# cordic_scheduler

**cordic_scheduler: metal 2**

Bar = 20 um.
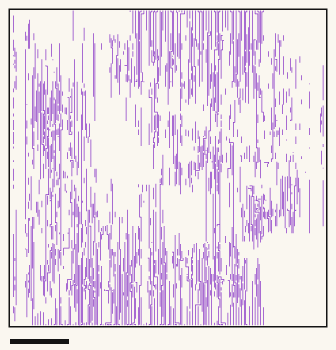
**cordic_scheduler: metal 1**

Bar = 20 um. Supply wires on this layer in grey.
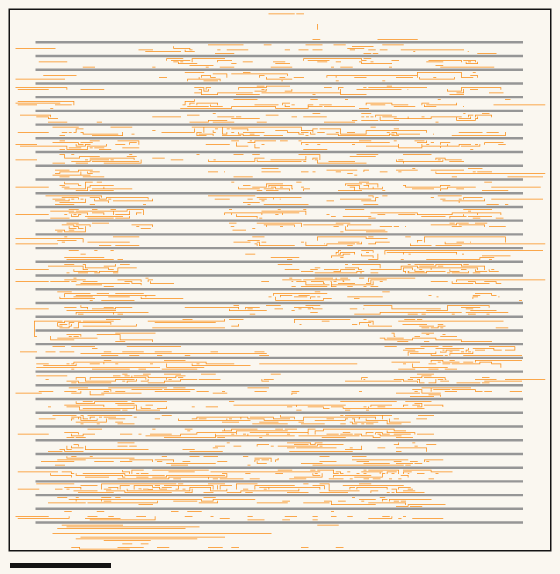
==> config.mk <==
export PLATFORM = sky130hd
export DESIGN_NAME = cordic_scheduler
export DESIGN_NICKNAME = d
export VERILOG_FILES = /design/src/rtl/cordic_sched_pkg.sv /design/src/rtl/cordic_scheduler_rr_arbiter.sv /design/src/rtl/cordic_scheduler.sv
export SDC_FILE = /design/constraint.sdc
export NUM_CORES = 1
export LEC_CHECK = 0
export CAP_MARGIN = 5
export CORE_MARGIN = 5
export CORE_UTILIZATION = 35
export CTS_BUF_LIST = sky130_fd_sc_hd__clkbuf_4
export DETAILED_ROUTE_END_ITERATION = 10
export PLACE_DENSITY = 0.82
export SYNTH_ARGS = -nofsm -noshare
export SYNTH_HDL_FRONTEND = slang
export SYNTH_HIERARCHICAL = 1
export SYNTH_SLANG_ARGS = --single-unit
==> constraint.sdc <==
create_clock -name clock -period 13.4 [get_ports clock]
set_clock_uncertainty 0.1 [all_clocks]
set_input_delay 4.02 -clock clock [delete_from_list [all_inputs] [get_ports clock]]
set_output_delay 4.02 -clock clock [all_outputs]
set_load 0.1 [all_outputs]
==> src/rtl/cordic_sched_pkg.sv <==
`default_nettype none
// ============================================================================
// cordic_sched_pkg : shared types and constants for the cordic scheduler
// Rev 1.0
// ============================================================================
package cordic_sched_pkg;

  typedef enum logic [1:0] {
    IDLE = 2'd0,
    WARM = 2'd1,
    BUSY = 2'd2
  } state_e;

  localparam int CORDIC_LAST_IDX = 9;
  localparam int CORDIC_WORD_W   = 32;
  localparam int IDX_W           = 4;

endpackage
`default_nettype wire

==> src/rtl/cordic_scheduler_rr_arbiter.sv <==
`default_nettype none
// ============================================================================
// rr_arbiter : round-robin one-hot grant, search starts at ptr_i and wraps
// Rev 1.0
// ============================================================================
module rr_arbiter #(
  parameter int NUM_REQ = 4
) (
  input  logic [NUM_REQ-1:0]         req_i,
  input  logic [$clog2(NUM_REQ)-1:0] ptr_i,
  output logic [NUM_REQ-1:0]         grant_o
);

  localparam int PTR_W = $clog2(NUM_REQ);

  always_comb begin
    logic found;
    int   pos;
    grant_o = '0;
    found   = 1'b0;
    pos     = 0;
    for (int i = 0; i < NUM_REQ; i++) begin
      pos = (int'(ptr_i) + i) % NUM_REQ;
      if (!found && req_i[pos[PTR_W-1:0]]) begin
        grant_o[pos[PTR_W-1:0]] = 1'b1;
        found                   = 1'b1;
      end
    end
  end

endmodule
`default_nettype wire

==> src/rtl/cordic_scheduler.sv <==
`default_nettype none
// ============================================================================
// cordic_scheduler : time-shares one 10-cycle cordic unit among NUM_REQ users
// Rev 1.0
// ============================================================================
module cordic_scheduler
  import cordic_sched_pkg::*;
#(
  parameter int NUM_REQ = 4
) (
  input  logic                               clock,
  input  logic                               aclr,
  input  logic [NUM_REQ-1:0]                 req_valid,
  input  logic [CORDIC_WORD_W*NUM_REQ-1:0]   req_data,
  output logic [NUM_REQ-1:0]                 req_ready,
  output logic [NUM_REQ-1:0]                 resp_valid,
  output logic [CORDIC_WORD_W-1:0]           resp_data,
  output logic                               cordic_aclr,
  output logic                               cordic_clk_en,
  output logic [CORDIC_WORD_W-1:0]           cordic_dataa,
  input  logic [CORDIC_WORD_W-1:0]           cordic_result,
  output logic                               busy
);

  localparam int PTR_W = $clog2(NUM_REQ);

  state_e                   state_q, state_d;
  logic [IDX_W-1:0]         idx_q, idx_d;
  logic [PTR_W-1:0]         ptr_q, ptr_d;
  logic [PTR_W-1:0]         inflight_q, inflight_d;
  logic [PTR_W-1:0]         owner_q, owner_d;
  logic                     pend_q, pend_d;
  logic [CORDIC_WORD_W-1:0] resp_data_q, resp_data_d;

  logic [NUM_REQ-1:0]       w_grant;
  logic [PTR_W-1:0]         w_win_idx;
  logic [CORDIC_WORD_W-1:0] w_win_data;
  logic                     w_run, w_last, w_accept, w_capture;

  rr_arbiter #(
    .NUM_REQ (NUM_REQ)
  ) u_arb (
    .req_i   (req_valid),
    .ptr_i   (ptr_q),
    .grant_o (w_grant)
  );

  always_comb begin
    w_win_idx  = '0;
    w_win_data = '0;
    for (int i = 0; i < NUM_REQ; i++) begin
      if (w_grant[i]) begin
        w_win_idx  = PTR_W'(i);
        w_win_data = req_data[i*CORDIC_WORD_W +: CORDIC_WORD_W];
      end
    end
  end

  always_comb begin
    state_d     = state_q;
    ptr_d       = ptr_q;
    inflight_d  = inflight_q;
    owner_d     = owner_q;
    pend_d      = 1'b0;
    resp_data_d = resp_data_q;

    w_run         = (state_q != IDLE);
    w_last        = (idx_q == IDX_W'(CORDIC_LAST_IDX));
    cordic_aclr   = w_run ? aclr : 1'b1;
    cordic_clk_en = w_run && !aclr;
    busy          = w_run && !aclr;
    w_accept      = w_run && w_last && (|req_valid) && !aclr;
    w_capture     = (state_q == BUSY) && w_last && !aclr;

    // idx mirrors the cordic's internal iteration counter, which its reset clears
    if (cordic_aclr || w_last) idx_d = '0;
    else                       idx_d = idx_q + 1'b1;

    case (state_q)
      IDLE:       if (|req_valid) state_d = WARM;
      WARM, BUSY: if (w_last)     state_d = w_accept ? BUSY : IDLE;
      default:                    state_d = IDLE;
    endcase

    if (w_accept) begin
      ptr_d      = (w_win_idx == PTR_W'(NUM_REQ - 1)) ? '0 : w_win_idx + 1'b1;
      inflight_d = w_win_idx;
    end

    if (w_capture) begin
      owner_d     = inflight_q;
      pend_d      = 1'b1;
      resp_data_d = cordic_result;
    end

    req_ready    = w_accept ? w_grant : '0;
    cordic_dataa = w_accept ? w_win_data : '0;
  end

  always_comb begin
    resp_valid = '0;
    if (pend_q) resp_valid[owner_q] = 1'b1;
  end

  assign resp_data = resp_data_q;

  always_ff @(posedge clock) begin
    if (aclr) begin
      state_q     <= IDLE;
      idx_q       <= '0;
      ptr_q       <= '0;
      inflight_q  <= '0;
      owner_q     <= '0;
      pend_q      <= 1'b0;
      resp_data_q <= '0;
    end else begin
      state_q     <= state_d;
      idx_q       <= idx_d;
      ptr_q       <= ptr_d;
      inflight_q  <= inflight_d;
      owner_q     <= owner_d;
      pend_q      <= pend_d;
      resp_data_q <= resp_data_d;
    end
  end

endmodule
`default_nettype wire

==> flow_summary.json <==
{
  "status": "complete, no violations",
  "rr_startpoint": "ptr_q[0]$_SDFFE_PP0P_",
  "diodes": 0,
  "clk_pin_slew_ns": 0.13,
  "final-seq-area_um2": 901,
  "switchingPower_uw": 97.5,
  "comb_cell_power_uw": 121,
  "avgSynthCellArea_um2": 7.47,
  "preCtsSetupSlack_ns": 1.19,
  "hold_ws_ns": 0.362,
  "common_cells": "nand2_1, a21oi_1, dfxtp_1",
  "synthMuxAreaShare_pct": 3.61,
  "grt-ovfl-total": 0,
  "clock_sinks": 45,
  "xor_area_share_pct": 0.532,
  "end_kind": "output port",
  "worstHoldEndpoint": "resp_data[9]$_SDFFE_PP0P_",
  "top_area_share_pct": 27.3,
  "worstPathRequired_ns": 9.28,
  "finalSetupTns_ns": 0,
  "fin_area_um2": 5670,
  "relSlewSlack_pct": 20.7,
  "rows": 35,
  "stdcell_count": 764,
  "clockBufferDepth": 2,
  "slew_violations": 0,
  "p_clk_share_pct": 19.2,
  "crit_path_cell_trace": "clkdlybuf4s50_1, mux4_2, nor4b_4, nand2_1, o211ai_1, buf_4, inv_1, nor2_1, clkdlybuf4s50_1"
}
## Picture notes: 'metal 2' of cordic_scheduler
The longest straight run is 57.5 um. The layer holds 50% of the routed length. 689 nets have wire on it. The layer carries 6750 um of wire. The wires run mostly vertical.
M2 GR Usage: 39.6%
total number of vias: 4107
DRT Wirelength: 13500 um

## Picture notes: 'metal 1' of cordic_scheduler
The layer carries 5180 um of wire. The wires run mostly horizontal.
grt met1 use: 24.8%


# fetch_unit

===== config.mk =====
export PLATFORM = sky130hd
export DESIGN_NAME = fetch_unit
export DESIGN_NICKNAME = d
export VERILOG_FILES = /design/src/rtl/fetch_unit.sv
export SDC_FILE = /design/constraint.sdc
export NUM_CORES = 1
export LEC_CHECK = 0
export CAP_MARGIN = 10
export CORE_ASPECT_RATIO = 0.6
export CORE_MARGIN = 2
export CORE_UTILIZATION = 25
export CTS_CLUSTER_DIAMETER = 150
export CTS_CLUSTER_SIZE = 12
export DETAILED_ROUTE_END_ITERATION = 10
export GPL_ROUTABILITY_DRIVEN = 0
export PLACE_DENSITY = 0.5
export SLEW_MARGIN = 20
export SYNTH_ARGS = -nofsm -noshare
export SYNTH_HDL_FRONTEND = slang
export SYNTH_SLANG_ARGS = --single-unit
export TNS_END_PERCENT = 50

===== constraint.sdc =====
create_clock -name clk -period 1.48 [get_ports clk]
set_input_delay 0.222 -clock clk [delete_from_list [all_inputs] [get_ports clk]]
set_output_delay 0.222 -clock clk [all_outputs]
set_load 0.05 [all_outputs]

===== src/rtl/fetch_unit.sv =====
// Instruction fetch stage: owns the PC, fills a small prefetch queue and hands {pc, word} to decode.
// Optional feature: define FETCH_HALT_EN to stop fetching after a 16'hFFFF halt word.
module fetch_unit #(
    parameter logic [15:0] RESET_PC = 16'h0000,
    parameter int unsigned DEPTH    = 2
) (
    input  logic        clk,
    input  logic        rst_n,
    output logic [15:0] imem_addr,
    input  logic [15:0] imem_data,
    input  logic        redirect,
    input  logic [15:0] redirect_pc,
    output logic        inst_valid,
    input  logic        inst_ready,
    output logic [15:0] inst,
    output logic [15:0] inst_pc,
    output logic        halted
);

    localparam int unsigned XLEN  = 16;
    localparam int unsigned PTR_W = $clog2(DEPTH);
    localparam int unsigned CNT_W = PTR_W + 1;
    localparam logic [XLEN-1:0] HALT_WORD = 16'hFFFF;

    typedef struct packed {
        logic [XLEN-1:0] pc;
        logic [XLEN-1:0] word;
    } entry_t;

    logic [XLEN-1:0]  fpc_q, fpc_d;
    logic [PTR_W-1:0] rd_ptr_q, rd_ptr_d;
    logic [PTR_W-1:0] wr_ptr_q, wr_ptr_d;
    logic [CNT_W-1:0] count_q, count_d;
    entry_t           mem_q [DEPTH];
    entry_t           mem_d [DEPTH];
    logic             halt_q;
    logic             pop;
    logic             push;

`ifdef FETCH_HALT_EN
    logic             halt_d;
`else
    assign halt_q = 1'b0;
`endif

    assign inst_valid = (count_q != '0);
    assign pop        = inst_valid & inst_ready;
    assign push       = ~redirect & ~halt_q & ((count_q < CNT_W'(DEPTH)) | pop);

    assign imem_addr  = fpc_q;
    assign inst       = inst_valid ? mem_q[rd_ptr_q].word : '0;
    assign inst_pc    = inst_valid ? mem_q[rd_ptr_q].pc   : '0;
    assign halted     = halt_q;

    // Next-state: enqueue/dequeue, then a redirect overrides with a full flush.
    always_comb begin
        fpc_d    = fpc_q;
        rd_ptr_d = rd_ptr_q;
        wr_ptr_d = wr_ptr_q;
        count_d  = count_q;
        mem_d    = mem_q;
`ifdef FETCH_HALT_EN
        halt_d   = halt_q;
`endif

        if (pop) begin
            rd_ptr_d = rd_ptr_q + PTR_W'(1);
        end

        if (push) begin
            mem_d[wr_ptr_q] = '{pc: fpc_q, word: imem_data};
            wr_ptr_d        = wr_ptr_q + PTR_W'(1);
            fpc_d           = fpc_q + XLEN'(1);
`ifdef FETCH_HALT_EN
            if (imem_data == HALT_WORD) begin
                halt_d = 1'b1;
            end
`endif
        end

        case ({push, pop})
            2'b10:   count_d = count_q + CNT_W'(1);
            2'b01:   count_d = count_q - CNT_W'(1);
            default: count_d = count_q;
        endcase

        if (redirect) begin
            rd_ptr_d = '0;
            wr_ptr_d = '0;
            count_d  = '0;
            fpc_d    = redirect_pc;
`ifdef FETCH_HALT_EN
            halt_d   = 1'b0;
`endif
        end
    end

    // State registers.
    always_ff @(posedge clk or negedge rst_n) begin
        if (!rst_n) begin
            fpc_q    <= RESET_PC;
            rd_ptr_q <= '0;
            wr_ptr_q <= '0;
            count_q  <= '0;
            for (int i = 0; i < int'(DEPTH); i++) begin
                mem_q[i] <= '0;
            end
        end else begin
            fpc_q    <= fpc_d;
            rd_ptr_q <= rd_ptr_d;
            wr_ptr_q <= wr_ptr_d;
            count_q  <= count_d;
            mem_q    <= mem_d;
        end
    end

`ifdef FETCH_HALT_EN
    always_ff @(posedge clk or negedge rst_n) begin
        if (!rst_n) begin
            halt_q <= 1'b0;
        end else begin
            halt_q <= halt_d;
        end
    end
`endif

endmodule


**fetch_unit: metal 2**

Bar = 50 um.
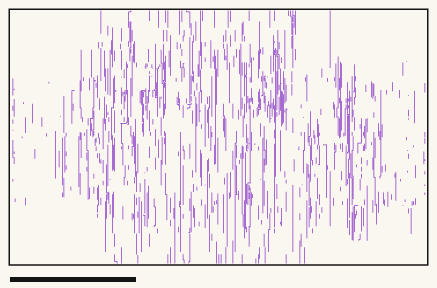
432 nets have wire on it. The layer carries 4690 um of wire. The wires run mostly vertical.
M2 GR Usage: 19.2%
DRT Wirelength: 10900 um
total number of vias: 2973

**fetch_unit: the metal 3 layer**

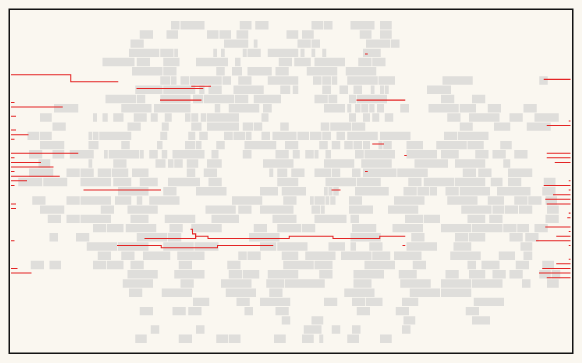
51 nets have wire on it. The layer carries 447 um of wire.
M3 GR Usage: 3.85%

==> flow_summary.json <==
{
  "inverters_excl_clock": 3,
  "hold_ws_ns": 0.314,
  "hold_violations": 0,
  "clock_sinks": 84,
  "ys_types": 30,
  "rr_startpoint": "count_q[1]$_DFFE_PN0P_",
  "rsz0062_at_grt": "true",
  "rrSetupSlack_ns": -0.12,
  "end_kind": "output port",
  "setup_ws_ns": -0.234,
  "stdcell_count": 660,
  "mi_logic_area_um2": 2200,
  "drv_cap": 0,
  "wl_per_cell_um": 16.6,
  "violations": "negative setup slack",
  "drt-pass1-iter-count": 4,
  "timing.rr.end": "mem_q[6]$_DFFE_PN0P_",
  "hp-class": "in2async",
  "simple_gate_area_share_pct": 10.3,
  "clk_pin_slew_ns": 0.06,
  "fp_nets": 364,
  "cts_made_buffers": 9,
  "comb_cell_power_mw": 3.58,
  "crit_start": "rd_ptr_q$_DFFE_PN0P_",
  "grt-ovfl-total": 0,
  "status": "complete, but fails checks",
  "swShare_pct": 34.6,
  "yosysMostFrequentCell": "dfrtp_1",
  "finalSetupViolations": 87,
  "preCtsSetupSlack_ns": -0.433
}

# gray_counter

$ cat config.mk
export PLATFORM = sky130hd
export DESIGN_NAME = gray_counter
export DESIGN_NICKNAME = d
export VERILOG_FILES = /design/src/rtl/gray_counter.sv
export SDC_FILE = /design/constraint.sdc
export NUM_CORES = 1
export LEC_CHECK = 0
export ABC_AREA = 1
export CORE_AREA = 2 2 39 41
export DETAILED_ROUTE_END_ITERATION = 12
export DIE_AREA = 0 0 41 43
export GPL_TIMING_DRIVEN = 1
export PLACE_DENSITY_LB_ADDON = 0.05
export SLEW_MARGIN = 20
export SYNTH_ARGS = -nofsm -noshare
export SYNTH_HDL_FRONTEND = slang
export SYNTH_SLANG_ARGS = --single-unit
$ cat constraint.sdc
create_clock -name clk -period 1.85 [get_ports clk]
set_input_delay 0.185 -clock clk [delete_from_list [all_inputs] [get_ports clk]]
set_output_delay 0.185 -clock clk [all_outputs]
set_load 0.05 [all_outputs]
$ cat src/rtl/gray_counter.sv
// Up/down binary counter with a registered reflected-Gray copy of the count,
// synchronous load, and one-cycle wrap/step pulses. All outputs come straight
// from flops.
module gray_counter #(
    parameter int unsigned N = 4
) (
    input  logic         clk,
    input  logic         rst_n,
    input  logic         en,
    input  logic         up,
    input  logic         load,
    input  logic [N-1:0] load_bin,
    output logic [N-1:0] bin,
    output logic [N-1:0] gray,
    output logic         wrap,
    output logic         step
);

    localparam logic [N-1:0] one = {{(N-1){1'b0}}, 1'b1};

    logic [N-1:0] bin_q, bin_d;
    logic [N-1:0] gray_q, gray_d;
    logic         wrap_q, wrap_d;
    logic         step_q, step_d;

    // Next-state: load beats count beats hold; Gray is derived from the next
    // binary value so both registers always agree.
    always_comb begin
        bin_d  = bin_q;
        wrap_d = 1'b0;
        step_d = 1'b0;
        if (load) begin
            bin_d  = load_bin;
            step_d = 1'b1;
        end else if (en) begin
            step_d = 1'b1;
            if (up) begin
                bin_d  = bin_q + one;
                wrap_d = &bin_q;
            end else begin
                bin_d  = bin_q - one;
                wrap_d = ~|bin_q;
            end
        end
        gray_d = bin_d ^ (bin_d >> 1);
    end

    // State registers; reset clears any pulse in flight.
    always_ff @(posedge clk or negedge rst_n) begin
        if (!rst_n) begin
            bin_q  <= '0;
            gray_q <= '0;
            wrap_q <= 1'b0;
            step_q <= 1'b0;
        end else begin
            bin_q  <= bin_d;
            gray_q <= gray_d;
            wrap_q <= wrap_d;
            step_q <= step_d;
        end
    end

    assign bin  = bin_q;
    assign gray = gray_q;
    assign wrap = wrap_q;
    assign step = step_q;

endmodule

**gray_counter: metal 1**

Bar = 10 um. Supply wires on this layer in grey.
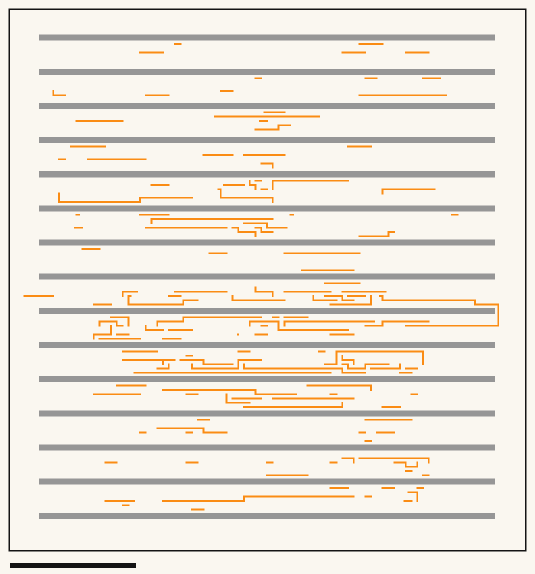
The wires run mostly horizontal. The longest straight run is 15.6 um. 83 nets have wire on it.
total number of vias: 468
grt met1 use: 18.3%
DRT Wirelength: 971 um

**gray_counter: metal 2**

Bar = 10 um.
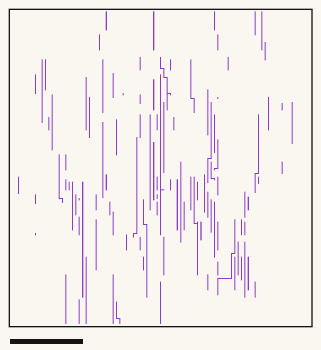
83 nets have wire on it. The layer carries 485 um of wire. The wires run mostly vertical. The longest straight run is 21.8 um.
M2 GR Usage: 22.8%

**gray_counter: the metal 3 layer**

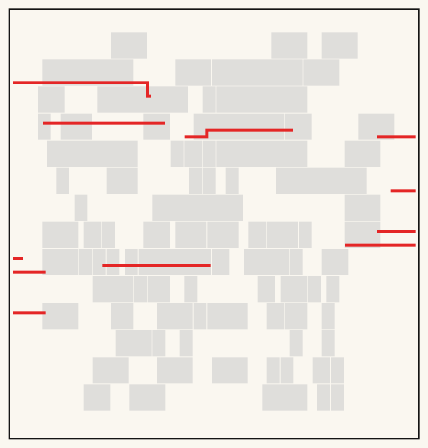
The wires run mostly horizontal. The longest straight run is 13.3 um. 10 nets have wire on it. The layer holds 7.4% of the routed length. The layer carries 71.5 um of wire.
M3 GR Usage: 9.42%

==> flow_summary.json <==
{
  "initial_core_util_pct": 37.6,
  "grt.busiest_layer": "met2",
  "antenna_left": 0,
  "powerSeq_uw": 249,
  "yosysMostFrequentCell": "nand2_1",
  "buffers": 21,
  "drc": 0,
  "setup_ws_ns": 0.110,
  "timing.rr.end": "gray[2]$_DFF_PN0_",
  "die-area_um2": 1760,
  "holdBufCountCts": 0,
  "drive_gt1_share_pct": 17.6,
  "wl_met1_um": 414,
  "buf_share_pct": 26.4,
  "max_stage_delay_ns": 0.84,
  "common_cells": "nand2_1, dfrtp_1, inv_1",
  "fillers": 145,
  "status": "complete, no violations",
  "largest_reg_flops": 4,
  "cts_root_buf": "clkbuf_4",
  "end_kind": "output port",
  "die_h_um": 43,
  "flop-count": 9,
  "inverters_excl_clock": 10,
  "sh_seq_area_pct": 29.7,
  "sh_comb_area_pct": 32.9
}

# euler_integrator_mc_flat

**euler_integrator_mc_flat: metal 1**

Bar = 50 um. Supply wires on this layer in grey.
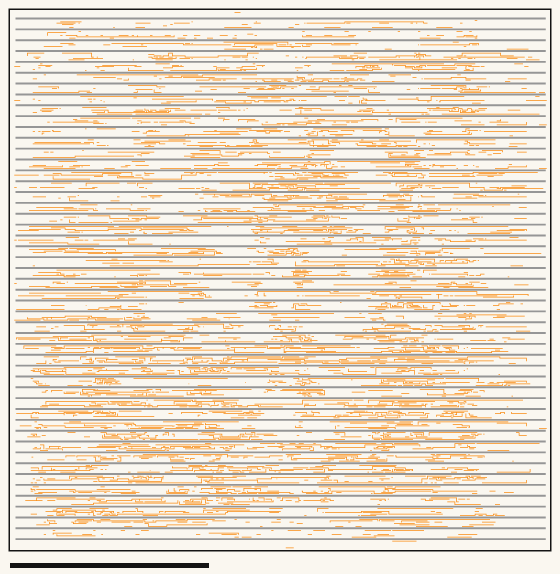
$ cat src/rtl/euler_integrator_mc_if.sv
// euler_integrator_mc_if: host control and derivative-unit bus for the multi-channel Euler integrator
interface euler_integrator_mc_if #(
  parameter int WIDTH = 18,
  parameter int NCH = 3,
  parameter int DTW = 4,
  parameter int STEPW = 16,
  parameter int CHW = (NCH > 1) ? $clog2(NCH) : 1
);
  logic [DTW-1:0] dt;
  logic init_we;
  logic [CHW-1:0] init_ch;
  logic [WIDTH-1:0] init_val;
  logic start;
  logic [STEPW-1:0] nsteps;
  logic func_req;
  logic func_valid;
  logic [NCH*WIDTH-1:0] func_flat;
  logic [NCH*WIDTH-1:0] x_flat;
  logic busy;
  logic done;
  logic [STEPW-1:0] step_count;
  logic sat_flag;
  modport master (
    output dt, init_we, init_ch, init_val, start, nsteps, func_valid, func_flat,
    input func_req, x_flat, busy, done, step_count, sat_flag
  );
  modport slave (
    input dt, init_we, init_ch, init_val, start, nsteps, func_valid, func_flat,
    output func_req, x_flat, busy, done, step_count, sat_flag
  );
endinterface

$ cat src/rtl/euler_integrator_mc.sv
// euler_integrator_mc: NCH-channel fixed-point Euler integrator, one shared adder, derivatives via req/valid.
// Define INTEG_SAT_EN to clamp updates and raise a sticky sat_flag; otherwise results wrap.
module euler_integrator_mc #(
  parameter int WIDTH = 18,
  parameter int FRAC = 16,
  parameter int NCH = 3,
  parameter int DTW = 4,
  parameter int STEPW = 16
) (
  input logic clock,
  input logic reset,
  euler_integrator_mc_if.slave bus
);
  localparam int CHW = (NCH > 1) ? $clog2(NCH) : 1;
  typedef enum logic [1:0] {IDLE, REQ, UPD, DONE} state_t;
  state_t r_state, w_next;
  logic signed [WIDTH-1:0] r_x [NCH];
  logic signed [WIDTH-1:0] r_f [NCH];
  logic [CHW-1:0] r_ch;
  logic [STEPW-1:0] r_nsteps, r_step, w_step_inc;
  logic signed [WIDTH-1:0] w_sh, w_new;
  logic w_last, w_init_ok, w_req, w_busy, w_done;
  generate
    if (NCH < 1 || FRAC < 0 || FRAC > WIDTH) begin : g_bad_cfg
      $error("euler_integrator_mc: invalid NCH/FRAC");
    end
  endgenerate
  assign w_sh = r_f[r_ch] >>> bus.dt;
`ifdef INTEG_SAT_EN
  logic signed [WIDTH:0] w_sum;
  logic w_clamp, r_sat;
  assign w_sum = {r_x[r_ch][WIDTH-1], r_x[r_ch]} + {w_sh[WIDTH-1], w_sh};
  // top two bits disagree only when the WIDTH+1 sum left the WIDTH range
  assign w_clamp = w_sum[WIDTH] != w_sum[WIDTH-1];
  assign w_new = w_clamp ? {w_sum[WIDTH], {(WIDTH-1){~w_sum[WIDTH]}}} : w_sum[WIDTH-1:0];
  always_ff @(posedge clock)
    r_sat <= (reset || (r_state == IDLE && bus.start)) ? 1'b0 : (r_sat || (r_state == UPD && w_clamp));
  assign bus.sat_flag = r_sat;
`else
  assign w_new = r_x[r_ch] + w_sh;
  assign bus.sat_flag = 1'b0;
`endif
  assign w_last = r_ch == CHW'(NCH - 1);
  assign w_step_inc = r_step + 1'b1;
  assign w_init_ok = {1'b0, bus.init_ch} < (CHW + 1)'(NCH);
  always_ff @(posedge clock)
    r_state <= reset ? IDLE : w_next;
  always_comb begin
    w_next = r_state;
    w_req = 1'b0;
    w_busy = 1'b1;
    w_done = 1'b0;
    case (r_state)
      IDLE: begin
        w_busy = 1'b0;
        w_next = !bus.start ? IDLE : (bus.nsteps == '0) ? DONE : REQ;
      end
      REQ: begin
        w_req = 1'b1;
        w_next = bus.func_valid ? UPD : REQ;
      end
      UPD: w_next = !w_last ? UPD : (w_step_inc == r_nsteps) ? DONE : REQ;
      default: begin
        w_done = 1'b1;
        w_next = IDLE;
      end
    endcase
  end
  assign bus.func_req = w_req;
  assign bus.busy = w_busy;
  assign bus.done = w_done;
  assign bus.step_count = r_step;
  always_ff @(posedge clock) begin
    if (reset) begin
      for (int k = 0; k < NCH; k++) begin
        r_x[k] <= '0;
        r_f[k] <= '0;
      end
      r_ch <= '0;
      r_nsteps <= '0;
      r_step <= '0;
    end else begin
      if (r_state == IDLE && bus.init_we && w_init_ok)
        r_x[bus.init_ch] <= bus.init_val;
      if (r_state == IDLE && bus.start) begin
        r_nsteps <= bus.nsteps;
        r_step <= '0;
      end
      if (r_state == REQ && bus.func_valid) begin
        for (int k = 0; k < NCH; k++)
          r_f[k] <= bus.func_flat[k*WIDTH +: WIDTH];
        r_ch <= '0;
      end
      if (r_state == UPD) begin
        r_x[r_ch] <= w_new;
        r_ch <= w_last ? '0 : r_ch + 1'b1;
        if (w_last)
          r_step <= w_step_inc;
      end
    end
  end
  genvar i;
  generate
    for (i = 0; i < NCH; i++) begin : g_flat
      assign bus.x_flat[i*WIDTH +: WIDTH] = r_x[i];
    end
  endgenerate
endmodule

$ cat src/flat_wrapper.sv
// flat-port wrapper written by rule: the top's interface ports become plain ports
module euler_integrator_mc_flat 
#(
  parameter int WIDTH = 18,
  parameter int FRAC = 16,
  parameter int NCH = 3,
  parameter int DTW = 4,
  parameter int STEPW = 16
)
  (clock, reset, bus_dt, bus_init_we, bus_init_ch, bus_init_val, bus_start, bus_nsteps, bus_func_valid, bus_func_flat, bus_func_req, bus_x_flat, bus_busy, bus_done, bus_step_count, bus_sat_flag);
  euler_integrator_mc_if #(.WIDTH(WIDTH), .NCH(NCH), .DTW(DTW), .STEPW(STEPW)) bus_i ();
  input logic clock;
  input logic reset;
  input wire logic [$bits(bus_i.dt)-1:0] bus_dt;
  input wire logic [$bits(bus_i.init_we)-1:0] bus_init_we;
  input wire logic [$bits(bus_i.init_ch)-1:0] bus_init_ch;
  input wire logic [$bits(bus_i.init_val)-1:0] bus_init_val;
  input wire logic [$bits(bus_i.start)-1:0] bus_start;
  input wire logic [$bits(bus_i.nsteps)-1:0] bus_nsteps;
  input wire logic [$bits(bus_i.func_valid)-1:0] bus_func_valid;
  input wire logic [$bits(bus_i.func_flat)-1:0] bus_func_flat;
  output wire logic [$bits(bus_i.func_req)-1:0] bus_func_req;
  output wire logic [$bits(bus_i.x_flat)-1:0] bus_x_flat;
  output wire logic [$bits(bus_i.busy)-1:0] bus_busy;
  output wire logic [$bits(bus_i.done)-1:0] bus_done;
  output wire logic [$bits(bus_i.step_count)-1:0] bus_step_count;
  output wire logic [$bits(bus_i.sat_flag)-1:0] bus_sat_flag;
  assign bus_i.dt = bus_dt;
  assign bus_i.init_we = bus_init_we;
  assign bus_i.init_ch = bus_init_ch;
  assign bus_i.init_val = bus_init_val;
  assign bus_i.start = bus_start;
  assign bus_i.nsteps = bus_nsteps;
  assign bus_i.func_valid = bus_func_valid;
  assign bus_i.func_flat = bus_func_flat;
  assign bus_func_req = bus_i.func_req;
  assign bus_x_flat = bus_i.x_flat;
  assign bus_busy = bus_i.busy;
  assign bus_done = bus_i.done;
  assign bus_step_count = bus_i.step_count;
  assign bus_sat_flag = bus_i.sat_flag;
  euler_integrator_mc #(.WIDTH(WIDTH), .FRAC(FRAC), .NCH(NCH), .DTW(DTW), .STEPW(STEPW)) u_core (.clock(clock), .reset(reset), .bus(bus_i));
endmodule
$ cat config.mk
export PLATFORM = sky130hd
export DESIGN_NAME = euler_integrator_mc_flat
export DESIGN_NICKNAME = d
export VERILOG_FILES = /design/src/rtl/euler_integrator_mc_if.sv /design/src/rtl/euler_integrator_mc.sv /design/src/flat_wrapper.sv
export SDC_FILE = /design/constraint.sdc
export NUM_CORES = 1
export LEC_CHECK = 0
export CAP_MARGIN = 10
export CORE_UTILIZATION = 53
export CTS_CLUSTER_DIAMETER = 150
export CTS_CLUSTER_SIZE = 16
export DETAILED_ROUTE_END_ITERATION = 16
export PLACE_DENSITY_LB_ADDON = 0.08
export RECOVER_POWER = 25
export SLEW_MARGIN = 20
export SYNTH_ARGS = -nofsm -noshare
export SYNTH_HDL_FRONTEND = slang
export SYNTH_SLANG_ARGS = --single-unit
$ cat constraint.sdc
create_clock -name clock -period 6.48 [get_ports clock]
set_clock_uncertainty 0.15 [all_clocks]
set_input_delay 1.296 -clock clock [delete_from_list [all_inputs] [get_ports clock]]
set_output_delay 1.296 -clock clock [all_outputs]
set_load 0.03 [all_outputs]
==> flow_summary.json <==
{
  "area_leaders": "edfxtp_1, dfxtp_1, mux4_2",
  "reg.largest.list": "u_core.r_x: 72 flops, u_core.r_f: 54 flops",
  "syn_area_um2": 9430,
  "vias_per_cell": 5.77,
  "fin_area_um2": 11900,
  "slew_violations": 100,
  "violations": "max-capacitance violations, max-slew violations",
  "cp_slowest_cell": "clkdlybuf4s50_1",
  "area_growth_pct": 26.4,
  "fmax_mhz": 185,
  "lay_top_count": "clkdlybuf4s50_1",
  "dp.cells": 1235,
  "finalPower_mw": 2.84,
  "inverters_excl_clock": 25,
  "drc": 0,
  "crit_path_cell_trace": "clkdlybuf4s50_1, buf_4, mux4_2, mux2_2, mux2i_1, o21ai_0, ha_1, a21o_1, a31oi_1, o21ai_0, a221oi_1, mux2i_1, nor2_1",
  "clock_sinks": 164,
  "ys_chip_area_um2": 9430,
  "avgSynthCellArea_um2": 10.7,
  "common_cells": "edfxtp_1, nor2_1, nand2_1",
  "worstPathRequired_ns": 6.48,
  "relSlewSlack_pct": -32.0,
  "status": "complete, but fails checks",
  "drt-pass1-iter-count": 5,
  "core-area_um2": 17400,
  "synthMuxAreaShare_pct": 13.4,
  "period_used_pct": 83.2,
  "layout_min_cycle_time_ns": 5.39,
  "edf_count": 126,
  "drt-initial-drc-count": 548,
  "logic_gates": 638,
  "async_flop_share_pct": 0,
  "warning_count": 26,
  "top_area_share_pct": 40.1,
  "grt_max_degree": 55,
  "drv_cap": 2
}
Notes on 'metal 1' of euler_integrator_mc_flat above:
The layer holds 45% of the routed length. The wires run mostly horizontal. The longest straight run is 38.6 um. 1032 nets have wire on it.
DRT Wirelength: 23200 um
total number of vias: 7322


# serial_subtractor

## config.mk

```make
export PLATFORM = sky130hd
export DESIGN_NAME = serial_subtractor
export DESIGN_NICKNAME = d
export VERILOG_FILES = /design/src/rtl/serial_subtractor_pkg.sv /design/src/rtl/full_subtractor_bit.sv /design/src/rtl/serial_subtractor.sv
export SDC_FILE = /design/constraint.sdc
export NUM_CORES = 1
export LEC_CHECK = 0
export CAP_MARGIN = 20
export CELL_PAD_IN_SITES_DETAIL_PLACEMENT = 0
export CELL_PAD_IN_SITES_GLOBAL_PLACEMENT = 1
export CORE_ASPECT_RATIO = 1.75
export CORE_MARGIN = 8
export CORE_UTILIZATION = 43
export DETAILED_ROUTE_END_ITERATION = 12
export PLACE_DENSITY = 0.89
export SETUP_SLACK_MARGIN = 0.3
export SYNTH_ARGS = -nofsm -noshare
export SYNTH_HDL_FRONTEND = slang
export SYNTH_SLANG_ARGS = --single-unit
```

## constraint.sdc

```tcl
create_clock -name clk -period 2.3 [get_ports clk]
set_clock_uncertainty 0.05 [all_clocks]
set_input_delay 0.46 -clock clk [delete_from_list [all_inputs] [get_ports clk]]
set_output_delay 0.46 -clock clk [all_outputs]
set_load 0.03 [all_outputs]
```

## src/rtl/serial_subtractor_pkg.sv

```systemverilog
// Shared constants for the serial subtractor and the adder/subtractor benches:
// FSM state encoding and the default datapath width.
package serial_subtractor_pkg;

  localparam int unsigned DEFAULT_WIDTH = 5;

  localparam logic [1:0] ST_IDLE  = 2'd0;
  localparam logic [1:0] ST_SHIFT = 2'd1;
  localparam logic [1:0] ST_DONE  = 2'd2;

  typedef enum logic [1:0] {
    StIdle  = ST_IDLE,
    StShift = ST_SHIFT,
    StDone  = ST_DONE
  } state_e;

endpackage

```

## src/rtl/full_subtractor_bit.sv

```systemverilog
// One-bit full subtractor: d = a - b - bi, with borrow out.
module full_subtractor_bit (
  input  logic a,
  input  logic b,
  input  logic bi,
  output logic d,
  output logic bo
);

  assign d  = a ^ b ^ bi;
  assign bo = (~a & b) | (~(a ^ b) & bi);

endmodule

```

## src/rtl/serial_subtractor.sv

```systemverilog
// Bit-serial subtractor: diff = x - y over WIDTH cycles, LSB first, with a
// start/busy/done handshake and registered results.
module serial_subtractor
  import serial_subtractor_pkg::*;
#(
  parameter int unsigned WIDTH = DEFAULT_WIDTH
) (
  input  logic             clk,
  input  logic             rst,
  input  logic             start,
  input  logic [WIDTH-1:0] x,
  input  logic [WIDTH-1:0] y,
  output logic             busy,
  output logic             done,
  output logic [WIDTH-1:0] diff,
  output logic             borrow_out
);

  localparam int unsigned CW = $clog2(WIDTH) + 1;
  localparam logic [CW-1:0] LAST = CW'(WIDTH - 1);

  state_e           state_q, state_d;
  logic [WIDTH-1:0] x_q, x_d;
  logic [WIDTH-1:0] y_q, y_d;
  logic [WIDTH-1:0] acc_q, acc_d;
  logic [WIDTH-1:0] diff_q, diff_d;
  logic             borrow_q, borrow_d;
  logic             borrow_out_q, borrow_out_d;
  logic [CW-1:0]    count_q, count_d;
  logic             d_bit;
  logic             bo_bit;

  full_subtractor_bit u_fs (
    .a  (x_q[0]),
    .b  (y_q[0]),
    .bi (borrow_q),
    .d  (d_bit),
    .bo (bo_bit)
  );

  always_comb begin
    state_d      = state_q;
    x_d          = x_q;
    y_d          = y_q;
    acc_d        = acc_q;
    diff_d       = diff_q;
    borrow_d     = borrow_q;
    borrow_out_d = borrow_out_q;
    count_d      = count_q;

    case (state_q)
      StIdle, StDone: begin
        if (start) begin
          x_d      = x;
          y_d      = y;
          acc_d    = '0;
          borrow_d = 1'b0;
          count_d  = '0;
          state_d  = StShift;
        end else begin
          state_d  = StIdle;
        end
      end
      StShift: begin
        // Difference bits enter at the MSB so bit 0 lands at the LSB after WIDTH shifts.
        acc_d    = {d_bit, acc_q[WIDTH-1:1]};
        x_d      = x_q >> 1;
        y_d      = y_q >> 1;
        borrow_d = bo_bit;
        count_d  = count_q + CW'(1);
        if (count_q == LAST) begin
          diff_d       = {d_bit, acc_q[WIDTH-1:1]};
          borrow_out_d = bo_bit;
          state_d      = StDone;
        end
      end
      default: state_d = StIdle;
    endcase
  end

  always_ff @(posedge clk or posedge rst) begin
    if (rst) begin
      state_q      <= StIdle;
      x_q          <= '0;
      y_q          <= '0;
      acc_q        <= '0;
      diff_q       <= '0;
      borrow_q     <= 1'b0;
      borrow_out_q <= 1'b0;
      count_q      <= '0;
    end else begin
      state_q      <= state_d;
      x_q          <= x_d;
      y_q          <= y_d;
      acc_q        <= acc_d;
      diff_q       <= diff_d;
      borrow_q     <= borrow_d;
      borrow_out_q <= borrow_out_d;
      count_q      <= count_d;
    end
  end

  assign busy       = (state_q == StShift);
  assign done       = (state_q == StDone);
  assign diff       = diff_q;
  assign borrow_out = borrow_out_q;

endmodule

```

**serial_subtractor: track usage over the die**

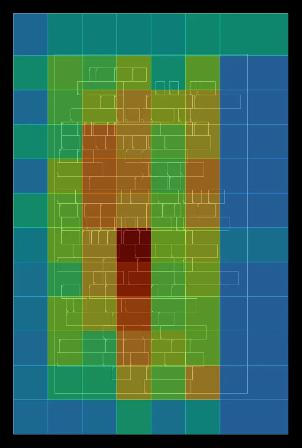
M2 GR Usage: 16.9%
grt met1 use: 14.4%
wire per inst: 16.0 um
GRT busiest layer: met2

==> flow_summary.json <==
{
  "cp_num_buf_inv": 2,
  "initial_core_util_pct": 43.7,
  "timing.rr.end": "diff[4]$_DFFE_PP0P_",
  "finalSetupTns_ns": 0,
  "vias_per_cell": 5.67,
  "dp.cells": 142,
  "cts.htree.levels": 1,
  "comb_cell_power_uw": 925,
  "clock_net_power_uw": 261,
  "portBuffers": 20,
  "cts_tree": "yes",
  "sh_seq_area_pct": 47.2,
  "postCtsSetupRepairBufs": 0,
  "end_kind": "output port",
  "crit_cells": 3,
  "p_seq_share_pct": 40.9,
  "ys_seq_share_pct": 58.9,
  "status": "complete, no violations",
  "final-seq-area_um2": 676,
  "ys_sh_aoi_pct": 13.5,
  "simple_gate_area_share_pct": 14.1,
  "period_used_pct": 79.0,
  "track_usage_pct": 11.3,
  "antenna_left": 0,
  "swShare_pct": 39.5,
  "io_pins": 21,
  "avgSynthCellArea_um2": 12.1,
  "ys_top_logic_family": "simple AND/OR/NAND/NOR gates",
  "ys_cells": 95,
  "lay_top_count": "dfrtp_1",
  "max_stage_delay_ns": 0.39,
  "drv_cap": 0
}

# ntt_controller

**ntt_controller: metal 1**

Bar = 20 um. Supply wires on this layer in grey.
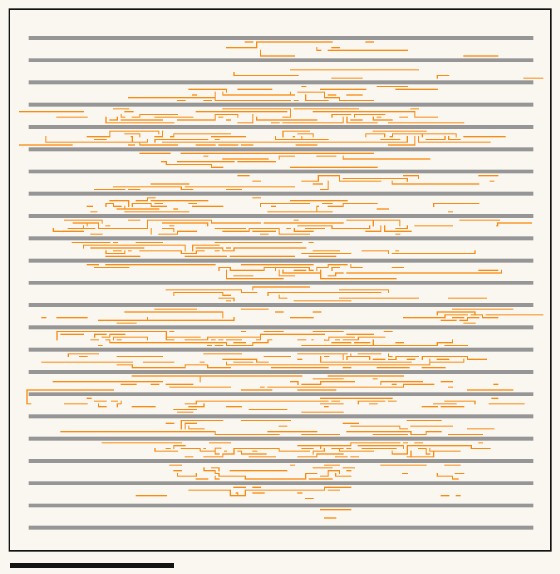
**ntt_controller: metal 2**

Bar = 20 um.
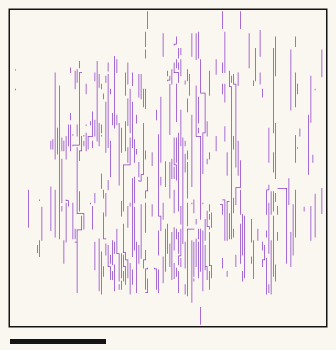
===== src/rtl/ntt_controller.sv =====
// Issue sequencer for a 16-point forward NTT (Cooley-Tukey, bit-reversed twiddles).
// Walks 4 stages x 8 butterflies, drains the butterfly pipeline between stages, pulses done.
module ntt_controller #(
  parameter int unsigned BF_LATENCY = 4
) (
  input  logic       clk,
  input  logic       rst,
  input  logic       start,
  input  logic       bf_ready,
  output logic       bf_valid,
  output logic [3:0] addr_a,
  output logic [3:0] addr_b,
  output logic [3:0] psi_addr,
  output logic [1:0] stage,
  output logic       busy,
  output logic       done
);

  localparam int unsigned AddrW  = 4;
  localparam int unsigned KW     = 3;
  localparam int unsigned StageW = 2;
  localparam int unsigned CntW   = 4;
  localparam logic [CntW-1:0] DrainLast = CntW'(BF_LATENCY == 0 ? 0 : BF_LATENCY - 1);

  typedef enum logic [1:0] {IDLE, RUN, DRAIN, DONE} state_e;

  typedef struct packed {
    logic [AddrW-1:0] a;
    logic [AddrW-1:0] b;
    logic [AddrW-1:0] p;
  } addr_t;

  state_e            state_q;
  logic [KW-1:0]     k_q;
  logic [StageW-1:0] stage_q;
  logic [CntW-1:0]   drain_q;
  logic              valid_q;
  logic              busy_q;
  logic              done_q;
  addr_t             addr_q;

  // t = 8>>s is a power of two, so div/mod reduce to shift/mask
  function automatic addr_t gen_addr(input logic [StageW-1:0] s, input logic [KW-1:0] k);
    logic [AddrW-1:0] kk, t, i, j;
    addr_t r;
    kk  = {1'b0, k};
    t   = 4'd8 >> s;
    i   = kk >> (2'd3 - s);
    j   = (i << (3'd4 - {1'b0, s})) | (kk & (t - 4'd1));
    r.a = j;
    r.b = j + t;
    r.p = (4'd1 << s) + i;
    return r;
  endfunction

  always_ff @(posedge clk or posedge rst) begin
    if (rst) begin
      state_q <= IDLE;
      k_q     <= '0;
      stage_q <= '0;
      drain_q <= '0;
      valid_q <= 1'b0;
      busy_q  <= 1'b0;
      done_q  <= 1'b0;
      addr_q  <= '0;
    end else begin
      done_q <= 1'b0;
      unique case (state_q)
        IDLE: begin
          if (start) begin
            state_q <= RUN;
            k_q     <= '0;
            stage_q <= '0;
            valid_q <= 1'b1;
            busy_q  <= 1'b1;
            addr_q  <= gen_addr(2'd0, 3'd0);
          end
        end
        RUN: begin
          if (bf_ready) begin
            if (k_q != 3'd7) begin
              k_q    <= k_q + 3'd1;
              addr_q <= gen_addr(stage_q, k_q + 3'd1);
            end else if (BF_LATENCY != 0) begin
              state_q <= DRAIN;
              valid_q <= 1'b0;
              drain_q <= DrainLast;
            end else if (stage_q != 2'd3) begin
              stage_q <= stage_q + 2'd1;
              k_q     <= '0;
              addr_q  <= gen_addr(stage_q + 2'd1, 3'd0);
            end else begin
              state_q <= DONE;
              valid_q <= 1'b0;
              done_q  <= 1'b1;
            end
          end
        end
        DRAIN: begin
          if (drain_q != '0) begin
            drain_q <= drain_q - 4'd1;
          end else if (stage_q != 2'd3) begin
            state_q <= RUN;
            stage_q <= stage_q + 2'd1;
            k_q     <= '0;
            valid_q <= 1'b1;
            addr_q  <= gen_addr(stage_q + 2'd1, 3'd0);
          end else begin
            state_q <= DONE;
            done_q  <= 1'b1;
          end
        end
        DONE: begin
          state_q <= IDLE;
          busy_q  <= 1'b0;
        end
        default: state_q <= IDLE;
      endcase
    end
  end

  assign bf_valid = valid_q;
  assign addr_a   = addr_q.a;
  assign addr_b   = addr_q.b;
  assign psi_addr = addr_q.p;
  assign stage    = stage_q;
  assign busy     = busy_q;
  assign done     = done_q;

endmodule


===== config.mk =====
export PLATFORM = sky130hd
export DESIGN_NAME = ntt_controller
export DESIGN_NICKNAME = d
export VERILOG_FILES = /design/src/rtl/ntt_controller.sv
export SDC_FILE = /design/constraint.sdc
export NUM_CORES = 1
export LEC_CHECK = 0
export ABC_CLOCK_PERIOD_IN_PS = 6100
export CAP_MARGIN = 40
export CORE_MARGIN = 2
export CORE_UTILIZATION = 45
export CTS_CLUSTER_DIAMETER = 60
export CTS_CLUSTER_SIZE = 10
export DETAILED_ROUTE_END_ITERATION = 8
export GPL_ROUTABILITY_DRIVEN = 0
export MAX_ROUTING_LAYER = met4
export PLACE_DENSITY_LB_ADDON = 0.1
export SYNTH_ARGS = -nofsm -noshare
export SYNTH_HDL_FRONTEND = slang
export SYNTH_SLANG_ARGS = --single-unit

===== constraint.sdc =====
create_clock -name clk -period 6.1 [get_ports clk]
set_clock_uncertainty 0.2 [all_clocks]
set_input_delay 1.22 -clock clk [delete_from_list [all_inputs] [get_ports clk]]
set_output_delay 1.22 -clock clk [all_outputs]
set_load 0.02 [all_outputs]

==> flow_summary.json <==
{
  "status": "complete, no violations",
  "p_seq_share_pct": 30.2,
  "grt_pass1_vias": 1352,
  "fa_ha_area_share_pct": 14.9,
  "max_stage_delay_ns": 0.69,
  "swShare_pct": 46.7,
  "antenna_left": 0,
  "drv_cap": 0,
  "route.met2.wl_um": 1690,
  "grt.busiest_layer": "met1",
  "final-seq-area_um2": 651,
  "dominant_cells": "combinational gates",
  "comb_power_share_pct": 58.1,
  "nClkBuffers": 4,
  "finalPower_uw": 955,
  "top_area_share_pct": 37.7,
  "crit_path_cell_trace": "inv_1, ha_1, xnor2_1, o41ai_1, ha_1, a21oi_1, xor2_1, o2bb2ai_1",
  "buf_share_pct": 11.1,
  "wl_met1_um": 1960,
  "hp-start": "psi_addr[1]$_DFFE_PP0P_",
  "sh_comb_area_pct": 48.8,
  "xor_area_share_pct": 3.04,
  "ys_warn_count": 0,
  "portBuffers": 20
}
Notes on 'metal 1' of ntt_controller above:
The wires run mostly horizontal. The longest straight run is 29.9 um.
total number of vias: 1417
DRT Wirelength: 3830 um
grt met1 use: 30.3%

Notes on 'metal 2' of ntt_controller above:
The longest straight run is 32.0 um. The layer carries 1690 um of wire. The wires run mostly vertical. 185 nets have wire on it.
M2 GR Usage: 28.2%


# framebuffer_arbiter

**framebuffer_arbiter: metal 1**

Bar = 20 um. Supply wires on this layer in grey.
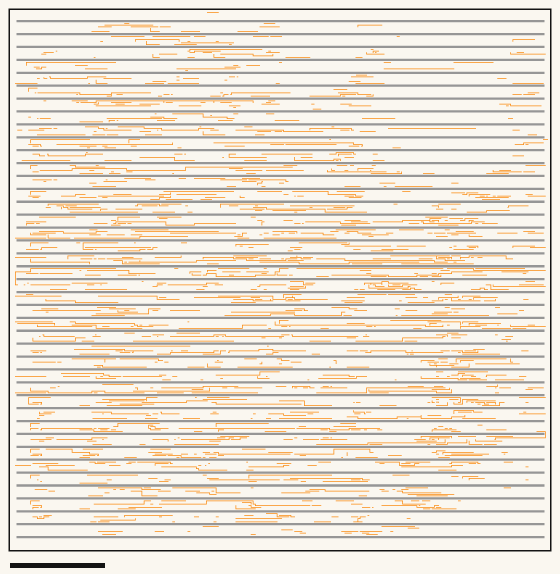
**framebuffer_arbiter: metal 2**

Bar = 20 um.
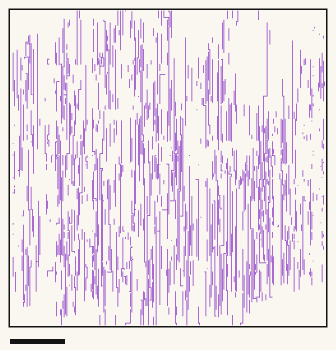
<file path="src/rtl/framebuffer_arbiter.sv">
// Frame-buffer RAM arbiter: scan reads take priority, UART writes are queued in a
// small FIFO, and a streak limit guarantees queued writes eventually reach the RAM.
module framebuffer_arbiter #(
  parameter int ADDR_WIDTH      = 11,
  parameter int DATA_WIDTH      = 18,
  parameter int FIFO_DEPTH      = 4,
  parameter int MAX_SCAN_STREAK = 8
) (
  input  logic                  clk_in,
  input  logic                  reset,
  input  logic                  scan_req,
  input  logic [ADDR_WIDTH-1:0] scan_addr,
  output logic                  scan_ack,
  output logic                  scan_valid,
  output logic [DATA_WIDTH-1:0] scan_data,
  input  logic                  wr_req,
  input  logic [ADDR_WIDTH-1:0] wr_addr,
  input  logic [DATA_WIDTH-1:0] wr_data,
  output logic                  wr_ready,
  output logic                  wr_overflow,
  output logic [ADDR_WIDTH-1:0] ram_addr,
  output logic                  ram_we,
  output logic                  ram_re,
  output logic [DATA_WIDTH-1:0] ram_wdata,
  input  logic [DATA_WIDTH-1:0] ram_rdata
);

  localparam int PTR_W = (FIFO_DEPTH > 1) ? $clog2(FIFO_DEPTH) : 1;
  localparam int CNT_W = PTR_W + 1;
  localparam int STK_W = $clog2(MAX_SCAN_STREAK + 1);

  typedef enum logic [1:0] {GRANT_IDLE, GRANT_READ, GRANT_WRITE} grant_t;

  logic [ADDR_WIDTH-1:0] fifo_addr [FIFO_DEPTH];
  logic [DATA_WIDTH-1:0] fifo_data [FIFO_DEPTH];
  logic [PTR_W-1:0]      rd_ptr;
  logic [PTR_W-1:0]      wr_ptr;
  logic [CNT_W-1:0]      count;
  logic [CNT_W-1:0]      count_nxt;
  logic [STK_W-1:0]      streak;
  logic                  fifo_empty;
  logic                  streak_full;
  logic                  push;
  logic                  pop;
  logic                  ready_q;
  logic                  overflow_q;
  grant_t                grant;

  logic [ADDR_WIDTH-1:0] addr_p1;
  logic [DATA_WIDTH-1:0] wdata_p1;
  logic                  we_p1;
  logic                  re_p1;
  logic                  vld_p2;

  assign fifo_empty  = (count == '0);
  assign streak_full = (streak == STK_W'(MAX_SCAN_STREAK));

  always_comb begin
    grant = GRANT_IDLE;
    if (!fifo_empty && (!scan_req || streak_full)) begin
      grant = GRANT_WRITE;
    end else if (scan_req) begin
      grant = GRANT_READ;
    end
  end

  assign scan_ack  = (grant == GRANT_READ) && !reset;
  assign push      = wr_req && ready_q && !reset;
  assign pop       = (grant == GRANT_WRITE);
  assign count_nxt = count + CNT_W'(push) - CNT_W'(pop);

  // Queue storage carries no control meaning, so it is left out of reset.
  always_ff @(posedge clk_in) begin
    if (push) begin
      fifo_addr[wr_ptr] <= wr_addr;
      fifo_data[wr_ptr] <= wr_data;
    end
  end

  always_ff @(posedge clk_in or posedge reset) begin
    if (reset) begin
      rd_ptr     <= '0;
      wr_ptr     <= '0;
      count      <= '0;
      ready_q    <= 1'b1;
      overflow_q <= 1'b0;
      streak     <= '0;
    end else begin
      if (push) wr_ptr <= wr_ptr + PTR_W'(1);
      if (pop)  rd_ptr <= rd_ptr + PTR_W'(1);
      count   <= count_nxt;
      ready_q <= (count_nxt < CNT_W'(FIFO_DEPTH));
      if (wr_req && !ready_q) overflow_q <= 1'b1;
      if (pop || fifo_empty) begin
        streak <= '0;
      end else if ((grant == GRANT_READ) && !streak_full) begin
        streak <= streak + STK_W'(1);
      end
    end
  end

  // Stage p1: RAM command registers; address and data hold across idle cycles.
  always_ff @(posedge clk_in or posedge reset) begin
    if (reset) begin
      addr_p1  <= '0;
      wdata_p1 <= '0;
      we_p1    <= 1'b0;
      re_p1    <= 1'b0;
    end else begin
      case (grant)
        GRANT_WRITE: begin
          we_p1    <= 1'b1;
          re_p1    <= 1'b0;
          addr_p1  <= fifo_addr[rd_ptr];
          wdata_p1 <= fifo_data[rd_ptr];
        end
        GRANT_READ: begin
          we_p1   <= 1'b0;
          re_p1   <= 1'b1;
          addr_p1 <= scan_addr;
        end
        default: begin
          we_p1 <= 1'b0;
          re_p1 <= 1'b0;
        end
      endcase
    end
  end

  // Stage p2: RAM returns read data one clock after sampling ram_re.
  always_ff @(posedge clk_in or posedge reset) begin
    if (reset) begin
      vld_p2 <= 1'b0;
    end else begin
      vld_p2 <= re_p1;
    end
  end

  assign ram_addr    = addr_p1;
  assign ram_wdata   = wdata_p1;
  assign ram_we      = we_p1;
  assign ram_re      = re_p1;
  assign scan_valid  = vld_p2;
  assign scan_data   = ram_rdata;
  assign wr_ready    = ready_q;
  assign wr_overflow = overflow_q;

endmodule

</file>
<file path="config.mk">
export PLATFORM = sky130hd
export DESIGN_NAME = framebuffer_arbiter
export DESIGN_NICKNAME = d
export VERILOG_FILES = /design/src/rtl/framebuffer_arbiter.sv
export SDC_FILE = /design/constraint.sdc
export NUM_CORES = 1
export LEC_CHECK = 0
export CORE_UTILIZATION = 52
export CTS_CLUSTER_SIZE = 10
export DETAILED_ROUTE_END_ITERATION = 10
export GPL_TIMING_DRIVEN = 0
export PLACE_DENSITY = 0.86
export SYNTH_ARGS = -nofsm -noshare
export SYNTH_HDL_FRONTEND = slang
export SYNTH_SLANG_ARGS = --single-unit
</file>
<file path="constraint.sdc">
create_clock -name clk_in -period 3.3 [get_ports clk_in]
set_input_delay 0.66 -clock clk_in [delete_from_list [all_inputs] [get_ports clk_in]]
set_output_delay 0.66 -clock clk_in [all_outputs]
set_load 0.05 [all_outputs]
</file>
==> flow_summary.json <==
{
  "status": "complete, no violations",
  "area_leaders": "edfxtp_1, dfrtp_1, mux4_2",
  "max_stage_delay_ns": 0.67,
  "hold_violations": 0,
  "peakVddDrop_uv": 696,
  "powerSeq_mw": 2.73,
  "fin_area_um2": 8290,
  "placed_area_um2": 7690,
  "top_area_share_pct": 53.5,
  "holdBufCountCts": 0,
  "gp_congestion": 0.717,
  "simple_gate_area_share_pct": 3.25,
  "p_clk_share_pct": 26.1,
  "antenna_left": 0,
  "finalPower_mw": 7.12,
  "finalNetCount": 535,
  "grt_pass1_vias": 3635,
  "clk_pin_slew_ns": 0.06,
  "power_density_nw_per_um2": 859,
  "crit_start": "reset",
  "timing.rr.end": "count[2]$_DFF_PP0_",
  "p_seq_share_pct": 38.3,
  "fillers": 826,
  "postCtsSetupRepairBufs": 1,
  "dominant_cells": "flip-flops and latches",
  "grt_max_degree": 30,
  "die-area_um2": 13000,
  "initial_core_util_pct": 53.7,
  "vias_per_cell": 5.27,
  "antenna_found_initial": 0,
  "preCtsSetupSlack_ns": -1.12,
  "fin_util_pct": 68.4,
  "top_area_cell": "edfxtp_1",
  "taps": 168,
  "stdcell_count": 645,
  "route.met2.wl_um": 6520,
  "worstPathRequired_ns": 3.59,
  "wl_per_cell_um": 19.3,
  "ys_sh_aoi_pct": 3.98,
  "lay_top_count": "edfxtp_1",
  "swShare_pct": 33.5,
  "largest_reg_flops": 72,
  "xor_area_share_pct": 0.942,
  "fp_nets": 416
}
Notes on 'metal 1' of framebuffer_arbiter above:
460 nets have wire on it. The layer carries 5120 um of wire. The longest straight run is 33.1 um. The wires run mostly horizontal.
grt met1 use: 26.0%
DRT Wirelength: 12400 um
total number of vias: 3401

Notes on 'metal 2' of framebuffer_arbiter above:
The wires run mostly vertical. The layer holds 53% of the routed length. 488 nets have wire on it. The layer carries 6530 um of wire. The longest straight run is 44.2 um.
M2 GR Usage: 36.5%


# button_conditioner

### src/rtl/button_conditioner.sv
// button_conditioner: per-channel input conditioning for raw board buttons and
// switches. Each channel is synchronised, polarity-normalised and debounced,
// then produces a clean level plus press, release and long-press pulses.
// Channels share only the clock and reset; no output depends
// combinationally on a pin.
module button_conditioner #(
  parameter int                NUM_CH          = 3,
  parameter int                DEBOUNCE_CYCLES = 120000,
  parameter int                HOLD_CYCLES     = 1200000,
  parameter logic [NUM_CH-1:0] ACTIVE_LOW_MASK = '0
) (
  input  logic              clk_i,
  input  logic              reset_i,
  input  logic [NUM_CH-1:0] btn_async_unsafe_i,
  output logic [NUM_CH-1:0] level_o,
  output logic [NUM_CH-1:0] press_o,
  output logic [NUM_CH-1:0] release_o,
  output logic [NUM_CH-1:0] hold_o
);

  // Debounce counter holds 0..DEBOUNCE_CYCLES; acceptance happens on the
  // edge where it has already counted DEBOUNCE_CYCLES-1 mismatching samples.
  localparam int              DB_W    = $clog2(DEBOUNCE_CYCLES + 1);
  localparam logic [DB_W-1:0] DB_LAST = DB_W'(DEBOUNCE_CYCLES - 1);

  // Hold counter is only generated when HOLD_CYCLES > 0; keep a legal width
  // otherwise so the declarations below stay well-formed.
  localparam int                HOLD_W   = (HOLD_CYCLES > 0) ? $clog2(HOLD_CYCLES + 1) : 1;
  localparam logic [HOLD_W-1:0] HOLD_MAX = HOLD_W'(HOLD_CYCLES);

  // True when the debounce counter is on its final mismatching sample.
  function automatic logic db_done(input logic [DB_W-1:0] cnt);
    return (cnt == DB_LAST);
  endfunction

  // Saturating increment for the hold counter: sticks at HOLD_CYCLES so a
  // long press produces a single hold pulse.
  function automatic logic [HOLD_W-1:0] hold_sat_inc(input logic [HOLD_W-1:0] cnt);
    return (cnt == HOLD_MAX) ? cnt : cnt + HOLD_W'(1);
  endfunction

  for (genvar i = 0; i < NUM_CH; i++) begin : g_ch

    logic            sync_p0;
    logic            sync_p1;
    logic            s_norm;
    logic [DB_W-1:0] db_cnt_p2;
    logic            level_p2;
    logic            press_p2;
    logic            release_p2;

    // Stage p0/p1: two-flop synchroniser; resets to the idle pin level so no
    // spurious activity appears when reset is released.
    always_ff @(posedge clk_i) begin
      if (reset_i) begin
        sync_p0 <= ACTIVE_LOW_MASK[i];
        sync_p1 <= ACTIVE_LOW_MASK[i];
      end else begin
        sync_p0 <= btn_async_unsafe_i[i];
        sync_p1 <= sync_p0;
      end
    end

    // Normalise so that 1 always means "pressed" downstream.
    assign s_norm = sync_p1 ^ ACTIVE_LOW_MASK[i];

    // Stage p2: debounce; any sample agreeing with the current level discards
    // the partial count, so short glitches never surface.
    always_ff @(posedge clk_i) begin
      if (reset_i) begin
        db_cnt_p2  <= '0;
        level_p2   <= 1'b0;
        press_p2   <= 1'b0;
        release_p2 <= 1'b0;
      end else begin
        press_p2   <= 1'b0;
        release_p2 <= 1'b0;
        if (s_norm == level_p2) begin
          db_cnt_p2 <= '0;
        end else if (db_done(db_cnt_p2)) begin
          db_cnt_p2  <= '0;
          level_p2   <= s_norm;
          press_p2   <= s_norm;
          release_p2 <= ~s_norm;
        end else begin
          db_cnt_p2 <= db_cnt_p2 + DB_W'(1);
        end
      end
    end

    assign level_o[i]   = level_p2;
    assign press_o[i]   = press_p2;
    assign release_o[i] = release_p2;

    if (HOLD_CYCLES > 0) begin : g_hold

      logic [HOLD_W-1:0] hold_cnt_p2;
      logic              hold_p3;

      // Stage p3: count cycles spent pressed; pulse once when the count first
      // reaches HOLD_CYCLES, re-armed only by the level dropping.
      always_ff @(posedge clk_i) begin
        if (reset_i) begin
          hold_cnt_p2 <= '0;
          hold_p3     <= 1'b0;
        end else if (!level_p2) begin
          hold_cnt_p2 <= '0;
          hold_p3     <= 1'b0;
        end else begin
          hold_cnt_p2 <= hold_sat_inc(hold_cnt_p2);
          hold_p3     <= (hold_cnt_p2 != HOLD_MAX) &&
                         (hold_sat_inc(hold_cnt_p2) == HOLD_MAX);
        end
      end

      assign hold_o[i] = hold_p3;

    end else begin : g_no_hold

      assign hold_o[i] = 1'b0;

    end

  end

endmodule
### config.mk
export PLATFORM = sky130hd
export DESIGN_NAME = button_conditioner
export DESIGN_NICKNAME = d
export VERILOG_FILES = /design/src/rtl/button_conditioner.sv
export SDC_FILE = /design/constraint.sdc
export NUM_CORES = 1
export LEC_CHECK = 0
export ABC_CLOCK_PERIOD_IN_PS = 2900
export CORE_MARGIN = 3
export CORE_UTILIZATION = 62
export CTS_CLUSTER_SIZE = 25
export DETAILED_ROUTE_END_ITERATION = 6
export PLACE_DENSITY = 0.89
export REMOVE_ABC_BUFFERS = 1
export SYNTH_ARGS = -nofsm -noshare
export SYNTH_HDL_FRONTEND = slang
export SYNTH_SLANG_ARGS = --single-unit
### constraint.sdc
create_clock -name clk_i -period 2.9 [get_ports clk_i]
set_clock_uncertainty 0.2 [all_clocks]
set_input_delay 0.87 -clock clk_i [delete_from_list [all_inputs] [get_ports clk_i]]
set_output_delay 0.87 -clock clk_i [all_outputs]
set_load 0.1 [all_outputs]
==> flow_summary.json <==
{
  "arrival_ns": 2.75,
  "area_leaders": "dfxtp_1, nor2_1, xor2_1",
  "met3_usage_pct": 7.34,
  "crit_path_cell_trace": "ha_1, nand4_1, nor3_4, and3_2, mux2i_1, a21oi_1, nor4_1",
  "peakVddDrop_uv": 349,
  "inverters_excl_clock": 13,
  "finalSetupTns_ns": 0,
  "common_cells": "nor2_1, dfxtp_1, xor2_1",
  "hold_ws_ns": 0.242,
  "ys_cells": 747,
  "synthMuxAreaShare_pct": 1.10,
  "power_density_nw_per_um2": 544,
  "reg2reg_depth": 7,
  "top_area_share_pct": 40.8,
  "ys_sh_aoi_pct": 5.49,
  "track_usage_pct": 24.7,
  "holdBufCountCts": 0,
  "fa_ha_area_share_pct": 1.74,
  "relSlewSlack_pct": 56.6,
  "hold_violations": 0,
  "grt-ovfl-total": 0,
  "dp.cells": 862,
  "cp_num_buf_inv": 0,
  "fmax_mhz": 394,
  "grtUsageMet1_pct": 29.8,
  "cp_max_fo": 6,
  "buf_share_pct": 2.35,
  "diodes": 0,
  "mi_logic_area_um2": 3570,
  "syn_area_um2": 6480,
  "clock_area_share_pct": 7.72,
  "crit_end": "g_ch[1].g_hold.hold_p3$_SDFF_PP0_",
  "wl_met1_um": 5760,
  "crit_start": "g_ch[1].g_hold.hold_cnt_p2[1]$_SDFF_PP0_",
  "placed_area_um2": 6590,
  "crit_family": "simple AND/OR/NAND/NOR gates",
  "flop-count": 132,
  "largest_reg_flops": 63,
  "clk_latency_ns": 0.52,
  "p_leak_nw": 2.35,
  "finalPower_mw": 3.89,
  "crit_cells": 7,
  "status": "complete, no violations"
}
**button_conditioner: metal 2**

Bar = 20 um.
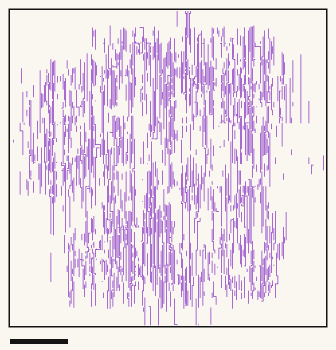
The layer carries 6730 um of wire. The layer holds 50% of the routed length. The wires run mostly vertical.
DRT Wirelength: 13400 um
M2 GR Usage: 41.8%
total number of vias: 5178


# run_length_detector

**Run_length_detector: clock wires, drivers and flops**

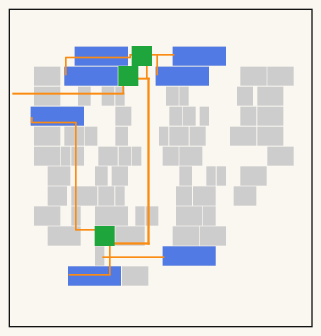
**Run_length_detector: metal 2**

Bar = 10 um.
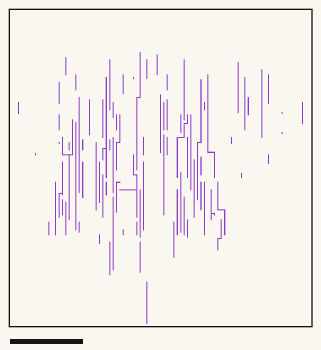
===== config.mk =====
export PLATFORM = sky130hd
export DESIGN_NAME = run_length_detector
export DESIGN_NICKNAME = d
export VERILOG_FILES = /design/src/rtl/run_length_detector.sv
export SDC_FILE = /design/constraint.sdc
export NUM_CORES = 1
export LEC_CHECK = 0
export CAP_MARGIN = 30
export CORE_AREA = 2 2 39 41
export DETAILED_ROUTE_END_ITERATION = 8
export DIE_AREA = 0 0 41 43
export HOLD_SLACK_MARGIN = 0.06
export PLACE_DENSITY = 0.73
export SYNTH_ARGS = -nofsm -noshare
export SYNTH_HDL_FRONTEND = slang
export SYNTH_SLANG_ARGS = --single-unit

===== constraint.sdc =====
create_clock -name clk -period 3.2 [get_ports clk]
set_input_delay 0.32 -clock clk [delete_from_list [all_inputs] [get_ports clk]]
set_output_delay 0.32 -clock clk [all_outputs]
set_load 0.02 [all_outputs]

===== src/rtl/run_length_detector.sv =====
// run_length_detector: Moore detector for runs of ZERO_LEN 0s / ONE_LEN 1s with saturating run counter.
// Define MATCH_COUNT_EN to add the saturating match_cnt detection-event counter.
module run_length_detector #(
  parameter int ZERO_LEN = 4,
  parameter int ONE_LEN  = 4,
  parameter int CNT_W    = 4,
  parameter int MCNT_W   = 8
) (
  input  logic             clk,
  input  logic             reset,
  input  logic             en,
  input  logic             w,
  input  logic [1:0]       mode,
  output logic             z,
  output logic             z_zero,
  output logic             z_one,
`ifdef MATCH_COUNT_EN
  output logic [MCNT_W-1:0] match_cnt,
`endif
  output logic [CNT_W-1:0] run_len
);
  typedef enum logic [2:0] {
    S_IDLE = 3'b000,
    S_ZCNT = 3'b001,
    S_ZHIT = 3'b010,
    S_OCNT = 3'b101,
    S_OHIT = 3'b100
  } state_t;
  localparam logic [CNT_W-1:0] ZL = CNT_W'(ZERO_LEN);
  localparam logic [CNT_W-1:0] OL = CNT_W'(ONE_LEN);
  state_t state_q, state_d;
  logic [CNT_W-1:0] cnt_q, cnt_d, cnt_inc;
  logic zrun, orun, cont;
  always_comb begin
    zrun    = state_q == S_ZCNT || state_q == S_ZHIT;
    orun    = state_q == S_OCNT || state_q == S_OHIT;
    cnt_inc = (&cnt_q) ? cnt_q : cnt_q + 1'b1;
    cont    = (zrun && !w) || (orun && w);
    state_d = state_q;
    cnt_d   = cnt_q;
    // Unused encodings recover to idle regardless of en
    if (!(zrun || orun || state_q == S_IDLE)) begin
      state_d = S_IDLE;
      cnt_d   = '0;
    end else if (en && cont) begin
      cnt_d   = cnt_inc;
      state_d = zrun ? ((state_q == S_ZHIT || cnt_inc == ZL) ? S_ZHIT : S_ZCNT)
                     : ((state_q == S_OHIT || cnt_inc == OL) ? S_OHIT : S_OCNT);
    end else if (en) begin
      cnt_d   = CNT_W'(1);
      state_d = w ? ((ONE_LEN == 1) ? S_OHIT : S_OCNT) : ((ZERO_LEN == 1) ? S_ZHIT : S_ZCNT);
    end
  end
`ifdef MATCH_COUNT_EN
  logic [MCNT_W-1:0] match_q;
  logic hit_evt;
  assign hit_evt = en && state_d != state_q &&
                   ((state_d == S_ZHIT && mode[0]) || (state_d == S_OHIT && mode[1]));
  always_ff @(posedge clk)
    if (reset) match_q <= '0;
    else if (hit_evt && !(&match_q)) match_q <= match_q + 1'b1;
  assign match_cnt = match_q;
`endif
  always_ff @(posedge clk) begin
    if (reset) begin
      state_q <= S_IDLE;
      cnt_q   <= '0;
    end else begin
      state_q <= state_d;
      cnt_q   <= cnt_d;
    end
  end
  assign z_zero  = state_q == S_ZHIT && mode[0];
  assign z_one   = state_q == S_OHIT && mode[1];
  assign z       = z_zero | z_one;
  assign run_len = cnt_q;
endmodule


==> flow_summary.json <==
{
  "dominant_cells": "combinational gates",
  "status": "complete, no violations",
  "synthMuxAreaShare_pct": 2.14,
  "start_kind": "input pin",
  "drt-pass1-iter-count": 3,
  "cts_tree": "yes",
  "comb_cell_power_uw": 37.5,
  "route.met2.wl_um": 448,
  "cp_num_buf_inv": 2,
  "grt-ovfl-total": 0,
  "slew_violations": 0,
  "die_w_um": 41,
  "cts_made_buffers": 3,
  "p_seq_share_pct": 44.5,
  "peakVddDrop_uv": 177,
  "crit_cells": 4,
  "simple_gate_area_share_pct": 34.2,
  "worstSetupPathType": "in2out",
  "ys_chip_area_um2": 468,
  "worstPathRequired_ns": 2.88,
  "io_pins": 13,
  "crit_top_cell": "clkdlybuf4s50_1",
  "crit_family": "buffers and inverters",
  "crit_path_cell_trace": "clkdlybuf4s50_1, nor4bb_1, or2_2, clkdlybuf4s50_1",
  "fmax_mhz": 462,
  "max_stage_delay_ns": 0.59,
  "dp.cells": 84,
  "rr_startpoint": "run_len[1]$_SDFFE_PP0P_",
  "timing.rr.end": "state_q[0]$_SDFFE_PP0P_",
  "portBuffers": 12,
  "buf_share_pct": 19.2,
  "edf_count": 0,
  "mi_logic_area_um2": 314,
  "xor_area_share_pct": 1.87,
  "swShare_pct": 27.4,
  "postCtsSetupRepairBufs": 0
}
Notes on 'clock wires, drivers and flops' of run_length_detector above:
Key: green = cells driving clock nets [count 3]; orange = clock wires [length 117 um]; blue = flip-flops [count 7]
There are 4 routed clock nets.
Setup Skew: 0.0112 ns
clock network power: 83.1 uW
Clock power frac: 38.3%
Latency at later pin: 0.26 ns

Notes on 'metal 2' of run_length_detector above:
The layer holds 43% of the routed length. The wires run mostly vertical.
M2 GR Usage: 20.9%
total number of vias: 474
DRT Wirelength: 1040 um


# instr_fetch_unit

**instr_fetch_unit: signal wires on met4**

Bar = 20 um. Supply wires on this layer in grey.
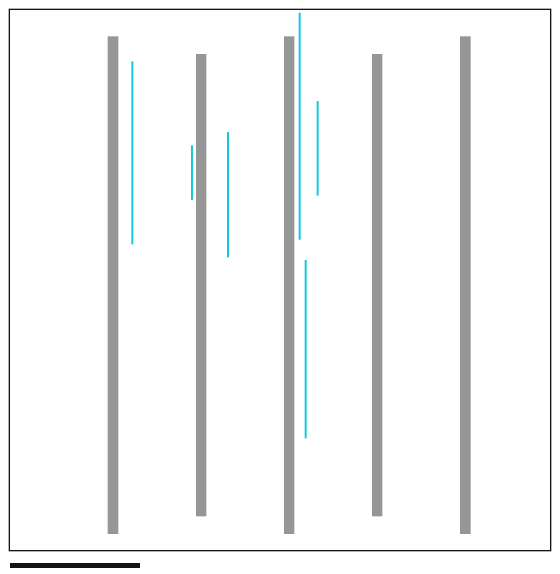
**instr_fetch_unit: metal 2**

Bar = 20 um.
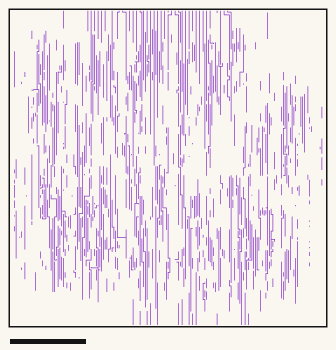
--- src/rtl/instr_fetch_unit.sv ---
// Fetch stage: walks the PC through the asynchronous program memory, hands
// instructions to decode over valid/ready, and stops on the halt encoding.
module instr_fetch_unit #(
    parameter int                ADDR_W    = 8,
    parameter int                DATA_W    = 32,
    parameter logic [ADDR_W-1:0] RESET_PC  = 8'h00,
    parameter logic [DATA_W-1:0] HALT_WORD = 32'hF800_0000,
    parameter int                CNT_W     = 16
) (
    input  logic              CLK,
    input  logic              RESET_N,
    input  logic              START,
    output logic [ADDR_W-1:0] MEM_ADDR,
    input  logic [DATA_W-1:0] MEM_DATA,
    output logic [DATA_W-1:0] INSTR,
    output logic [ADDR_W-1:0] INSTR_PC,
    output logic              INSTR_VALID,
    input  logic              INSTR_READY,
    input  logic              REDIRECT,
    input  logic [ADDR_W-1:0] REDIRECT_PC,
    output logic              HALTED,
    output logic [CNT_W-1:0]  FETCH_COUNT
);

    typedef enum logic [1:0] {
        IDLE  = 2'd0,
        RUN   = 2'd1,
        DRAIN = 2'd2,
        HALT  = 2'd3
    } state_t;

    state_t            state;
    logic [ADDR_W-1:0] pc;
    logic              accept;
    logic              load;
    logic              is_halt;

    assign MEM_ADDR = pc;
    assign accept   = INSTR_VALID && INSTR_READY;
    assign load     = (state == RUN) && (!INSTR_VALID || accept) && !REDIRECT;
    assign is_halt  = (MEM_DATA == HALT_WORD);

    // NOTE: all state is updated with <= so every branch sees pre-edge values.
    always_ff @(posedge CLK) begin
        if (!RESET_N) begin
            state       <= IDLE;
            pc          <= RESET_PC;
            INSTR       <= '0;
            INSTR_PC    <= '0;
            INSTR_VALID <= 1'b0;
            HALTED      <= 1'b0;
            FETCH_COUNT <= '0;
        end else begin
            // Accepted instructions count in every state, squashing cycles included.
            if (accept && (FETCH_COUNT != {CNT_W{1'b1}}))
                FETCH_COUNT <= FETCH_COUNT + 1'b1;

            case (state)
                IDLE: begin
                    if (START)
                        state <= RUN;
                end
                RUN: begin
                    if (REDIRECT) begin
                        pc          <= REDIRECT_PC;
                        INSTR_VALID <= 1'b0;
                    end else if (load) begin
                        INSTR       <= MEM_DATA;
                        INSTR_PC    <= pc;
                        INSTR_VALID <= 1'b1;
                        if (is_halt)
                            state <= DRAIN;
                        else
                            pc <= pc + {{(ADDR_W-1){1'b0}}, 1'b1};
                    end
                end
                DRAIN: begin
                    // A redirect here means the halt was on a mispredicted path.
                    if (REDIRECT) begin
                        pc          <= REDIRECT_PC;
                        INSTR_VALID <= 1'b0;
                        state       <= RUN;
                    end else if (accept) begin
                        INSTR_VALID <= 1'b0;
                        HALTED      <= 1'b1;
                        state       <= HALT;
                    end
                end
                default: begin
                    state <= HALT;
                end
            endcase
        end
    end

endmodule

--- config.mk ---
export PLATFORM = sky130hd
export DESIGN_NAME = instr_fetch_unit
export DESIGN_NICKNAME = d
export VERILOG_FILES = /design/src/rtl/instr_fetch_unit.sv
export SDC_FILE = /design/constraint.sdc
export NUM_CORES = 1
export LEC_CHECK = 0
export CORE_MARGIN = 2
export CORE_UTILIZATION = 47
export CTS_BUF_LIST = sky130_fd_sc_hd__clkbuf_8 sky130_fd_sc_hd__clkbuf_16
export CTS_CLUSTER_SIZE = 20
export DETAILED_ROUTE_END_ITERATION = 8
export PLACE_DENSITY_LB_ADDON = 0.3
export SLEW_MARGIN = 20
export SYNTH_ARGS = -nofsm -noshare
export SYNTH_HDL_FRONTEND = slang
export SYNTH_SLANG_ARGS = --single-unit
--- constraint.sdc ---
create_clock -name CLK -period 4.8 [get_ports CLK]
set_clock_uncertainty 0.15 [all_clocks]
set_input_delay 1.2 -clock CLK [delete_from_list [all_inputs] [get_ports CLK]]
set_output_delay 1.2 -clock CLK [all_outputs]
set_load 0.01 [all_outputs]
==> flow_summary.json <==
{
  "status": "complete, no violations",
  "initial_core_util_pct": 49.2,
  "worst_pin_slew_ns": 0.995,
  "preCtsSetupSlack_ns": 1.01,
  "crit_start": "MEM_DATA[5]",
  "inverters_excl_clock": 6,
  "cts_resized": 0,
  "hp-start": "INSTR[3]$_SDFFE_PN0P_",
  "drv_cap": 0,
  "max_flop_register": "INSTR",
  "drc": 0,
  "hold_ws_ns": 0.302,
  "syn_inst": 366,
  "xor_area_share_pct": 3.57,
  "drive_gt1_share_pct": 6.11,
  "worstSetupPathType": "in2reg",
  "clock_sinks": 68,
  "common_cells": "nand2_1, dfxtp_1, a21oi_1",
  "cp_num_buf_inv": 1,
  "async_flop_share_pct": 0,
  "mi_logic_area_um2": 1500,
  "ys_cells": 366,
  "peakVddDrop_uv": 236,
  "placed_area_um2": 4090,
  "edf_count": 0,
  "grt_pass1_wl_um": 12500,
  "vias_per_cell": 5.30,
  "gp_congestion": 0.828,
  "track_usage_pct": 22.5,
  "simple_gate_area_share_pct": 28.6,
  "top_area_cell": "dfxtp_1",
  "fa_ha_area_share_pct": 0.849,
  "worstHoldEndpoint": "INSTR[3]$_SDFFE_PN0P_",
  "clockBufferDepth": 2,
  "crit_end": "MEM_ADDR[3]$_SDFFE_PN0P_",
  "grt.busiest_layer": "met2"
}
About 'signal wires on met4' of instr_fetch_unit:
The layer holds 1.6% of the routed length. The wires run mostly vertical. The longest straight run is 34.7 um. The layer carries 131 um of wire. 5 nets have wire on it.
DRT Wirelength: 8000 um
total number of vias: 2915

About 'metal 2' of instr_fetch_unit:
The layer carries 3970 um of wire. The layer holds 50% of the routed length. 427 nets have wire on it.
M2 GR Usage: 37.8%


# fetch_queue_flat

**fetch_queue_flat: metal 1**

Bar = 50 um. Supply wires on this layer in grey.
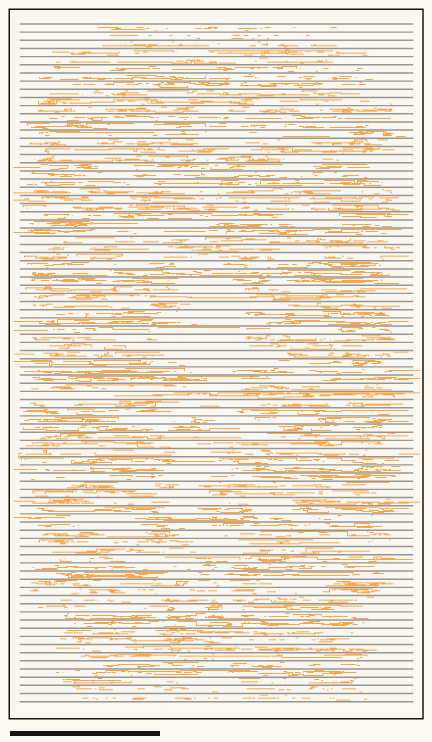
**fetch_queue_flat: metal 2**

Bar = 50 um.
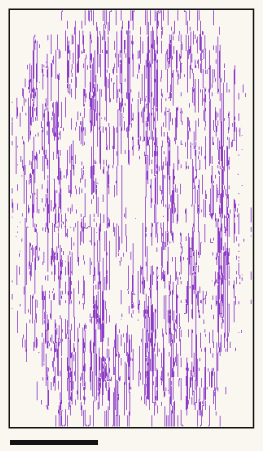
## src/rtl/fetch_queue_pkg.sv

```systemverilog
// Shared constants and helpers for the instruction fetch queue.
//   NOP     : instruction word presented when the queue is empty
//   INSTR_W : instruction word width
//   PC_W    : default word-PC width (byte address bits [31:2])
//   clog2   : pointer width for a given depth
package fetch_queue_pkg;

    localparam int unsigned INSTR_W = 32;
    localparam int unsigned PC_W    = 30;
    localparam logic [INSTR_W-1:0] NOP = 32'h0000_0000;

    // Smallest r with 2**r >= n; returns 0 for n <= 1.
    function automatic int unsigned clog2(input int unsigned n);
        int unsigned r;
        r = 0;
        while ((32'd1 << r) < n) begin
            r = r + 1;
        end
        return r;
    endfunction

endpackage

```

## src/rtl/fetch_queue_if.sv

```systemverilog
// Fetch-unit / decode-stage bundle for the fetch queue.
//   in_valid/in_pc/in_instr : word captured from the fetch unit
//   ifu_stall               : hold the fetch PC (queue full)
//   flush                   : redirect, squash everything
//   out_valid/out_pc/out_instr/out_ready : head entry handshake to decode
//   count                   : current occupancy
// master = fetch/decode side, slave = the queue.
interface fetch_queue_if #(
    parameter int unsigned DEPTH = 4,
    parameter int unsigned PCW   = fetch_queue_pkg::PC_W
);
    localparam int unsigned CW = fetch_queue_pkg::clog2(DEPTH) + 1;
    localparam int unsigned IW = fetch_queue_pkg::INSTR_W;

    logic          in_valid;
    logic [PCW-1:0] in_pc;
    logic [IW-1:0] in_instr;
    logic          ifu_stall;
    logic          flush;
    logic          out_valid;
    logic [PCW-1:0] out_pc;
    logic [IW-1:0] out_instr;
    logic          out_ready;
    logic [CW-1:0] count;

    modport master (
        output in_valid, in_pc, in_instr, flush, out_ready,
        input  ifu_stall, out_valid, out_pc, out_instr, count
    );

    modport slave (
        input  in_valid, in_pc, in_instr, flush, out_ready,
        output ifu_stall, out_valid, out_pc, out_instr, count
    );

endinterface

```

## src/rtl/fetch_queue_fq_ptr.sv

```systemverilog
// Wrapping pointer register for the fetch queue.
//   clock, rst : clock and synchronous active-high reset
//   inc        : advance by one, wrapping modulo 2**W
//   clr        : return to zero (takes priority over inc)
//   ptr        : current pointer value
module fq_ptr #(
    parameter int unsigned W = 2
) (
    input  logic         clock,
    input  logic         rst,
    input  logic         inc,
    input  logic         clr,
    output logic [W-1:0] ptr
);

    logic [W-1:0] ptr_q;
    logic [W-1:0] ptr_d;

    // Next pointer: clear wins, natural overflow gives the wrap.
    always_comb begin
        ptr_d = ptr_q;
        if (clr) begin
            ptr_d = '0;
        end else if (inc) begin
            ptr_d = ptr_q + W'(1);
        end
    end

    always_ff @(posedge clock) begin
        if (rst) begin
            ptr_q <= '0;
        end else begin
            ptr_q <= ptr_d;
        end
    end

    assign ptr = ptr_q;

endmodule

```

## src/rtl/fetch_queue.sv

```systemverilog
// Instruction fetch queue: circular buffer of {pc, instr} between fetch and decode.
//   clock, rst : clock and synchronous active-high reset
//   bus        : fetch_queue_if slave (fetch input, decode output, flush, stall, count)
// Outputs are decoded from registered state only; no in_* to out_* path.
module fetch_queue
    import fetch_queue_pkg::*;
#(
    parameter int unsigned DEPTH = 4,
    parameter int unsigned PCW   = PC_W
) (
    input  logic          clock,
    input  logic          rst,
    fetch_queue_if.slave  bus
);

    localparam int unsigned PW = clog2(DEPTH);
    localparam int unsigned CW = PW + 1;

    logic [CW-1:0]      count_q;
    logic [CW-1:0]      count_d;
    logic [PCW-1:0]     pc_mem_q    [DEPTH];
    logic [PCW-1:0]     pc_mem_d    [DEPTH];
    logic [INSTR_W-1:0] instr_mem_q [DEPTH];
    logic [INSTR_W-1:0] instr_mem_d [DEPTH];

    logic [PW-1:0] wr_ptr;
    logic [PW-1:0] rd_ptr;
    logic          full;
    logic          empty;
    logic          push;
    logic          pop;

    // Occupancy decode and handshake qualification; flush suppresses both moves.
    always_comb begin
        full  = (count_q == CW'(DEPTH));
        empty = (count_q == '0);
        push  = bus.in_valid & ~full & ~bus.flush;
        pop   = ~empty & bus.out_ready & ~bus.flush;
    end

    fq_ptr #(.W(PW)) u_wr_ptr (
        .clock (clock),
        .rst   (rst),
        .inc   (push),
        .clr   (bus.flush),
        .ptr   (wr_ptr)
    );

    fq_ptr #(.W(PW)) u_rd_ptr (
        .clock (clock),
        .rst   (rst),
        .inc   (pop),
        .clr   (bus.flush),
        .ptr   (rd_ptr)
    );

    // Storage write and occupancy update; flush only resets count, storage keeps stale data.
    always_comb begin
        count_d     = count_q;
        pc_mem_d    = pc_mem_q;
        instr_mem_d = instr_mem_q;
        if (push) begin
            pc_mem_d[wr_ptr]    = bus.in_pc;
            instr_mem_d[wr_ptr] = bus.in_instr;
        end
        if (bus.flush) begin
            count_d = '0;
        end else if (push && !pop) begin
            count_d = count_q + CW'(1);
        end else if (pop && !push) begin
            count_d = count_q - CW'(1);
        end
    end

    always_ff @(posedge clock) begin
        if (rst) begin
            count_q <= '0;
            for (int i = 0; i < int'(DEPTH); i++) begin
                pc_mem_q[i]    <= '0;
                instr_mem_q[i] <= '0;
            end
        end else begin
            count_q     <= count_d;
            pc_mem_q    <= pc_mem_d;
            instr_mem_q <= instr_mem_d;
        end
    end

    // Head mux: stale storage is hidden when empty.
    assign bus.out_valid = ~empty;
    assign bus.out_pc    = empty ? '0  : pc_mem_q[rd_ptr];
    assign bus.out_instr = empty ? NOP : instr_mem_q[rd_ptr];
    assign bus.ifu_stall = full;
    assign bus.count     = count_q;

endmodule
```

## src/flat_wrapper.sv

```systemverilog
// flat-port wrapper written by rule: the top's interface ports become plain ports
module fetch_queue_flat import fetch_queue_pkg::*;
#(
    parameter int unsigned DEPTH = 4,
    parameter int unsigned PCW   = PC_W
)
  (clock, rst, bus_in_valid, bus_in_pc, bus_in_instr, bus_flush, bus_out_ready, bus_ifu_stall, bus_out_valid, bus_out_pc, bus_out_instr, bus_count);
  fetch_queue_if #(.DEPTH(DEPTH), .PCW(PCW)) bus_i ();
  input  logic clock;
  input  logic rst;
  input wire logic [$bits(bus_i.in_valid)-1:0] bus_in_valid;
  input wire logic [$bits(bus_i.in_pc)-1:0] bus_in_pc;
  input wire logic [$bits(bus_i.in_instr)-1:0] bus_in_instr;
  input wire logic [$bits(bus_i.flush)-1:0] bus_flush;
  input wire logic [$bits(bus_i.out_ready)-1:0] bus_out_ready;
  output wire logic [$bits(bus_i.ifu_stall)-1:0] bus_ifu_stall;
  output wire logic [$bits(bus_i.out_valid)-1:0] bus_out_valid;
  output wire logic [$bits(bus_i.out_pc)-1:0] bus_out_pc;
  output wire logic [$bits(bus_i.out_instr)-1:0] bus_out_instr;
  output wire logic [$bits(bus_i.count)-1:0] bus_count;
  assign bus_i.in_valid = bus_in_valid;
  assign bus_i.in_pc = bus_in_pc;
  assign bus_i.in_instr = bus_in_instr;
  assign bus_i.flush = bus_flush;
  assign bus_i.out_ready = bus_out_ready;
  assign bus_ifu_stall = bus_i.ifu_stall;
  assign bus_out_valid = bus_i.out_valid;
  assign bus_out_pc = bus_i.out_pc;
  assign bus_out_instr = bus_i.out_instr;
  assign bus_count = bus_i.count;
  fetch_queue #(.DEPTH(DEPTH), .PCW(PCW)) u_core (.clock(clock), .rst(rst), .bus(bus_i));
endmodule
```

## config.mk

```make
export PLATFORM = sky130hd
export DESIGN_NAME = fetch_queue_flat
export DESIGN_NICKNAME = d
export VERILOG_FILES = /design/src/rtl/fetch_queue_pkg.sv /design/src/rtl/fetch_queue_if.sv /design/src/rtl/fetch_queue_fq_ptr.sv /design/src/rtl/fetch_queue.sv /design/src/flat_wrapper.sv
export SDC_FILE = /design/constraint.sdc
export NUM_CORES = 1
export LEC_CHECK = 0
export CAP_MARGIN = 20
export CORE_ASPECT_RATIO = 1.75
export CORE_MARGIN = 3
export CORE_UTILIZATION = 40
export DETAILED_ROUTE_END_ITERATION = 6
export GPL_ROUTABILITY_DRIVEN = 0
export HOLD_SLACK_MARGIN = 0.06
export MAX_ROUTING_LAYER = met4
export PLACE_DENSITY_LB_ADDON = 0.1
export SYNTH_ARGS = -nofsm -noshare
export SYNTH_HDL_FRONTEND = slang
export SYNTH_SLANG_ARGS = --single-unit
```

## constraint.sdc

```tcl
create_clock -name clock -period 4.17 [get_ports clock]
set_input_delay 0.417 -clock clock [delete_from_list [all_inputs] [get_ports clock]]
set_output_delay 0.417 -clock clock [all_outputs]
set_load 0.1 [all_outputs]
```

==> flow_summary.json <==
{
  "status": "complete, no violations",
  "cp_max_fo": 7,
  "cts_root_buf": "clkbuf_16",
  "holdBufCountCts": 0,
  "switchingPower_mw": 1.32,
  "finalNetCount": 1229,
  "wl_met1_um": 11900,
  "buffers": 144,
  "buf_share_pct": 9.07,
  "ys_seq_share_pct": 42.3,
  "clock_sinks": 255,
  "cts_tree": "yes",
  "clockBufferDepth": 3,
  "dp.cells": 1510,
  "area_leaders": "dfxtp_1, mux2i_1, nand2b_1",
  "comb_cell_power_uw": 545,
  "clock_net_power_mw": 2.33,
  "cp_num_buf_inv": 2,
  "preCtsSetupSlack_ns": 1.49,
  "p_seq_share_pct": 46.5,
  "hp-start": "u_core.instr_mem_q[39]$_SDFFE_PP0P_",
  "crit_family": "buffers and inverters",
  "initial_core_util_pct": 40.8,
  "fa_ha_area_share_pct": 0.684,
  "worstPathRequired_ns": 3.75,
  "end_kind": "output port",
  "largestPowerGroup": "registers",
  "avgSynthCellArea_um2": 11.3,
  "grt.busiest_layer": "met2",
  "max_stage_delay_ns": 1.14,
  "route.met2.wl_um": 14000,
  "antenna_left": 0,
  "slew_violations": 0,
  "crit_start": "u_core.bus.count[0]$_SDFFE_PP0P_",
  "postCtsSetupRepairBufs": 0,
  "simple_gate_area_share_pct": 20.5,
  "cp_slowest_cell": "clkdlybuf4s50_1",
  "drc": 0
}
About 'metal 1' of fetch_queue_flat:
The layer carries 11900 um of wire. The longest straight run is 41.4 um.
total number of vias: 7738
grt met1 use: 21.5%
DRT Wirelength: 27500 um

About 'metal 2' of fetch_queue_flat:
The layer holds 51% of the routed length. 1027 nets have wire on it.
M2 GR Usage: 30.3%


# fp_div_round_pack_flat

**fp_div_round_pack_flat: metal 1**

Bar = 50 um. Supply wires on this layer in grey.
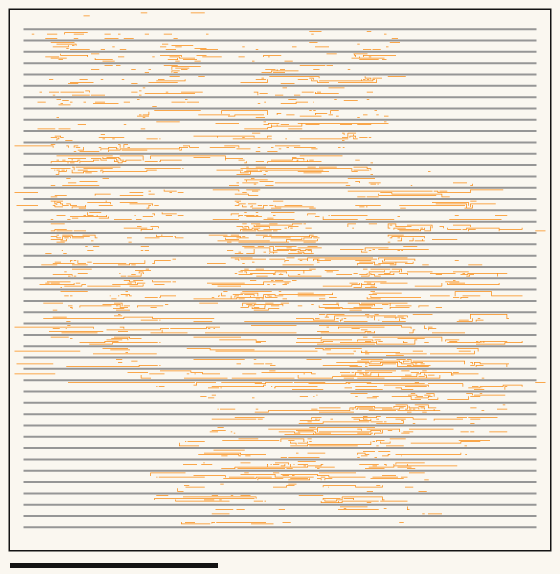
**fp_div_round_pack_flat: metal 2**

Bar = 50 um.
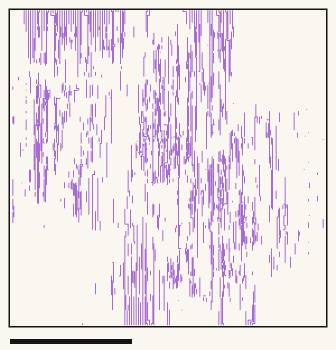
## config.mk

```make
export PLATFORM = sky130hd
export DESIGN_NAME = fp_div_round_pack_flat
export DESIGN_NICKNAME = d
export VERILOG_FILES = /design/src/rtl/fp_div_round_pack_if.sv /design/src/rtl/fp_div_round_pack.sv /design/src/flat_wrapper.sv
export SDC_FILE = /design/constraint.sdc
export NUM_CORES = 1
export LEC_CHECK = 0
export CAP_MARGIN = 20
export CORE_MARGIN = 3
export CORE_UTILIZATION = 30
export DETAILED_ROUTE_END_ITERATION = 10
export PLACE_DENSITY = 0.55
export SYNTH_ARGS = -nofsm -noshare
export SYNTH_HDL_FRONTEND = slang
export SYNTH_SLANG_ARGS = --single-unit
```

## constraint.sdc

```tcl
create_clock -name clk -period 6.1 [get_ports clk]
set_input_delay 0.915 -clock clk [delete_from_list [all_inputs] [get_ports clk]]
set_output_delay 0.915 -clock clk [all_outputs]
set_load 0.005 [all_outputs]
```

## src/rtl/fp_div_round_pack_if.sv

```systemverilog
// Handshake bundle for the divide post-processing stage.
// Optional out_flags is present when FPDIV_FLAGS_EN is defined.
`timescale 1ns/1ps
interface fp_div_round_pack_if #(
  parameter int K = 23,
  parameter int E = 8
);
  logic           in_valid;
  logic           in_ready;
  logic [E+K:0]   in_a;
  logic [E+K:0]   in_b;
  logic [2*K+1:0] in_q;
  logic           out_valid;
  logic           out_ready;
  logic [E+K:0]   out_result;
`ifdef FPDIV_FLAGS_EN
  logic [4:0]     out_flags;

  modport master (
    output in_valid, in_a, in_b, in_q, out_ready,
    input  in_ready, out_valid, out_result, out_flags
  );
  modport slave (
    input  in_valid, in_a, in_b, in_q, out_ready,
    output in_ready, out_valid, out_result, out_flags
  );
`else
  modport master (
    output in_valid, in_a, in_b, in_q, out_ready,
    input  in_ready, out_valid, out_result
  );
  modport slave (
    input  in_valid, in_a, in_b, in_q, out_ready,
    output in_ready, out_valid, out_result
  );
`endif
endinterface

```

## src/rtl/fp_div_round_pack.sv

```systemverilog
// Single-precision divide back end: sign/exponent, normalize, round, pack.
// Define FPDIV_FLAGS_EN to build the IEEE exception flag output.
`timescale 1ns/1ps
module fp_div_round_pack #(
  parameter int K    = 23,
  parameter int E    = 8,
  parameter int BIAS = 127
) (
  input logic               clk,
  input logic               rst,
  fp_div_round_pack_if.slave bus
);

  localparam int W  = 1 + E + K;
  localparam int XW = E + 2;

  localparam logic signed [XW-1:0] XBIAS = XW'(BIAS);
  localparam logic signed [XW-1:0] XMAX  = XW'((1 << E) - 1);
  localparam logic signed [XW-1:0] XZERO = '0;
  localparam logic signed [XW-1:0] XONE  = XW'(1);
  localparam logic [W-1:0] QNAN =
    {1'b0, {E{1'b1}}, 1'b1, {(K-1){1'b0}}};

  logic s1_en;
  logic s2_en;

  logic s1_valid_q, s1_valid_d;
  logic s1_sign_q,  s1_sign_d;
  logic s1_nan_q,   s1_nan_d;
  logic s1_inf_q,   s1_inf_d;
  logic s1_zero_q,  s1_zero_d;
  logic signed [XW-1:0] s1_exp_q, s1_exp_d;
  logic [K+1:0] s1_q_q, s1_q_d;

  logic         out_valid_q,  out_valid_d;
  logic [W-1:0] out_result_q, out_result_d;

  logic [E-1:0] ea, eb;
  logic [K-1:0] fa, fb;
  logic a_zero, a_inf, a_nan;
  logic b_zero, b_inf, b_nan;

  logic [K:0]   m_raw;
  logic         grd;
  logic [K+1:0] m_sum;
  logic [K:0]   m_fin;
  logic signed [XW-1:0] x_fin;
  logic ar, ovf, unf;
  logic [W-1:0] res;

  logic unused_ok;

  assign s2_en        = !out_valid_q || bus.out_ready;
  assign s1_en        = !s1_valid_q || s2_en;
  assign bus.in_ready = s1_en;

  assign bus.out_valid  = out_valid_q;
  assign bus.out_result = out_result_q;

  assign ea = bus.in_a[E+K-1:K];
  assign eb = bus.in_b[E+K-1:K];
  assign fa = bus.in_a[K-1:0];
  assign fb = bus.in_b[K-1:0];

  assign a_zero = (ea == '0);
  assign b_zero = (eb == '0);
  assign a_inf  = (&ea) && (fa == '0);
  assign b_inf  = (&eb) && (fb == '0);
  assign a_nan  = (&ea) && (|fa);
  assign b_nan  = (&eb) && (|fb);

  // Stage 1: classify operands, form exponent, capture low quotient bits
  always_comb begin
    s1_valid_d = s1_valid_q;
    s1_sign_d  = s1_sign_q;
    s1_nan_d   = s1_nan_q;
    s1_inf_d   = s1_inf_q;
    s1_zero_d  = s1_zero_q;
    s1_exp_d   = s1_exp_q;
    s1_q_d     = s1_q_q;
    if (s1_en) begin
      s1_valid_d = bus.in_valid;
      if (bus.in_valid) begin
        s1_sign_d = bus.in_a[W-1] ^ bus.in_b[W-1];
        s1_nan_d  = a_nan || b_nan ||
                    (a_zero && b_zero) ||
                    (a_inf && b_inf);
        s1_inf_d  = !s1_nan_d && (b_zero || a_inf);
        s1_zero_d = !s1_nan_d && !s1_inf_d &&
                    (a_zero || b_inf);
        s1_exp_d  = $signed({2'b00, ea})
                  - $signed({2'b00, eb})
                  + XBIAS
                  - $signed({{(XW-1){1'b0}}, !bus.in_q[K+1]});
        s1_q_d    = bus.in_q[K+1:0];
      end
    end
  end

  // Stage 2: normalize, round half-up on guard, saturate, pack
  always_comb begin
    if (s1_q_q[K+1]) begin
      m_raw = s1_q_q[K+1:1];
      grd   = s1_q_q[0];
    end else begin
      m_raw = s1_q_q[K:0];
      grd   = 1'b0;
    end
    m_sum = {1'b0, m_raw} + {{(K+1){1'b0}}, grd};
    if (m_sum[K+1]) begin
      m_fin = {1'b1, {K{1'b0}}};
      x_fin = s1_exp_q + XONE;
    end else begin
      m_fin = m_sum[K:0];
      x_fin = s1_exp_q;
    end
    ar  = !(s1_nan_q || s1_inf_q || s1_zero_q);
    ovf = ar && (x_fin >= XMAX);
    unf = ar && (x_fin <= XZERO);
    res = '0;
    unique case (1'b1)
      s1_nan_q:       res = QNAN;
      s1_inf_q, ovf:  res = {s1_sign_q, {E{1'b1}}, {K{1'b0}}};
      s1_zero_q, unf: res = {s1_sign_q, {(E+K){1'b0}}};
      default:        res = {s1_sign_q, x_fin[E-1:0], m_fin[K-1:0]};
    endcase
  end

  // Output register advances whenever the consumer is not stalling it
  always_comb begin
    out_valid_d  = out_valid_q;
    out_result_d = out_result_q;
    if (s2_en) begin
      out_valid_d = s1_valid_q;
      if (s1_valid_q) out_result_d = res;
    end
  end

  // Valid bits and result word with synchronous reset
  always_ff @(posedge clk) begin
    if (rst) begin
      s1_valid_q   <= 1'b0;
      out_valid_q  <= 1'b0;
      out_result_q <= '0;
    end else begin
      s1_valid_q   <= s1_valid_d;
      out_valid_q  <= out_valid_d;
      out_result_q <= out_result_d;
    end
  end

  // Stage-1 payload only matters while s1_valid_q is set
  always_ff @(posedge clk) begin
    s1_sign_q <= s1_sign_d;
    s1_nan_q  <= s1_nan_d;
    s1_inf_q  <= s1_inf_d;
    s1_zero_q <= s1_zero_d;
    s1_exp_q  <= s1_exp_d;
    s1_q_q    <= s1_q_d;
  end

`ifdef FPDIV_FLAGS_EN
  logic       s1_dz_q, s1_dz_d;
  logic [4:0] flags_q, flags_d;
  logic [4:0] flg;

  assign bus.out_flags = flags_q;
  assign unused_ok = ^bus.in_q[2*K+1:K+2];

  // Divide-by-zero is only raised for a finite nonzero dividend
  always_comb begin
    s1_dz_d = s1_dz_q;
    if (s1_en && bus.in_valid)
      s1_dz_d = b_zero && !a_zero && !a_inf && !a_nan;
  end

  // Flags: {invalid, divzero, overflow, underflow, inexact}
  always_comb begin
    flg = {s1_nan_q, s1_dz_q, ovf, unf,
           ar && (grd || ovf || (unf && |m_fin))};
    flags_d = flags_q;
    if (s2_en && s1_valid_q) flags_d = flg;
  end

  // Flag payload follows stage-1 data; flag output resets to zero
  always_ff @(posedge clk) begin
    s1_dz_q <= s1_dz_d;
    if (rst) flags_q <= '0;
    else     flags_q <= flags_d;
  end
`else
  assign unused_ok = ^{bus.in_q[2*K+1:K+2], m_fin[K]};
`endif

endmodule
```

## src/flat_wrapper.sv

```systemverilog
// flat-port wrapper written by rule: the top's interface ports become plain ports
module fp_div_round_pack_flat 
#(
  parameter int K    = 23,
  parameter int E    = 8,
  parameter int BIAS = 127
)
  (clk, rst, bus_in_valid, bus_in_a, bus_in_b, bus_in_q, bus_out_ready, bus_in_ready, bus_out_valid, bus_out_result);
  fp_div_round_pack_if #(.K(K), .E(E)) bus_i ();
  input logic clk;
  input logic rst;
  input wire logic [$bits(bus_i.in_valid)-1:0] bus_in_valid;
  input wire logic [$bits(bus_i.in_a)-1:0] bus_in_a;
  input wire logic [$bits(bus_i.in_b)-1:0] bus_in_b;
  input wire logic [$bits(bus_i.in_q)-1:0] bus_in_q;
  input wire logic [$bits(bus_i.out_ready)-1:0] bus_out_ready;
  output wire logic [$bits(bus_i.in_ready)-1:0] bus_in_ready;
  output wire logic [$bits(bus_i.out_valid)-1:0] bus_out_valid;
  output wire logic [$bits(bus_i.out_result)-1:0] bus_out_result;
  assign bus_i.in_valid = bus_in_valid;
  assign bus_i.in_a = bus_in_a;
  assign bus_i.in_b = bus_in_b;
  assign bus_i.in_q = bus_in_q;
  assign bus_i.out_ready = bus_out_ready;
  assign bus_in_ready = bus_i.in_ready;
  assign bus_out_valid = bus_i.out_valid;
  assign bus_out_result = bus_i.out_result;
  fp_div_round_pack #(.K(K), .E(E), .BIAS(BIAS)) u_core (.clk(clk), .rst(rst), .bus(bus_i));
endmodule
```

==> flow_summary.json <==
{
  "status": "complete, no violations",
  "drive_gt1_share_pct": 5.03,
  "ys_warn_count": 0,
  "rrSetupSlack_ns": 2.19,
  "worstSetupPathType": "reg2reg",
  "comb_power_share_pct": 22.9,
  "vias_per_cell": 5.00,
  "grt_max_degree": 40,
  "ys_types": 58,
  "buffers": 129,
  "fmax_mhz": 255,
  "finalPower_mw": 1.47,
  "largest_reg_flops": 32,
  "route.met2.wl_um": 5690,
  "reg2reg_depth": 9,
  "avgSynthCellArea_um2": 9.69,
  "stdcell_count": 780,
  "taps": 184,
  "final_cell_mix": "clkdlybuf4s50_1, nor2_1, edfxtp_1, dfxtp_1, nand2_1",
  "p_seq_share_pct": 43.3,
  "end_kind": "flop",
  "track_usage_pct": 13.3,
  "clk_latency_ns": 0.34,
  "max_stage_delay_ns": 0.60,
  "placed_area_um2": 5980,
  "fa_ha_area_share_pct": 6.05,
  "p_leak_nw": 2.32
}
Notes on 'metal 1' of fp_div_round_pack_flat above:
The longest straight run is 30.4 um. The layer holds 44% of the routed length. 639 nets have wire on it. The wires run mostly horizontal.
total number of vias: 3902
DRT Wirelength: 11300 um
grt met1 use: 16.4%

Notes on 'metal 2' of fp_div_round_pack_flat above:
The wires run mostly vertical. The layer holds 51% of the routed length. 594 nets have wire on it. The longest straight run is 44.4 um.
M2 GR Usage: 23.0%


# i2c_reg_bank

===== src/rtl/i2c_reg_bank.sv =====
// i2c_reg_bank: bank of NUM_REGS 8-bit registers written and read by an I2C
// slave front-end, with a host-side write port.
//
// I2C protocol: after rx_start, the first received byte is the register
// pointer (low bits). Every following byte is written to reg[ptr], and the
// pointer post-increments with wrap. Registers flagged in RO_MASK ignore I2C
// writes, but the pointer still advances. Each tx_req returns reg[ptr] and
// post-increments the pointer.
//
// Ports:
//   clock, reset_n          clock, async active-low reset
//   rx_start/rx_stop        transaction begin / end pulses
//   rx_valid, rx_byte       received byte pulse and data
//   tx_req                  slave wants the next byte
//   tx_byte, tx_valid       registered read data and its update pulse
//   host_we/addr/wdata      host-side write (ignores RO_MASK)
//   regs_flat               all registers, reg i at [8i+7:8i]
//   wr_strobe, wr_addr      pulse and address of each accepted I2C write
//   txn_done                pulse after rx_stop if the transaction wrote
module i2c_reg_bank #(
    parameter int                 NUM_REGS  = 16,
    parameter logic [NUM_REGS-1:0] RO_MASK  = 16'h8000,
    parameter logic [7:0]         RESET_VAL = 8'h00,
    localparam int                AW        = $clog2(NUM_REGS)
) (
    input  logic                  clock,
    input  logic                  reset_n,
    input  logic                  rx_start,
    input  logic                  rx_stop,
    input  logic                  rx_valid,
    input  logic [7:0]            rx_byte,
    input  logic                  tx_req,
    output logic [7:0]            tx_byte,
    output logic                  tx_valid,
    input  logic                  host_we,
    input  logic [AW-1:0]         host_addr,
    input  logic [7:0]            host_wdata,
    output logic [NUM_REGS*8-1:0] regs_flat,
    output logic                  wr_strobe,
    output logic [AW-1:0]         wr_addr,
    output logic                  txn_done
);

    typedef enum logic [1:0] {IDLE, GET_PTR, WRITE_DATA} state_t;

    state_t        state_q, state_d;
    logic [AW-1:0] ptr_q, ptr_d;
    logic          written_q, written_d;
    logic          do_wr, do_tx, do_done;
    logic [7:0]    regs_q [NUM_REGS];

    // Next-state and event decode. Priority: rx_start over everything,
    // then rx_valid over tx_req; rx_stop is applied after any same-cycle
    // write so txn_done accounts for it.
    always_comb begin
        state_d   = state_q;
        ptr_d     = ptr_q;
        written_d = written_q;
        do_wr     = 1'b0;
        do_tx     = 1'b0;
        do_done   = 1'b0;
        if (rx_start) begin
            state_d   = GET_PTR;
            written_d = 1'b0;
        end else begin
            if (rx_valid) begin
                case (state_q)
                    GET_PTR: begin
                        ptr_d   = rx_byte[AW-1:0];
                        state_d = WRITE_DATA;
                    end
                    WRITE_DATA: begin
                        do_wr = ~RO_MASK[ptr_q];
                        if (do_wr) written_d = 1'b1;
                        ptr_d = ptr_q + AW'(1);
                    end
                    default: ;
                endcase
            end else if (tx_req) begin
                do_tx = 1'b1;
                ptr_d = ptr_q + AW'(1);
            end
            if (rx_stop) begin
                state_d   = IDLE;
                do_done   = written_d;
                written_d = 1'b0;
            end
        end
    end

    always_ff @(posedge clock or negedge reset_n) begin
        if (!reset_n) begin
            state_q   <= IDLE;
            ptr_q     <= '0;
            written_q <= 1'b0;
        end else begin
            state_q   <= state_d;
            ptr_q     <= ptr_d;
            written_q <= written_d;
        end
    end

    // Register array: an I2C write to the same address overrides the host.
    always_ff @(posedge clock or negedge reset_n) begin
        if (!reset_n) begin
            for (int i = 0; i < NUM_REGS; i++) regs_q[i] <= RESET_VAL;
        end else begin
            for (int i = 0; i < NUM_REGS; i++) begin
                if (do_wr && ptr_q == AW'(i))
                    regs_q[i] <= rx_byte;
                else if (host_we && host_addr == AW'(i))
                    regs_q[i] <= host_wdata;
            end
        end
    end

    always_ff @(posedge clock or negedge reset_n) begin
        if (!reset_n) begin
            tx_byte   <= 8'h00;
            tx_valid  <= 1'b0;
            wr_strobe <= 1'b0;
            wr_addr   <= '0;
            txn_done  <= 1'b0;
        end else begin
            tx_valid  <= do_tx;
            wr_strobe <= do_wr;
            txn_done  <= do_done;
            if (do_tx) tx_byte <= regs_q[ptr_q];
            if (do_wr) wr_addr <= ptr_q;
        end
    end

    for (genvar g = 0; g < NUM_REGS; g++) begin : g_flat
        assign regs_flat[8*g +: 8] = regs_q[g];
    end

endmodule

===== config.mk =====
export PLATFORM = sky130hd
export DESIGN_NAME = i2c_reg_bank
export DESIGN_NICKNAME = d
export VERILOG_FILES = /design/src/rtl/i2c_reg_bank.sv
export SDC_FILE = /design/constraint.sdc
export NUM_CORES = 1
export LEC_CHECK = 0
export ABC_AREA = 0
export CAP_MARGIN = 20
export CORE_MARGIN = 10
export CORE_UTILIZATION = 35
export CTS_BUF_LIST = sky130_fd_sc_hd__clkbuf_2
export CTS_CLUSTER_SIZE = 16
export DETAILED_ROUTE_END_ITERATION = 8
export GPL_ROUTABILITY_DRIVEN = 0
export SYNTH_ARGS = -nofsm -noshare
export SYNTH_HDL_FRONTEND = slang
export SYNTH_SLANG_ARGS = --single-unit

===== constraint.sdc =====
create_clock -name clock -period 2.4 [get_ports clock]
set_clock_uncertainty 0.15 [all_clocks]
set_input_delay 0.6 -clock clock [delete_from_list [all_inputs] [get_ports clock]]
set_output_delay 0.6 -clock clock [all_outputs]
set_load 0.03 [all_outputs]

**i2c_reg_bank: metal 1**

Bar = 50 um. Supply wires on this layer in grey.
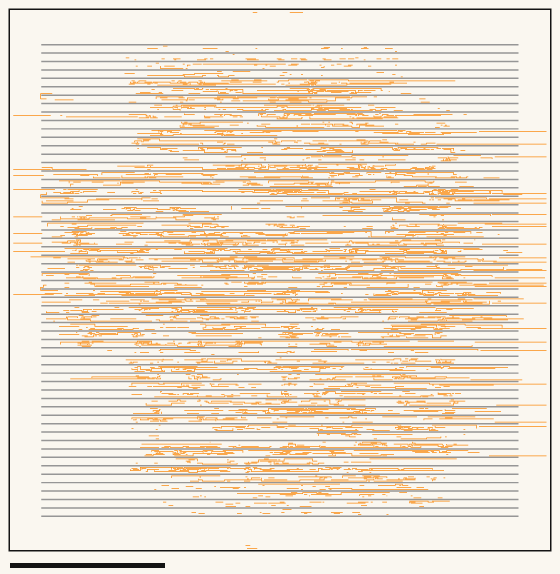
The layer holds 41% of the routed length. 910 nets have wire on it.
grt met1 use: 22.3%
DRT Wirelength: 29600 um
total number of vias: 6761

**i2c_reg_bank: metal 2**

Bar = 50 um.
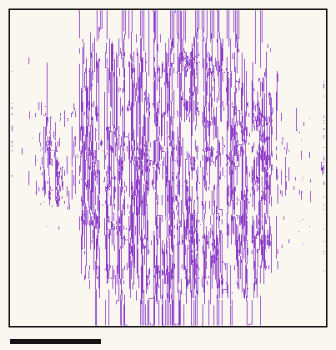
771 nets have wire on it. The layer holds 51% of the routed length. The longest straight run is 79.9 um.
M2 GR Usage: 33.7%

==> flow_summary.json <==
{
  "finalPower_mw": 9.77,
  "sh_seq_area_pct": 35.8,
  "wl_met3_um": 1760,
  "status": "complete, no violations",
  "p_seq_share_pct": 39.1,
  "core-area_um2": 23500,
  "ys.flop_type": "dfrtp_1",
  "comb_cell_power_mw": 4.62,
  "nClkBuffers": 18,
  "rrSetupSlack_ns": 0.23,
  "warning_count": 30,
  "cts_tree": "yes",
  "dominant_cells": "combinational gates",
  "crit_start": "regs_flat[33]$_DFFE_PN0P_",
  "met3_usage_pct": 5.59,
  "ys_cells": 792,
  "vias_per_cell": 5.15,
  "crit_family": "flip-flops",
  "crit_cells": 1
}

# matrix_multiply_host

`config.mk`:
```
export PLATFORM = sky130hd
export DESIGN_NAME = matrix_multiply_host
export DESIGN_NICKNAME = d
export VERILOG_FILES = /design/src/rtl/matrix_multiply_host.sv
export SDC_FILE = /design/constraint.sdc
export NUM_CORES = 1
export LEC_CHECK = 0
export CAP_MARGIN = 20
export CORE_AREA = 4 4 71 73
export CTS_BUF_LIST = sky130_fd_sc_hd__clkbuf_4 sky130_fd_sc_hd__clkbuf_8
export DETAILED_ROUTE_END_ITERATION = 12
export DIE_AREA = 0 0 75 77
export GPL_TIMING_DRIVEN = 0
export PLACE_DENSITY = 0.81
export SLEW_MARGIN = 20
export SYNTH_ARGS = -nofsm -noshare
export SYNTH_HDL_FRONTEND = slang
export SYNTH_SLANG_ARGS = --single-unit
```
`constraint.sdc`:
```
create_clock -name clk -period 1.78 [get_ports clk]
set_input_delay 0.267 -clock clk [delete_from_list [all_inputs] [get_ports clk]]
set_output_delay 0.267 -clock clk [all_outputs]
set_load 0.02 [all_outputs]
```
`src/rtl/matrix_multiply_host.sv`:
```
`default_nettype none
`timescale 1ns/1ps
// ============================================================================
// Module      : matrix_multiply_host
// Description : Host-side sequencer for the pin-level 2x2 matrix multiplier
//               core. Loads eight elements (A then B, row-major) from a
//               valid/ready stream through mm_sel_in/mm_input_val, strobes
//               mm_execute, waits EXEC_WAIT cycles, then walks mm_sel_out
//               0..3 and returns the four results on a valid/ready stream.
// Revision    : 1.0 - initial release
// ----------------------------------------------------------------------------
// Ports
//   clk          in   1       rising-edge clock
//   reset        in   1       asynchronous, active-high reset
//   in_data      in   DATA_W  element value
//   in_valid     in   1       element present
//   in_ready     out  1       element accepted when in_valid & in_ready
//   out_data     out  RES_W   result value
//   out_valid    out  1       result present, held until accepted
//   out_ready    in   1       consumer accepts
//   busy         out  1       transaction in progress
//   done         out  1       one-cycle pulse after the 4th result handshake
//   mm_sel_in    out  3       element index to the core
//   mm_input_val out  DATA_W  element value to the core
//   mm_execute   out  1       execute strobe to the core
//   mm_sel_out   out  2       result index to the core
//   mm_result    in   RES_W   result from the core
// ============================================================================
module matrix_multiply_host #(
    parameter int DATA_W    = 8,
    parameter int RES_W     = 17,
    parameter int EXEC_WAIT = 4     // legal range 1..15
) (
    input  logic              clk,
    input  logic              reset,
    input  logic [DATA_W-1:0] in_data,
    input  logic              in_valid,
    output logic              in_ready,
    output logic [RES_W-1:0]  out_data,
    output logic              out_valid,
    input  logic              out_ready,
    output logic              busy,
    output logic              done,
    output logic [2:0]        mm_sel_in,
    output logic [DATA_W-1:0] mm_input_val,
    output logic              mm_execute,
    output logic [1:0]        mm_sel_out,
    input  logic [RES_W-1:0]  mm_result
);

    // ------------------------------------------------------------------------
    // State encoding
    // ------------------------------------------------------------------------
    localparam logic [2:0] S_IDLE   = 3'd0;
    localparam logic [2:0] S_LOAD   = 3'd1;
    localparam logic [2:0] S_SETTLE = 3'd2;
    localparam logic [2:0] S_EXEC   = 3'd3;
    localparam logic [2:0] S_WAIT   = 3'd4;
    localparam logic [2:0] S_RSET   = 3'd5;
    localparam logic [2:0] S_RCAP   = 3'd6;
    localparam logic [2:0] S_SEND   = 3'd7;

    // WAIT is entered with the counter at zero, so the last WAIT cycle is the
    // one where the counter reads EXEC_WAIT-1.
    localparam logic [3:0] C_WAIT_LAST = 4'(EXEC_WAIT - 1);

    logic [2:0]        r_state;
    logic [2:0]        w_state_next;

    logic [2:0]        r_idx;
    logic [2:0]        w_idx_next;
    logic [1:0]        r_k;
    logic [1:0]        w_k_next;
    logic [3:0]        r_wait_cnt;
    logic [3:0]        w_wait_cnt_next;

    logic [2:0]        w_sel_in_next;
    logic [DATA_W-1:0] w_input_val_next;
    logic              w_execute_next;
    logic [1:0]        w_sel_out_next;
    logic [RES_W-1:0]  w_out_data_next;
    logic              w_out_valid_next;
    logic              w_done_next;

    logic              w_in_hs;
    logic              w_out_hs;
    logic              w_wait_last;

    // in_ready/busy are pure state decodes; everything else is registered.
    assign in_ready    = (r_state == S_LOAD);
    assign busy        = !((r_state == S_IDLE) ||
                           ((r_state == S_LOAD) && (r_idx == 3'd0)));

    // Handshakes are qualified by state so stray in_valid/out_ready are inert.
    assign w_in_hs     = (r_state == S_LOAD) && in_valid;
    assign w_out_hs    = (r_state == S_SEND) && out_ready;
    assign w_wait_last = (r_wait_cnt == C_WAIT_LAST);

    // ------------------------------------------------------------------------
    // State register
    // ------------------------------------------------------------------------
    always_ff @(posedge clk or posedge reset) begin
        if (reset) begin
            r_state <= S_IDLE;
        end else begin
            r_state <= w_state_next;
        end
    end

    // ------------------------------------------------------------------------
    // Next-state logic
    // ------------------------------------------------------------------------
    always_comb begin
        w_state_next = r_state;
        case (r_state)
            S_IDLE:   w_state_next = S_LOAD;
            S_LOAD:   if (w_in_hs && (r_idx == 3'd7)) w_state_next = S_SETTLE;
            S_SETTLE: w_state_next = S_EXEC;
            S_EXEC:   w_state_next = S_WAIT;
            S_WAIT:   if (w_wait_last) w_state_next = S_RSET;
            S_RSET:   w_state_next = S_RCAP;
            S_RCAP:   w_state_next = S_SEND;
            S_SEND: begin
                if (w_out_hs) begin
                    w_state_next = (r_k == 2'd3) ? S_LOAD : S_RSET;
                end
            end
            default:  w_state_next = S_IDLE;
        endcase
    end

    // ------------------------------------------------------------------------
    // Output / datapath next-value logic
    // ------------------------------------------------------------------------
    always_comb begin
        w_idx_next       = r_idx;
        w_k_next         = r_k;
        w_wait_cnt_next  = r_wait_cnt;
        w_sel_in_next    = mm_sel_in;
        w_input_val_next = mm_input_val;
        w_execute_next   = 1'b0;
        w_sel_out_next   = mm_sel_out;
        w_out_data_next  = out_data;
        w_out_valid_next = out_valid;
        w_done_next      = 1'b0;

        case (r_state)
            S_LOAD: begin
                if (w_in_hs) begin
                    w_sel_in_next    = r_idx;
                    w_input_val_next = in_data;
                    w_idx_next       = (r_idx == 3'd7) ? 3'd0 : r_idx + 3'd1;
                end
            end
            S_SETTLE: begin
                // Registered strobe: raised here so it is high during EXEC only.
                w_execute_next = 1'b1;
            end
            S_EXEC: begin
                w_wait_cnt_next = 4'd0;
            end
            S_WAIT: begin
                w_wait_cnt_next = r_wait_cnt + 4'd1;
                if (w_wait_last) begin
                    w_sel_out_next = r_k;
                end
            end
            S_RCAP: begin
                // RSET gave the core a full cycle to settle after mm_sel_out moved.
                w_out_data_next  = mm_result;
                w_out_valid_next = 1'b1;
            end
            S_SEND: begin
                if (w_out_hs) begin
                    w_out_valid_next = 1'b0;
                    if (r_k == 2'd3) begin
                        w_k_next    = 2'd0;
                        w_done_next = 1'b1;
                    end else begin
                        w_k_next       = r_k + 2'd1;
                        w_sel_out_next = r_k + 2'd1;
                    end
                end
            end
            default: ;
        endcase
    end

    // ------------------------------------------------------------------------
    // Datapath / registered outputs
    // ------------------------------------------------------------------------
    always_ff @(posedge clk or posedge reset) begin
        if (reset) begin
            r_idx        <= 3'd0;
            r_k          <= 2'd0;
            r_wait_cnt   <= 4'd0;
            mm_sel_in    <= 3'd0;
            mm_input_val <= '0;
            mm_execute   <= 1'b0;
            mm_sel_out   <= 2'd0;
            out_data     <= '0;
            out_valid    <= 1'b0;
            done         <= 1'b0;
        end else begin
            r_idx        <= w_idx_next;
            r_k          <= w_k_next;
            r_wait_cnt   <= w_wait_cnt_next;
            mm_sel_in    <= w_sel_in_next;
            mm_input_val <= w_input_val_next;
            mm_execute   <= w_execute_next;
            mm_sel_out   <= w_sel_out_next;
            out_data     <= w_out_data_next;
            out_valid    <= w_out_valid_next;
            done         <= w_done_next;
        end
    end

endmodule
`default_nettype wire
```
**matrix_multiply_host: clock wires, drivers and flops**

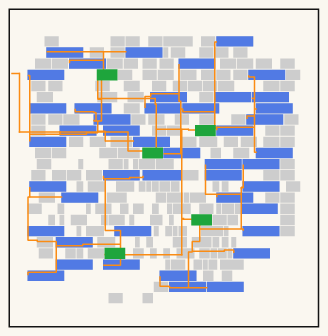
Key: orange = clock wires [length 547 um]; blue = flip-flops [count 45]; green = cells driving clock nets [count 5]
There are 6 routed clock nets. Position of the flops: all over the die.
Latency at later pin: 0.29 ns
Setup Skew: 0.00250 ns
Clock power frac: 13.1%
clock network power: 689 uW

**matrix_multiply_host: metal 2**

Bar = 20 um.
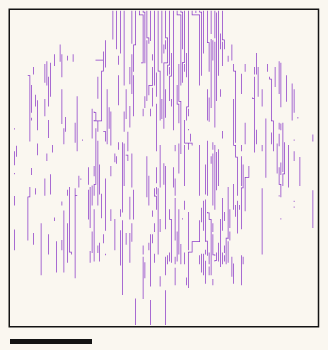
The longest straight run is 29.0 um. The layer carries 2090 um of wire. The layer holds 51% of the routed length. 235 nets have wire on it.
M2 GR Usage: 25.7%
total number of vias: 1386
DRT Wirelength: 4110 um

==> flow_summary.json <==
{
  "crit_end": "mm_sel_out[1]$_DFFE_PP0P_",
  "inverters_excl_clock": 7,
  "hp-class": "in2async",
  "cts_root_buf": "clkbuf_8",
  "route.met2.wl_um": 2090,
  "status": "complete, no violations",
  "postCtsSetupRepairBufs": 1,
  "syn_inst": 154,
  "rr_startpoint": "r_state[1]$_DFFE_PP0P_",
  "top_area_share_pct": 55.2,
  "ys_types": 31,
  "powerSeq_mw": 1.79,
  "initial_core_util_pct": 46.9,
  "grtUsageMet1_pct": 18.2,
  "warning_count": 30,
  "clk_pin_slew_ns": 0.08,
  "fa_ha_area_share_pct": 5.52,
  "switchingPower_mw": 1.94,
  "taps": 52,
  "final-seq-area_um2": 1130,
  "setup_ws_ns": 0.0657
}


==> screenshots <==
Metal 1.
(a)
Bar = 20 um. Supply wires on this layer in grey.
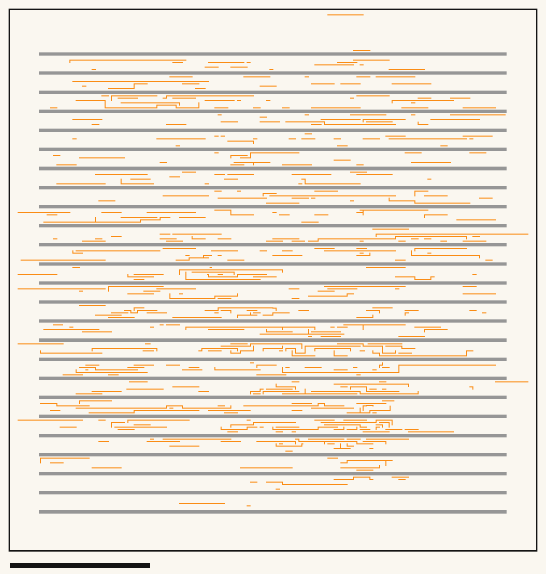
(b)
Bar = 20 um. Supply wires on this layer in grey.
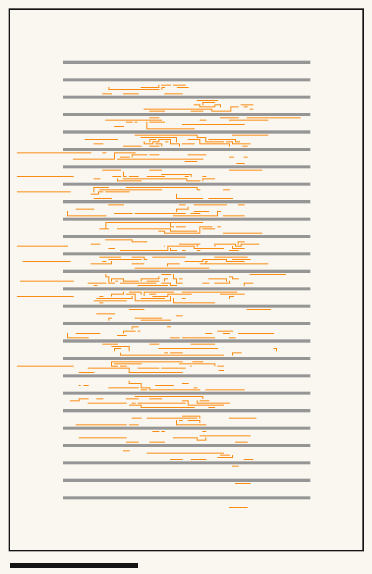
(c)
Bar = 20 um. Supply wires on this layer in grey.
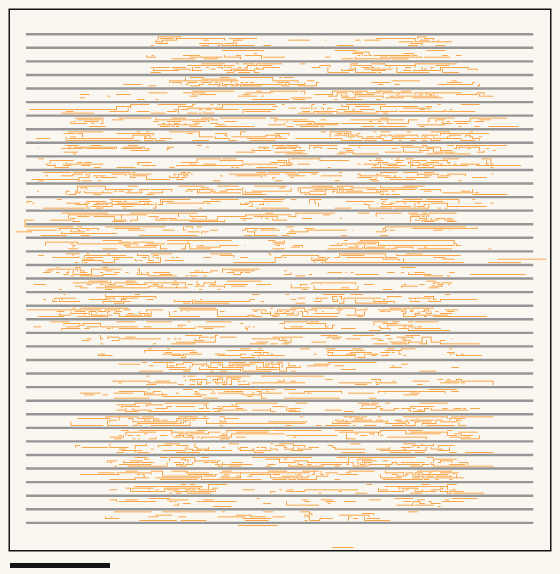
(d)
Bar = 50 um. Supply wires on this layer in grey.
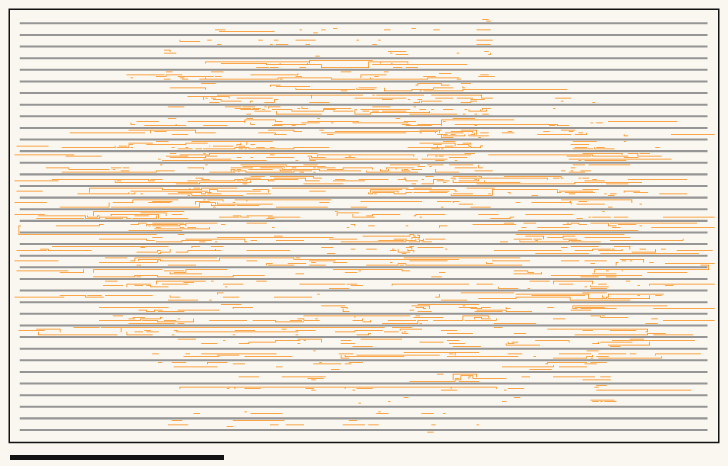
(e)
Bar = 20 um. Supply wires on this layer in grey.
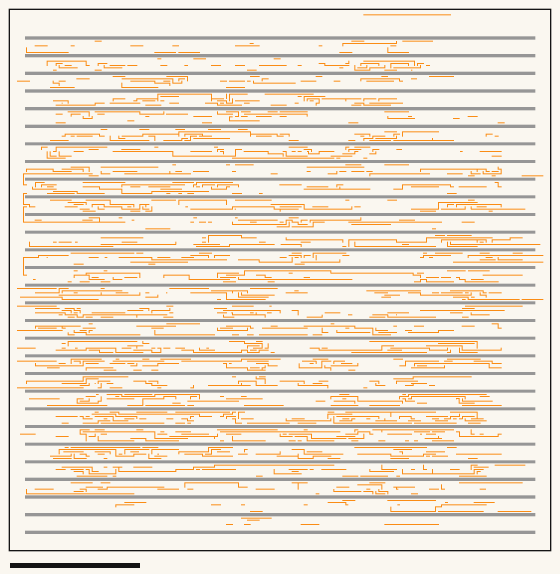
(f)
Bar = 10 um. Supply wires on this layer in grey.
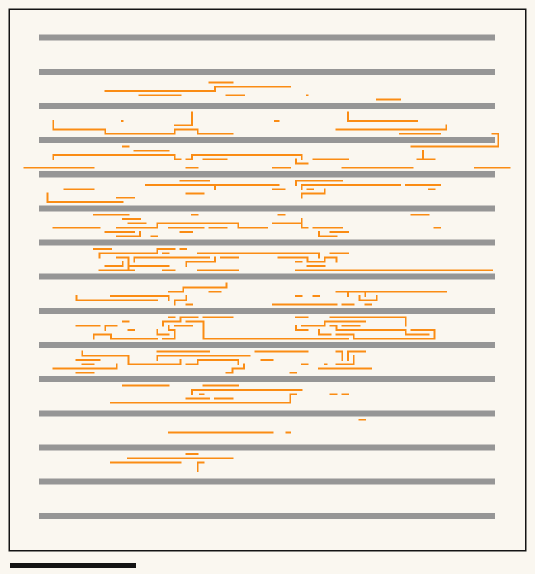
- largest die: (d)
- smallest die: (f)
matrix_multiply_host -> (a)
button_conditioner -> (c)
fetch_unit -> (d)
run_length_detector -> (f)
instr_fetch_unit -> (e)
serial_subtractor -> (b)


## Gallery

Track usage over the die.
panel A
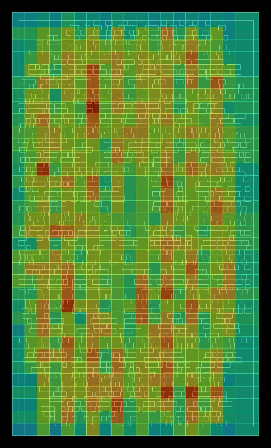
panel B
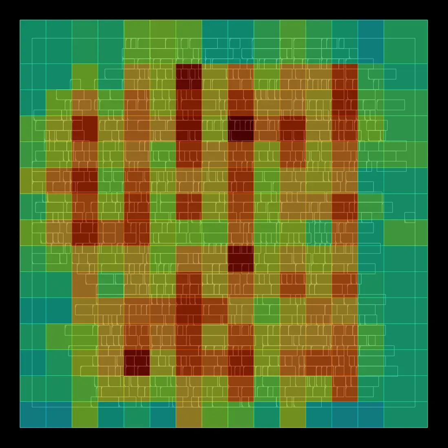
panel C
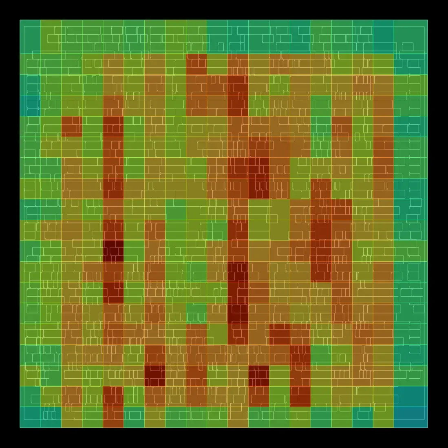
panel D
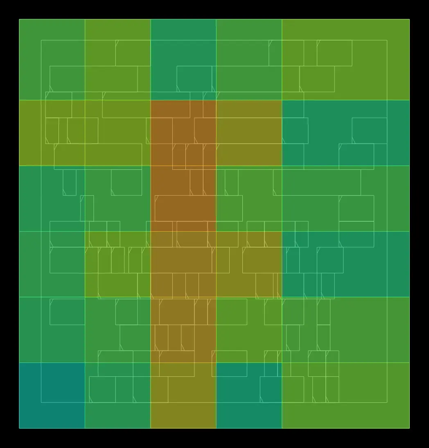
panel E
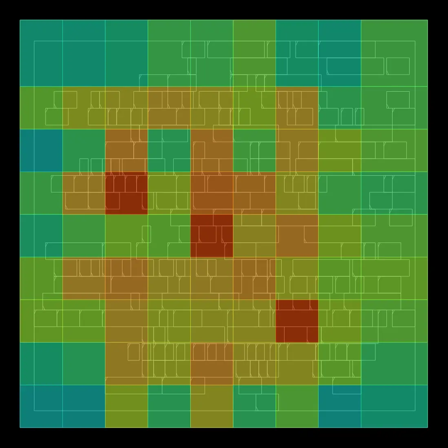
panel F
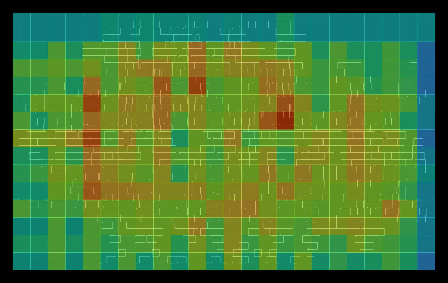
Panel B comes from button_conditioner.
Panel D comes from gray_counter.
Panel E comes from ntt_controller.
Panel F comes from fetch_unit.
Panel C comes from euler_integrator_mc_flat.
Panel A comes from fetch_queue_flat.
Of these, least wire per cell: panel D

Power is estimated from default activity; no workload was simulated.
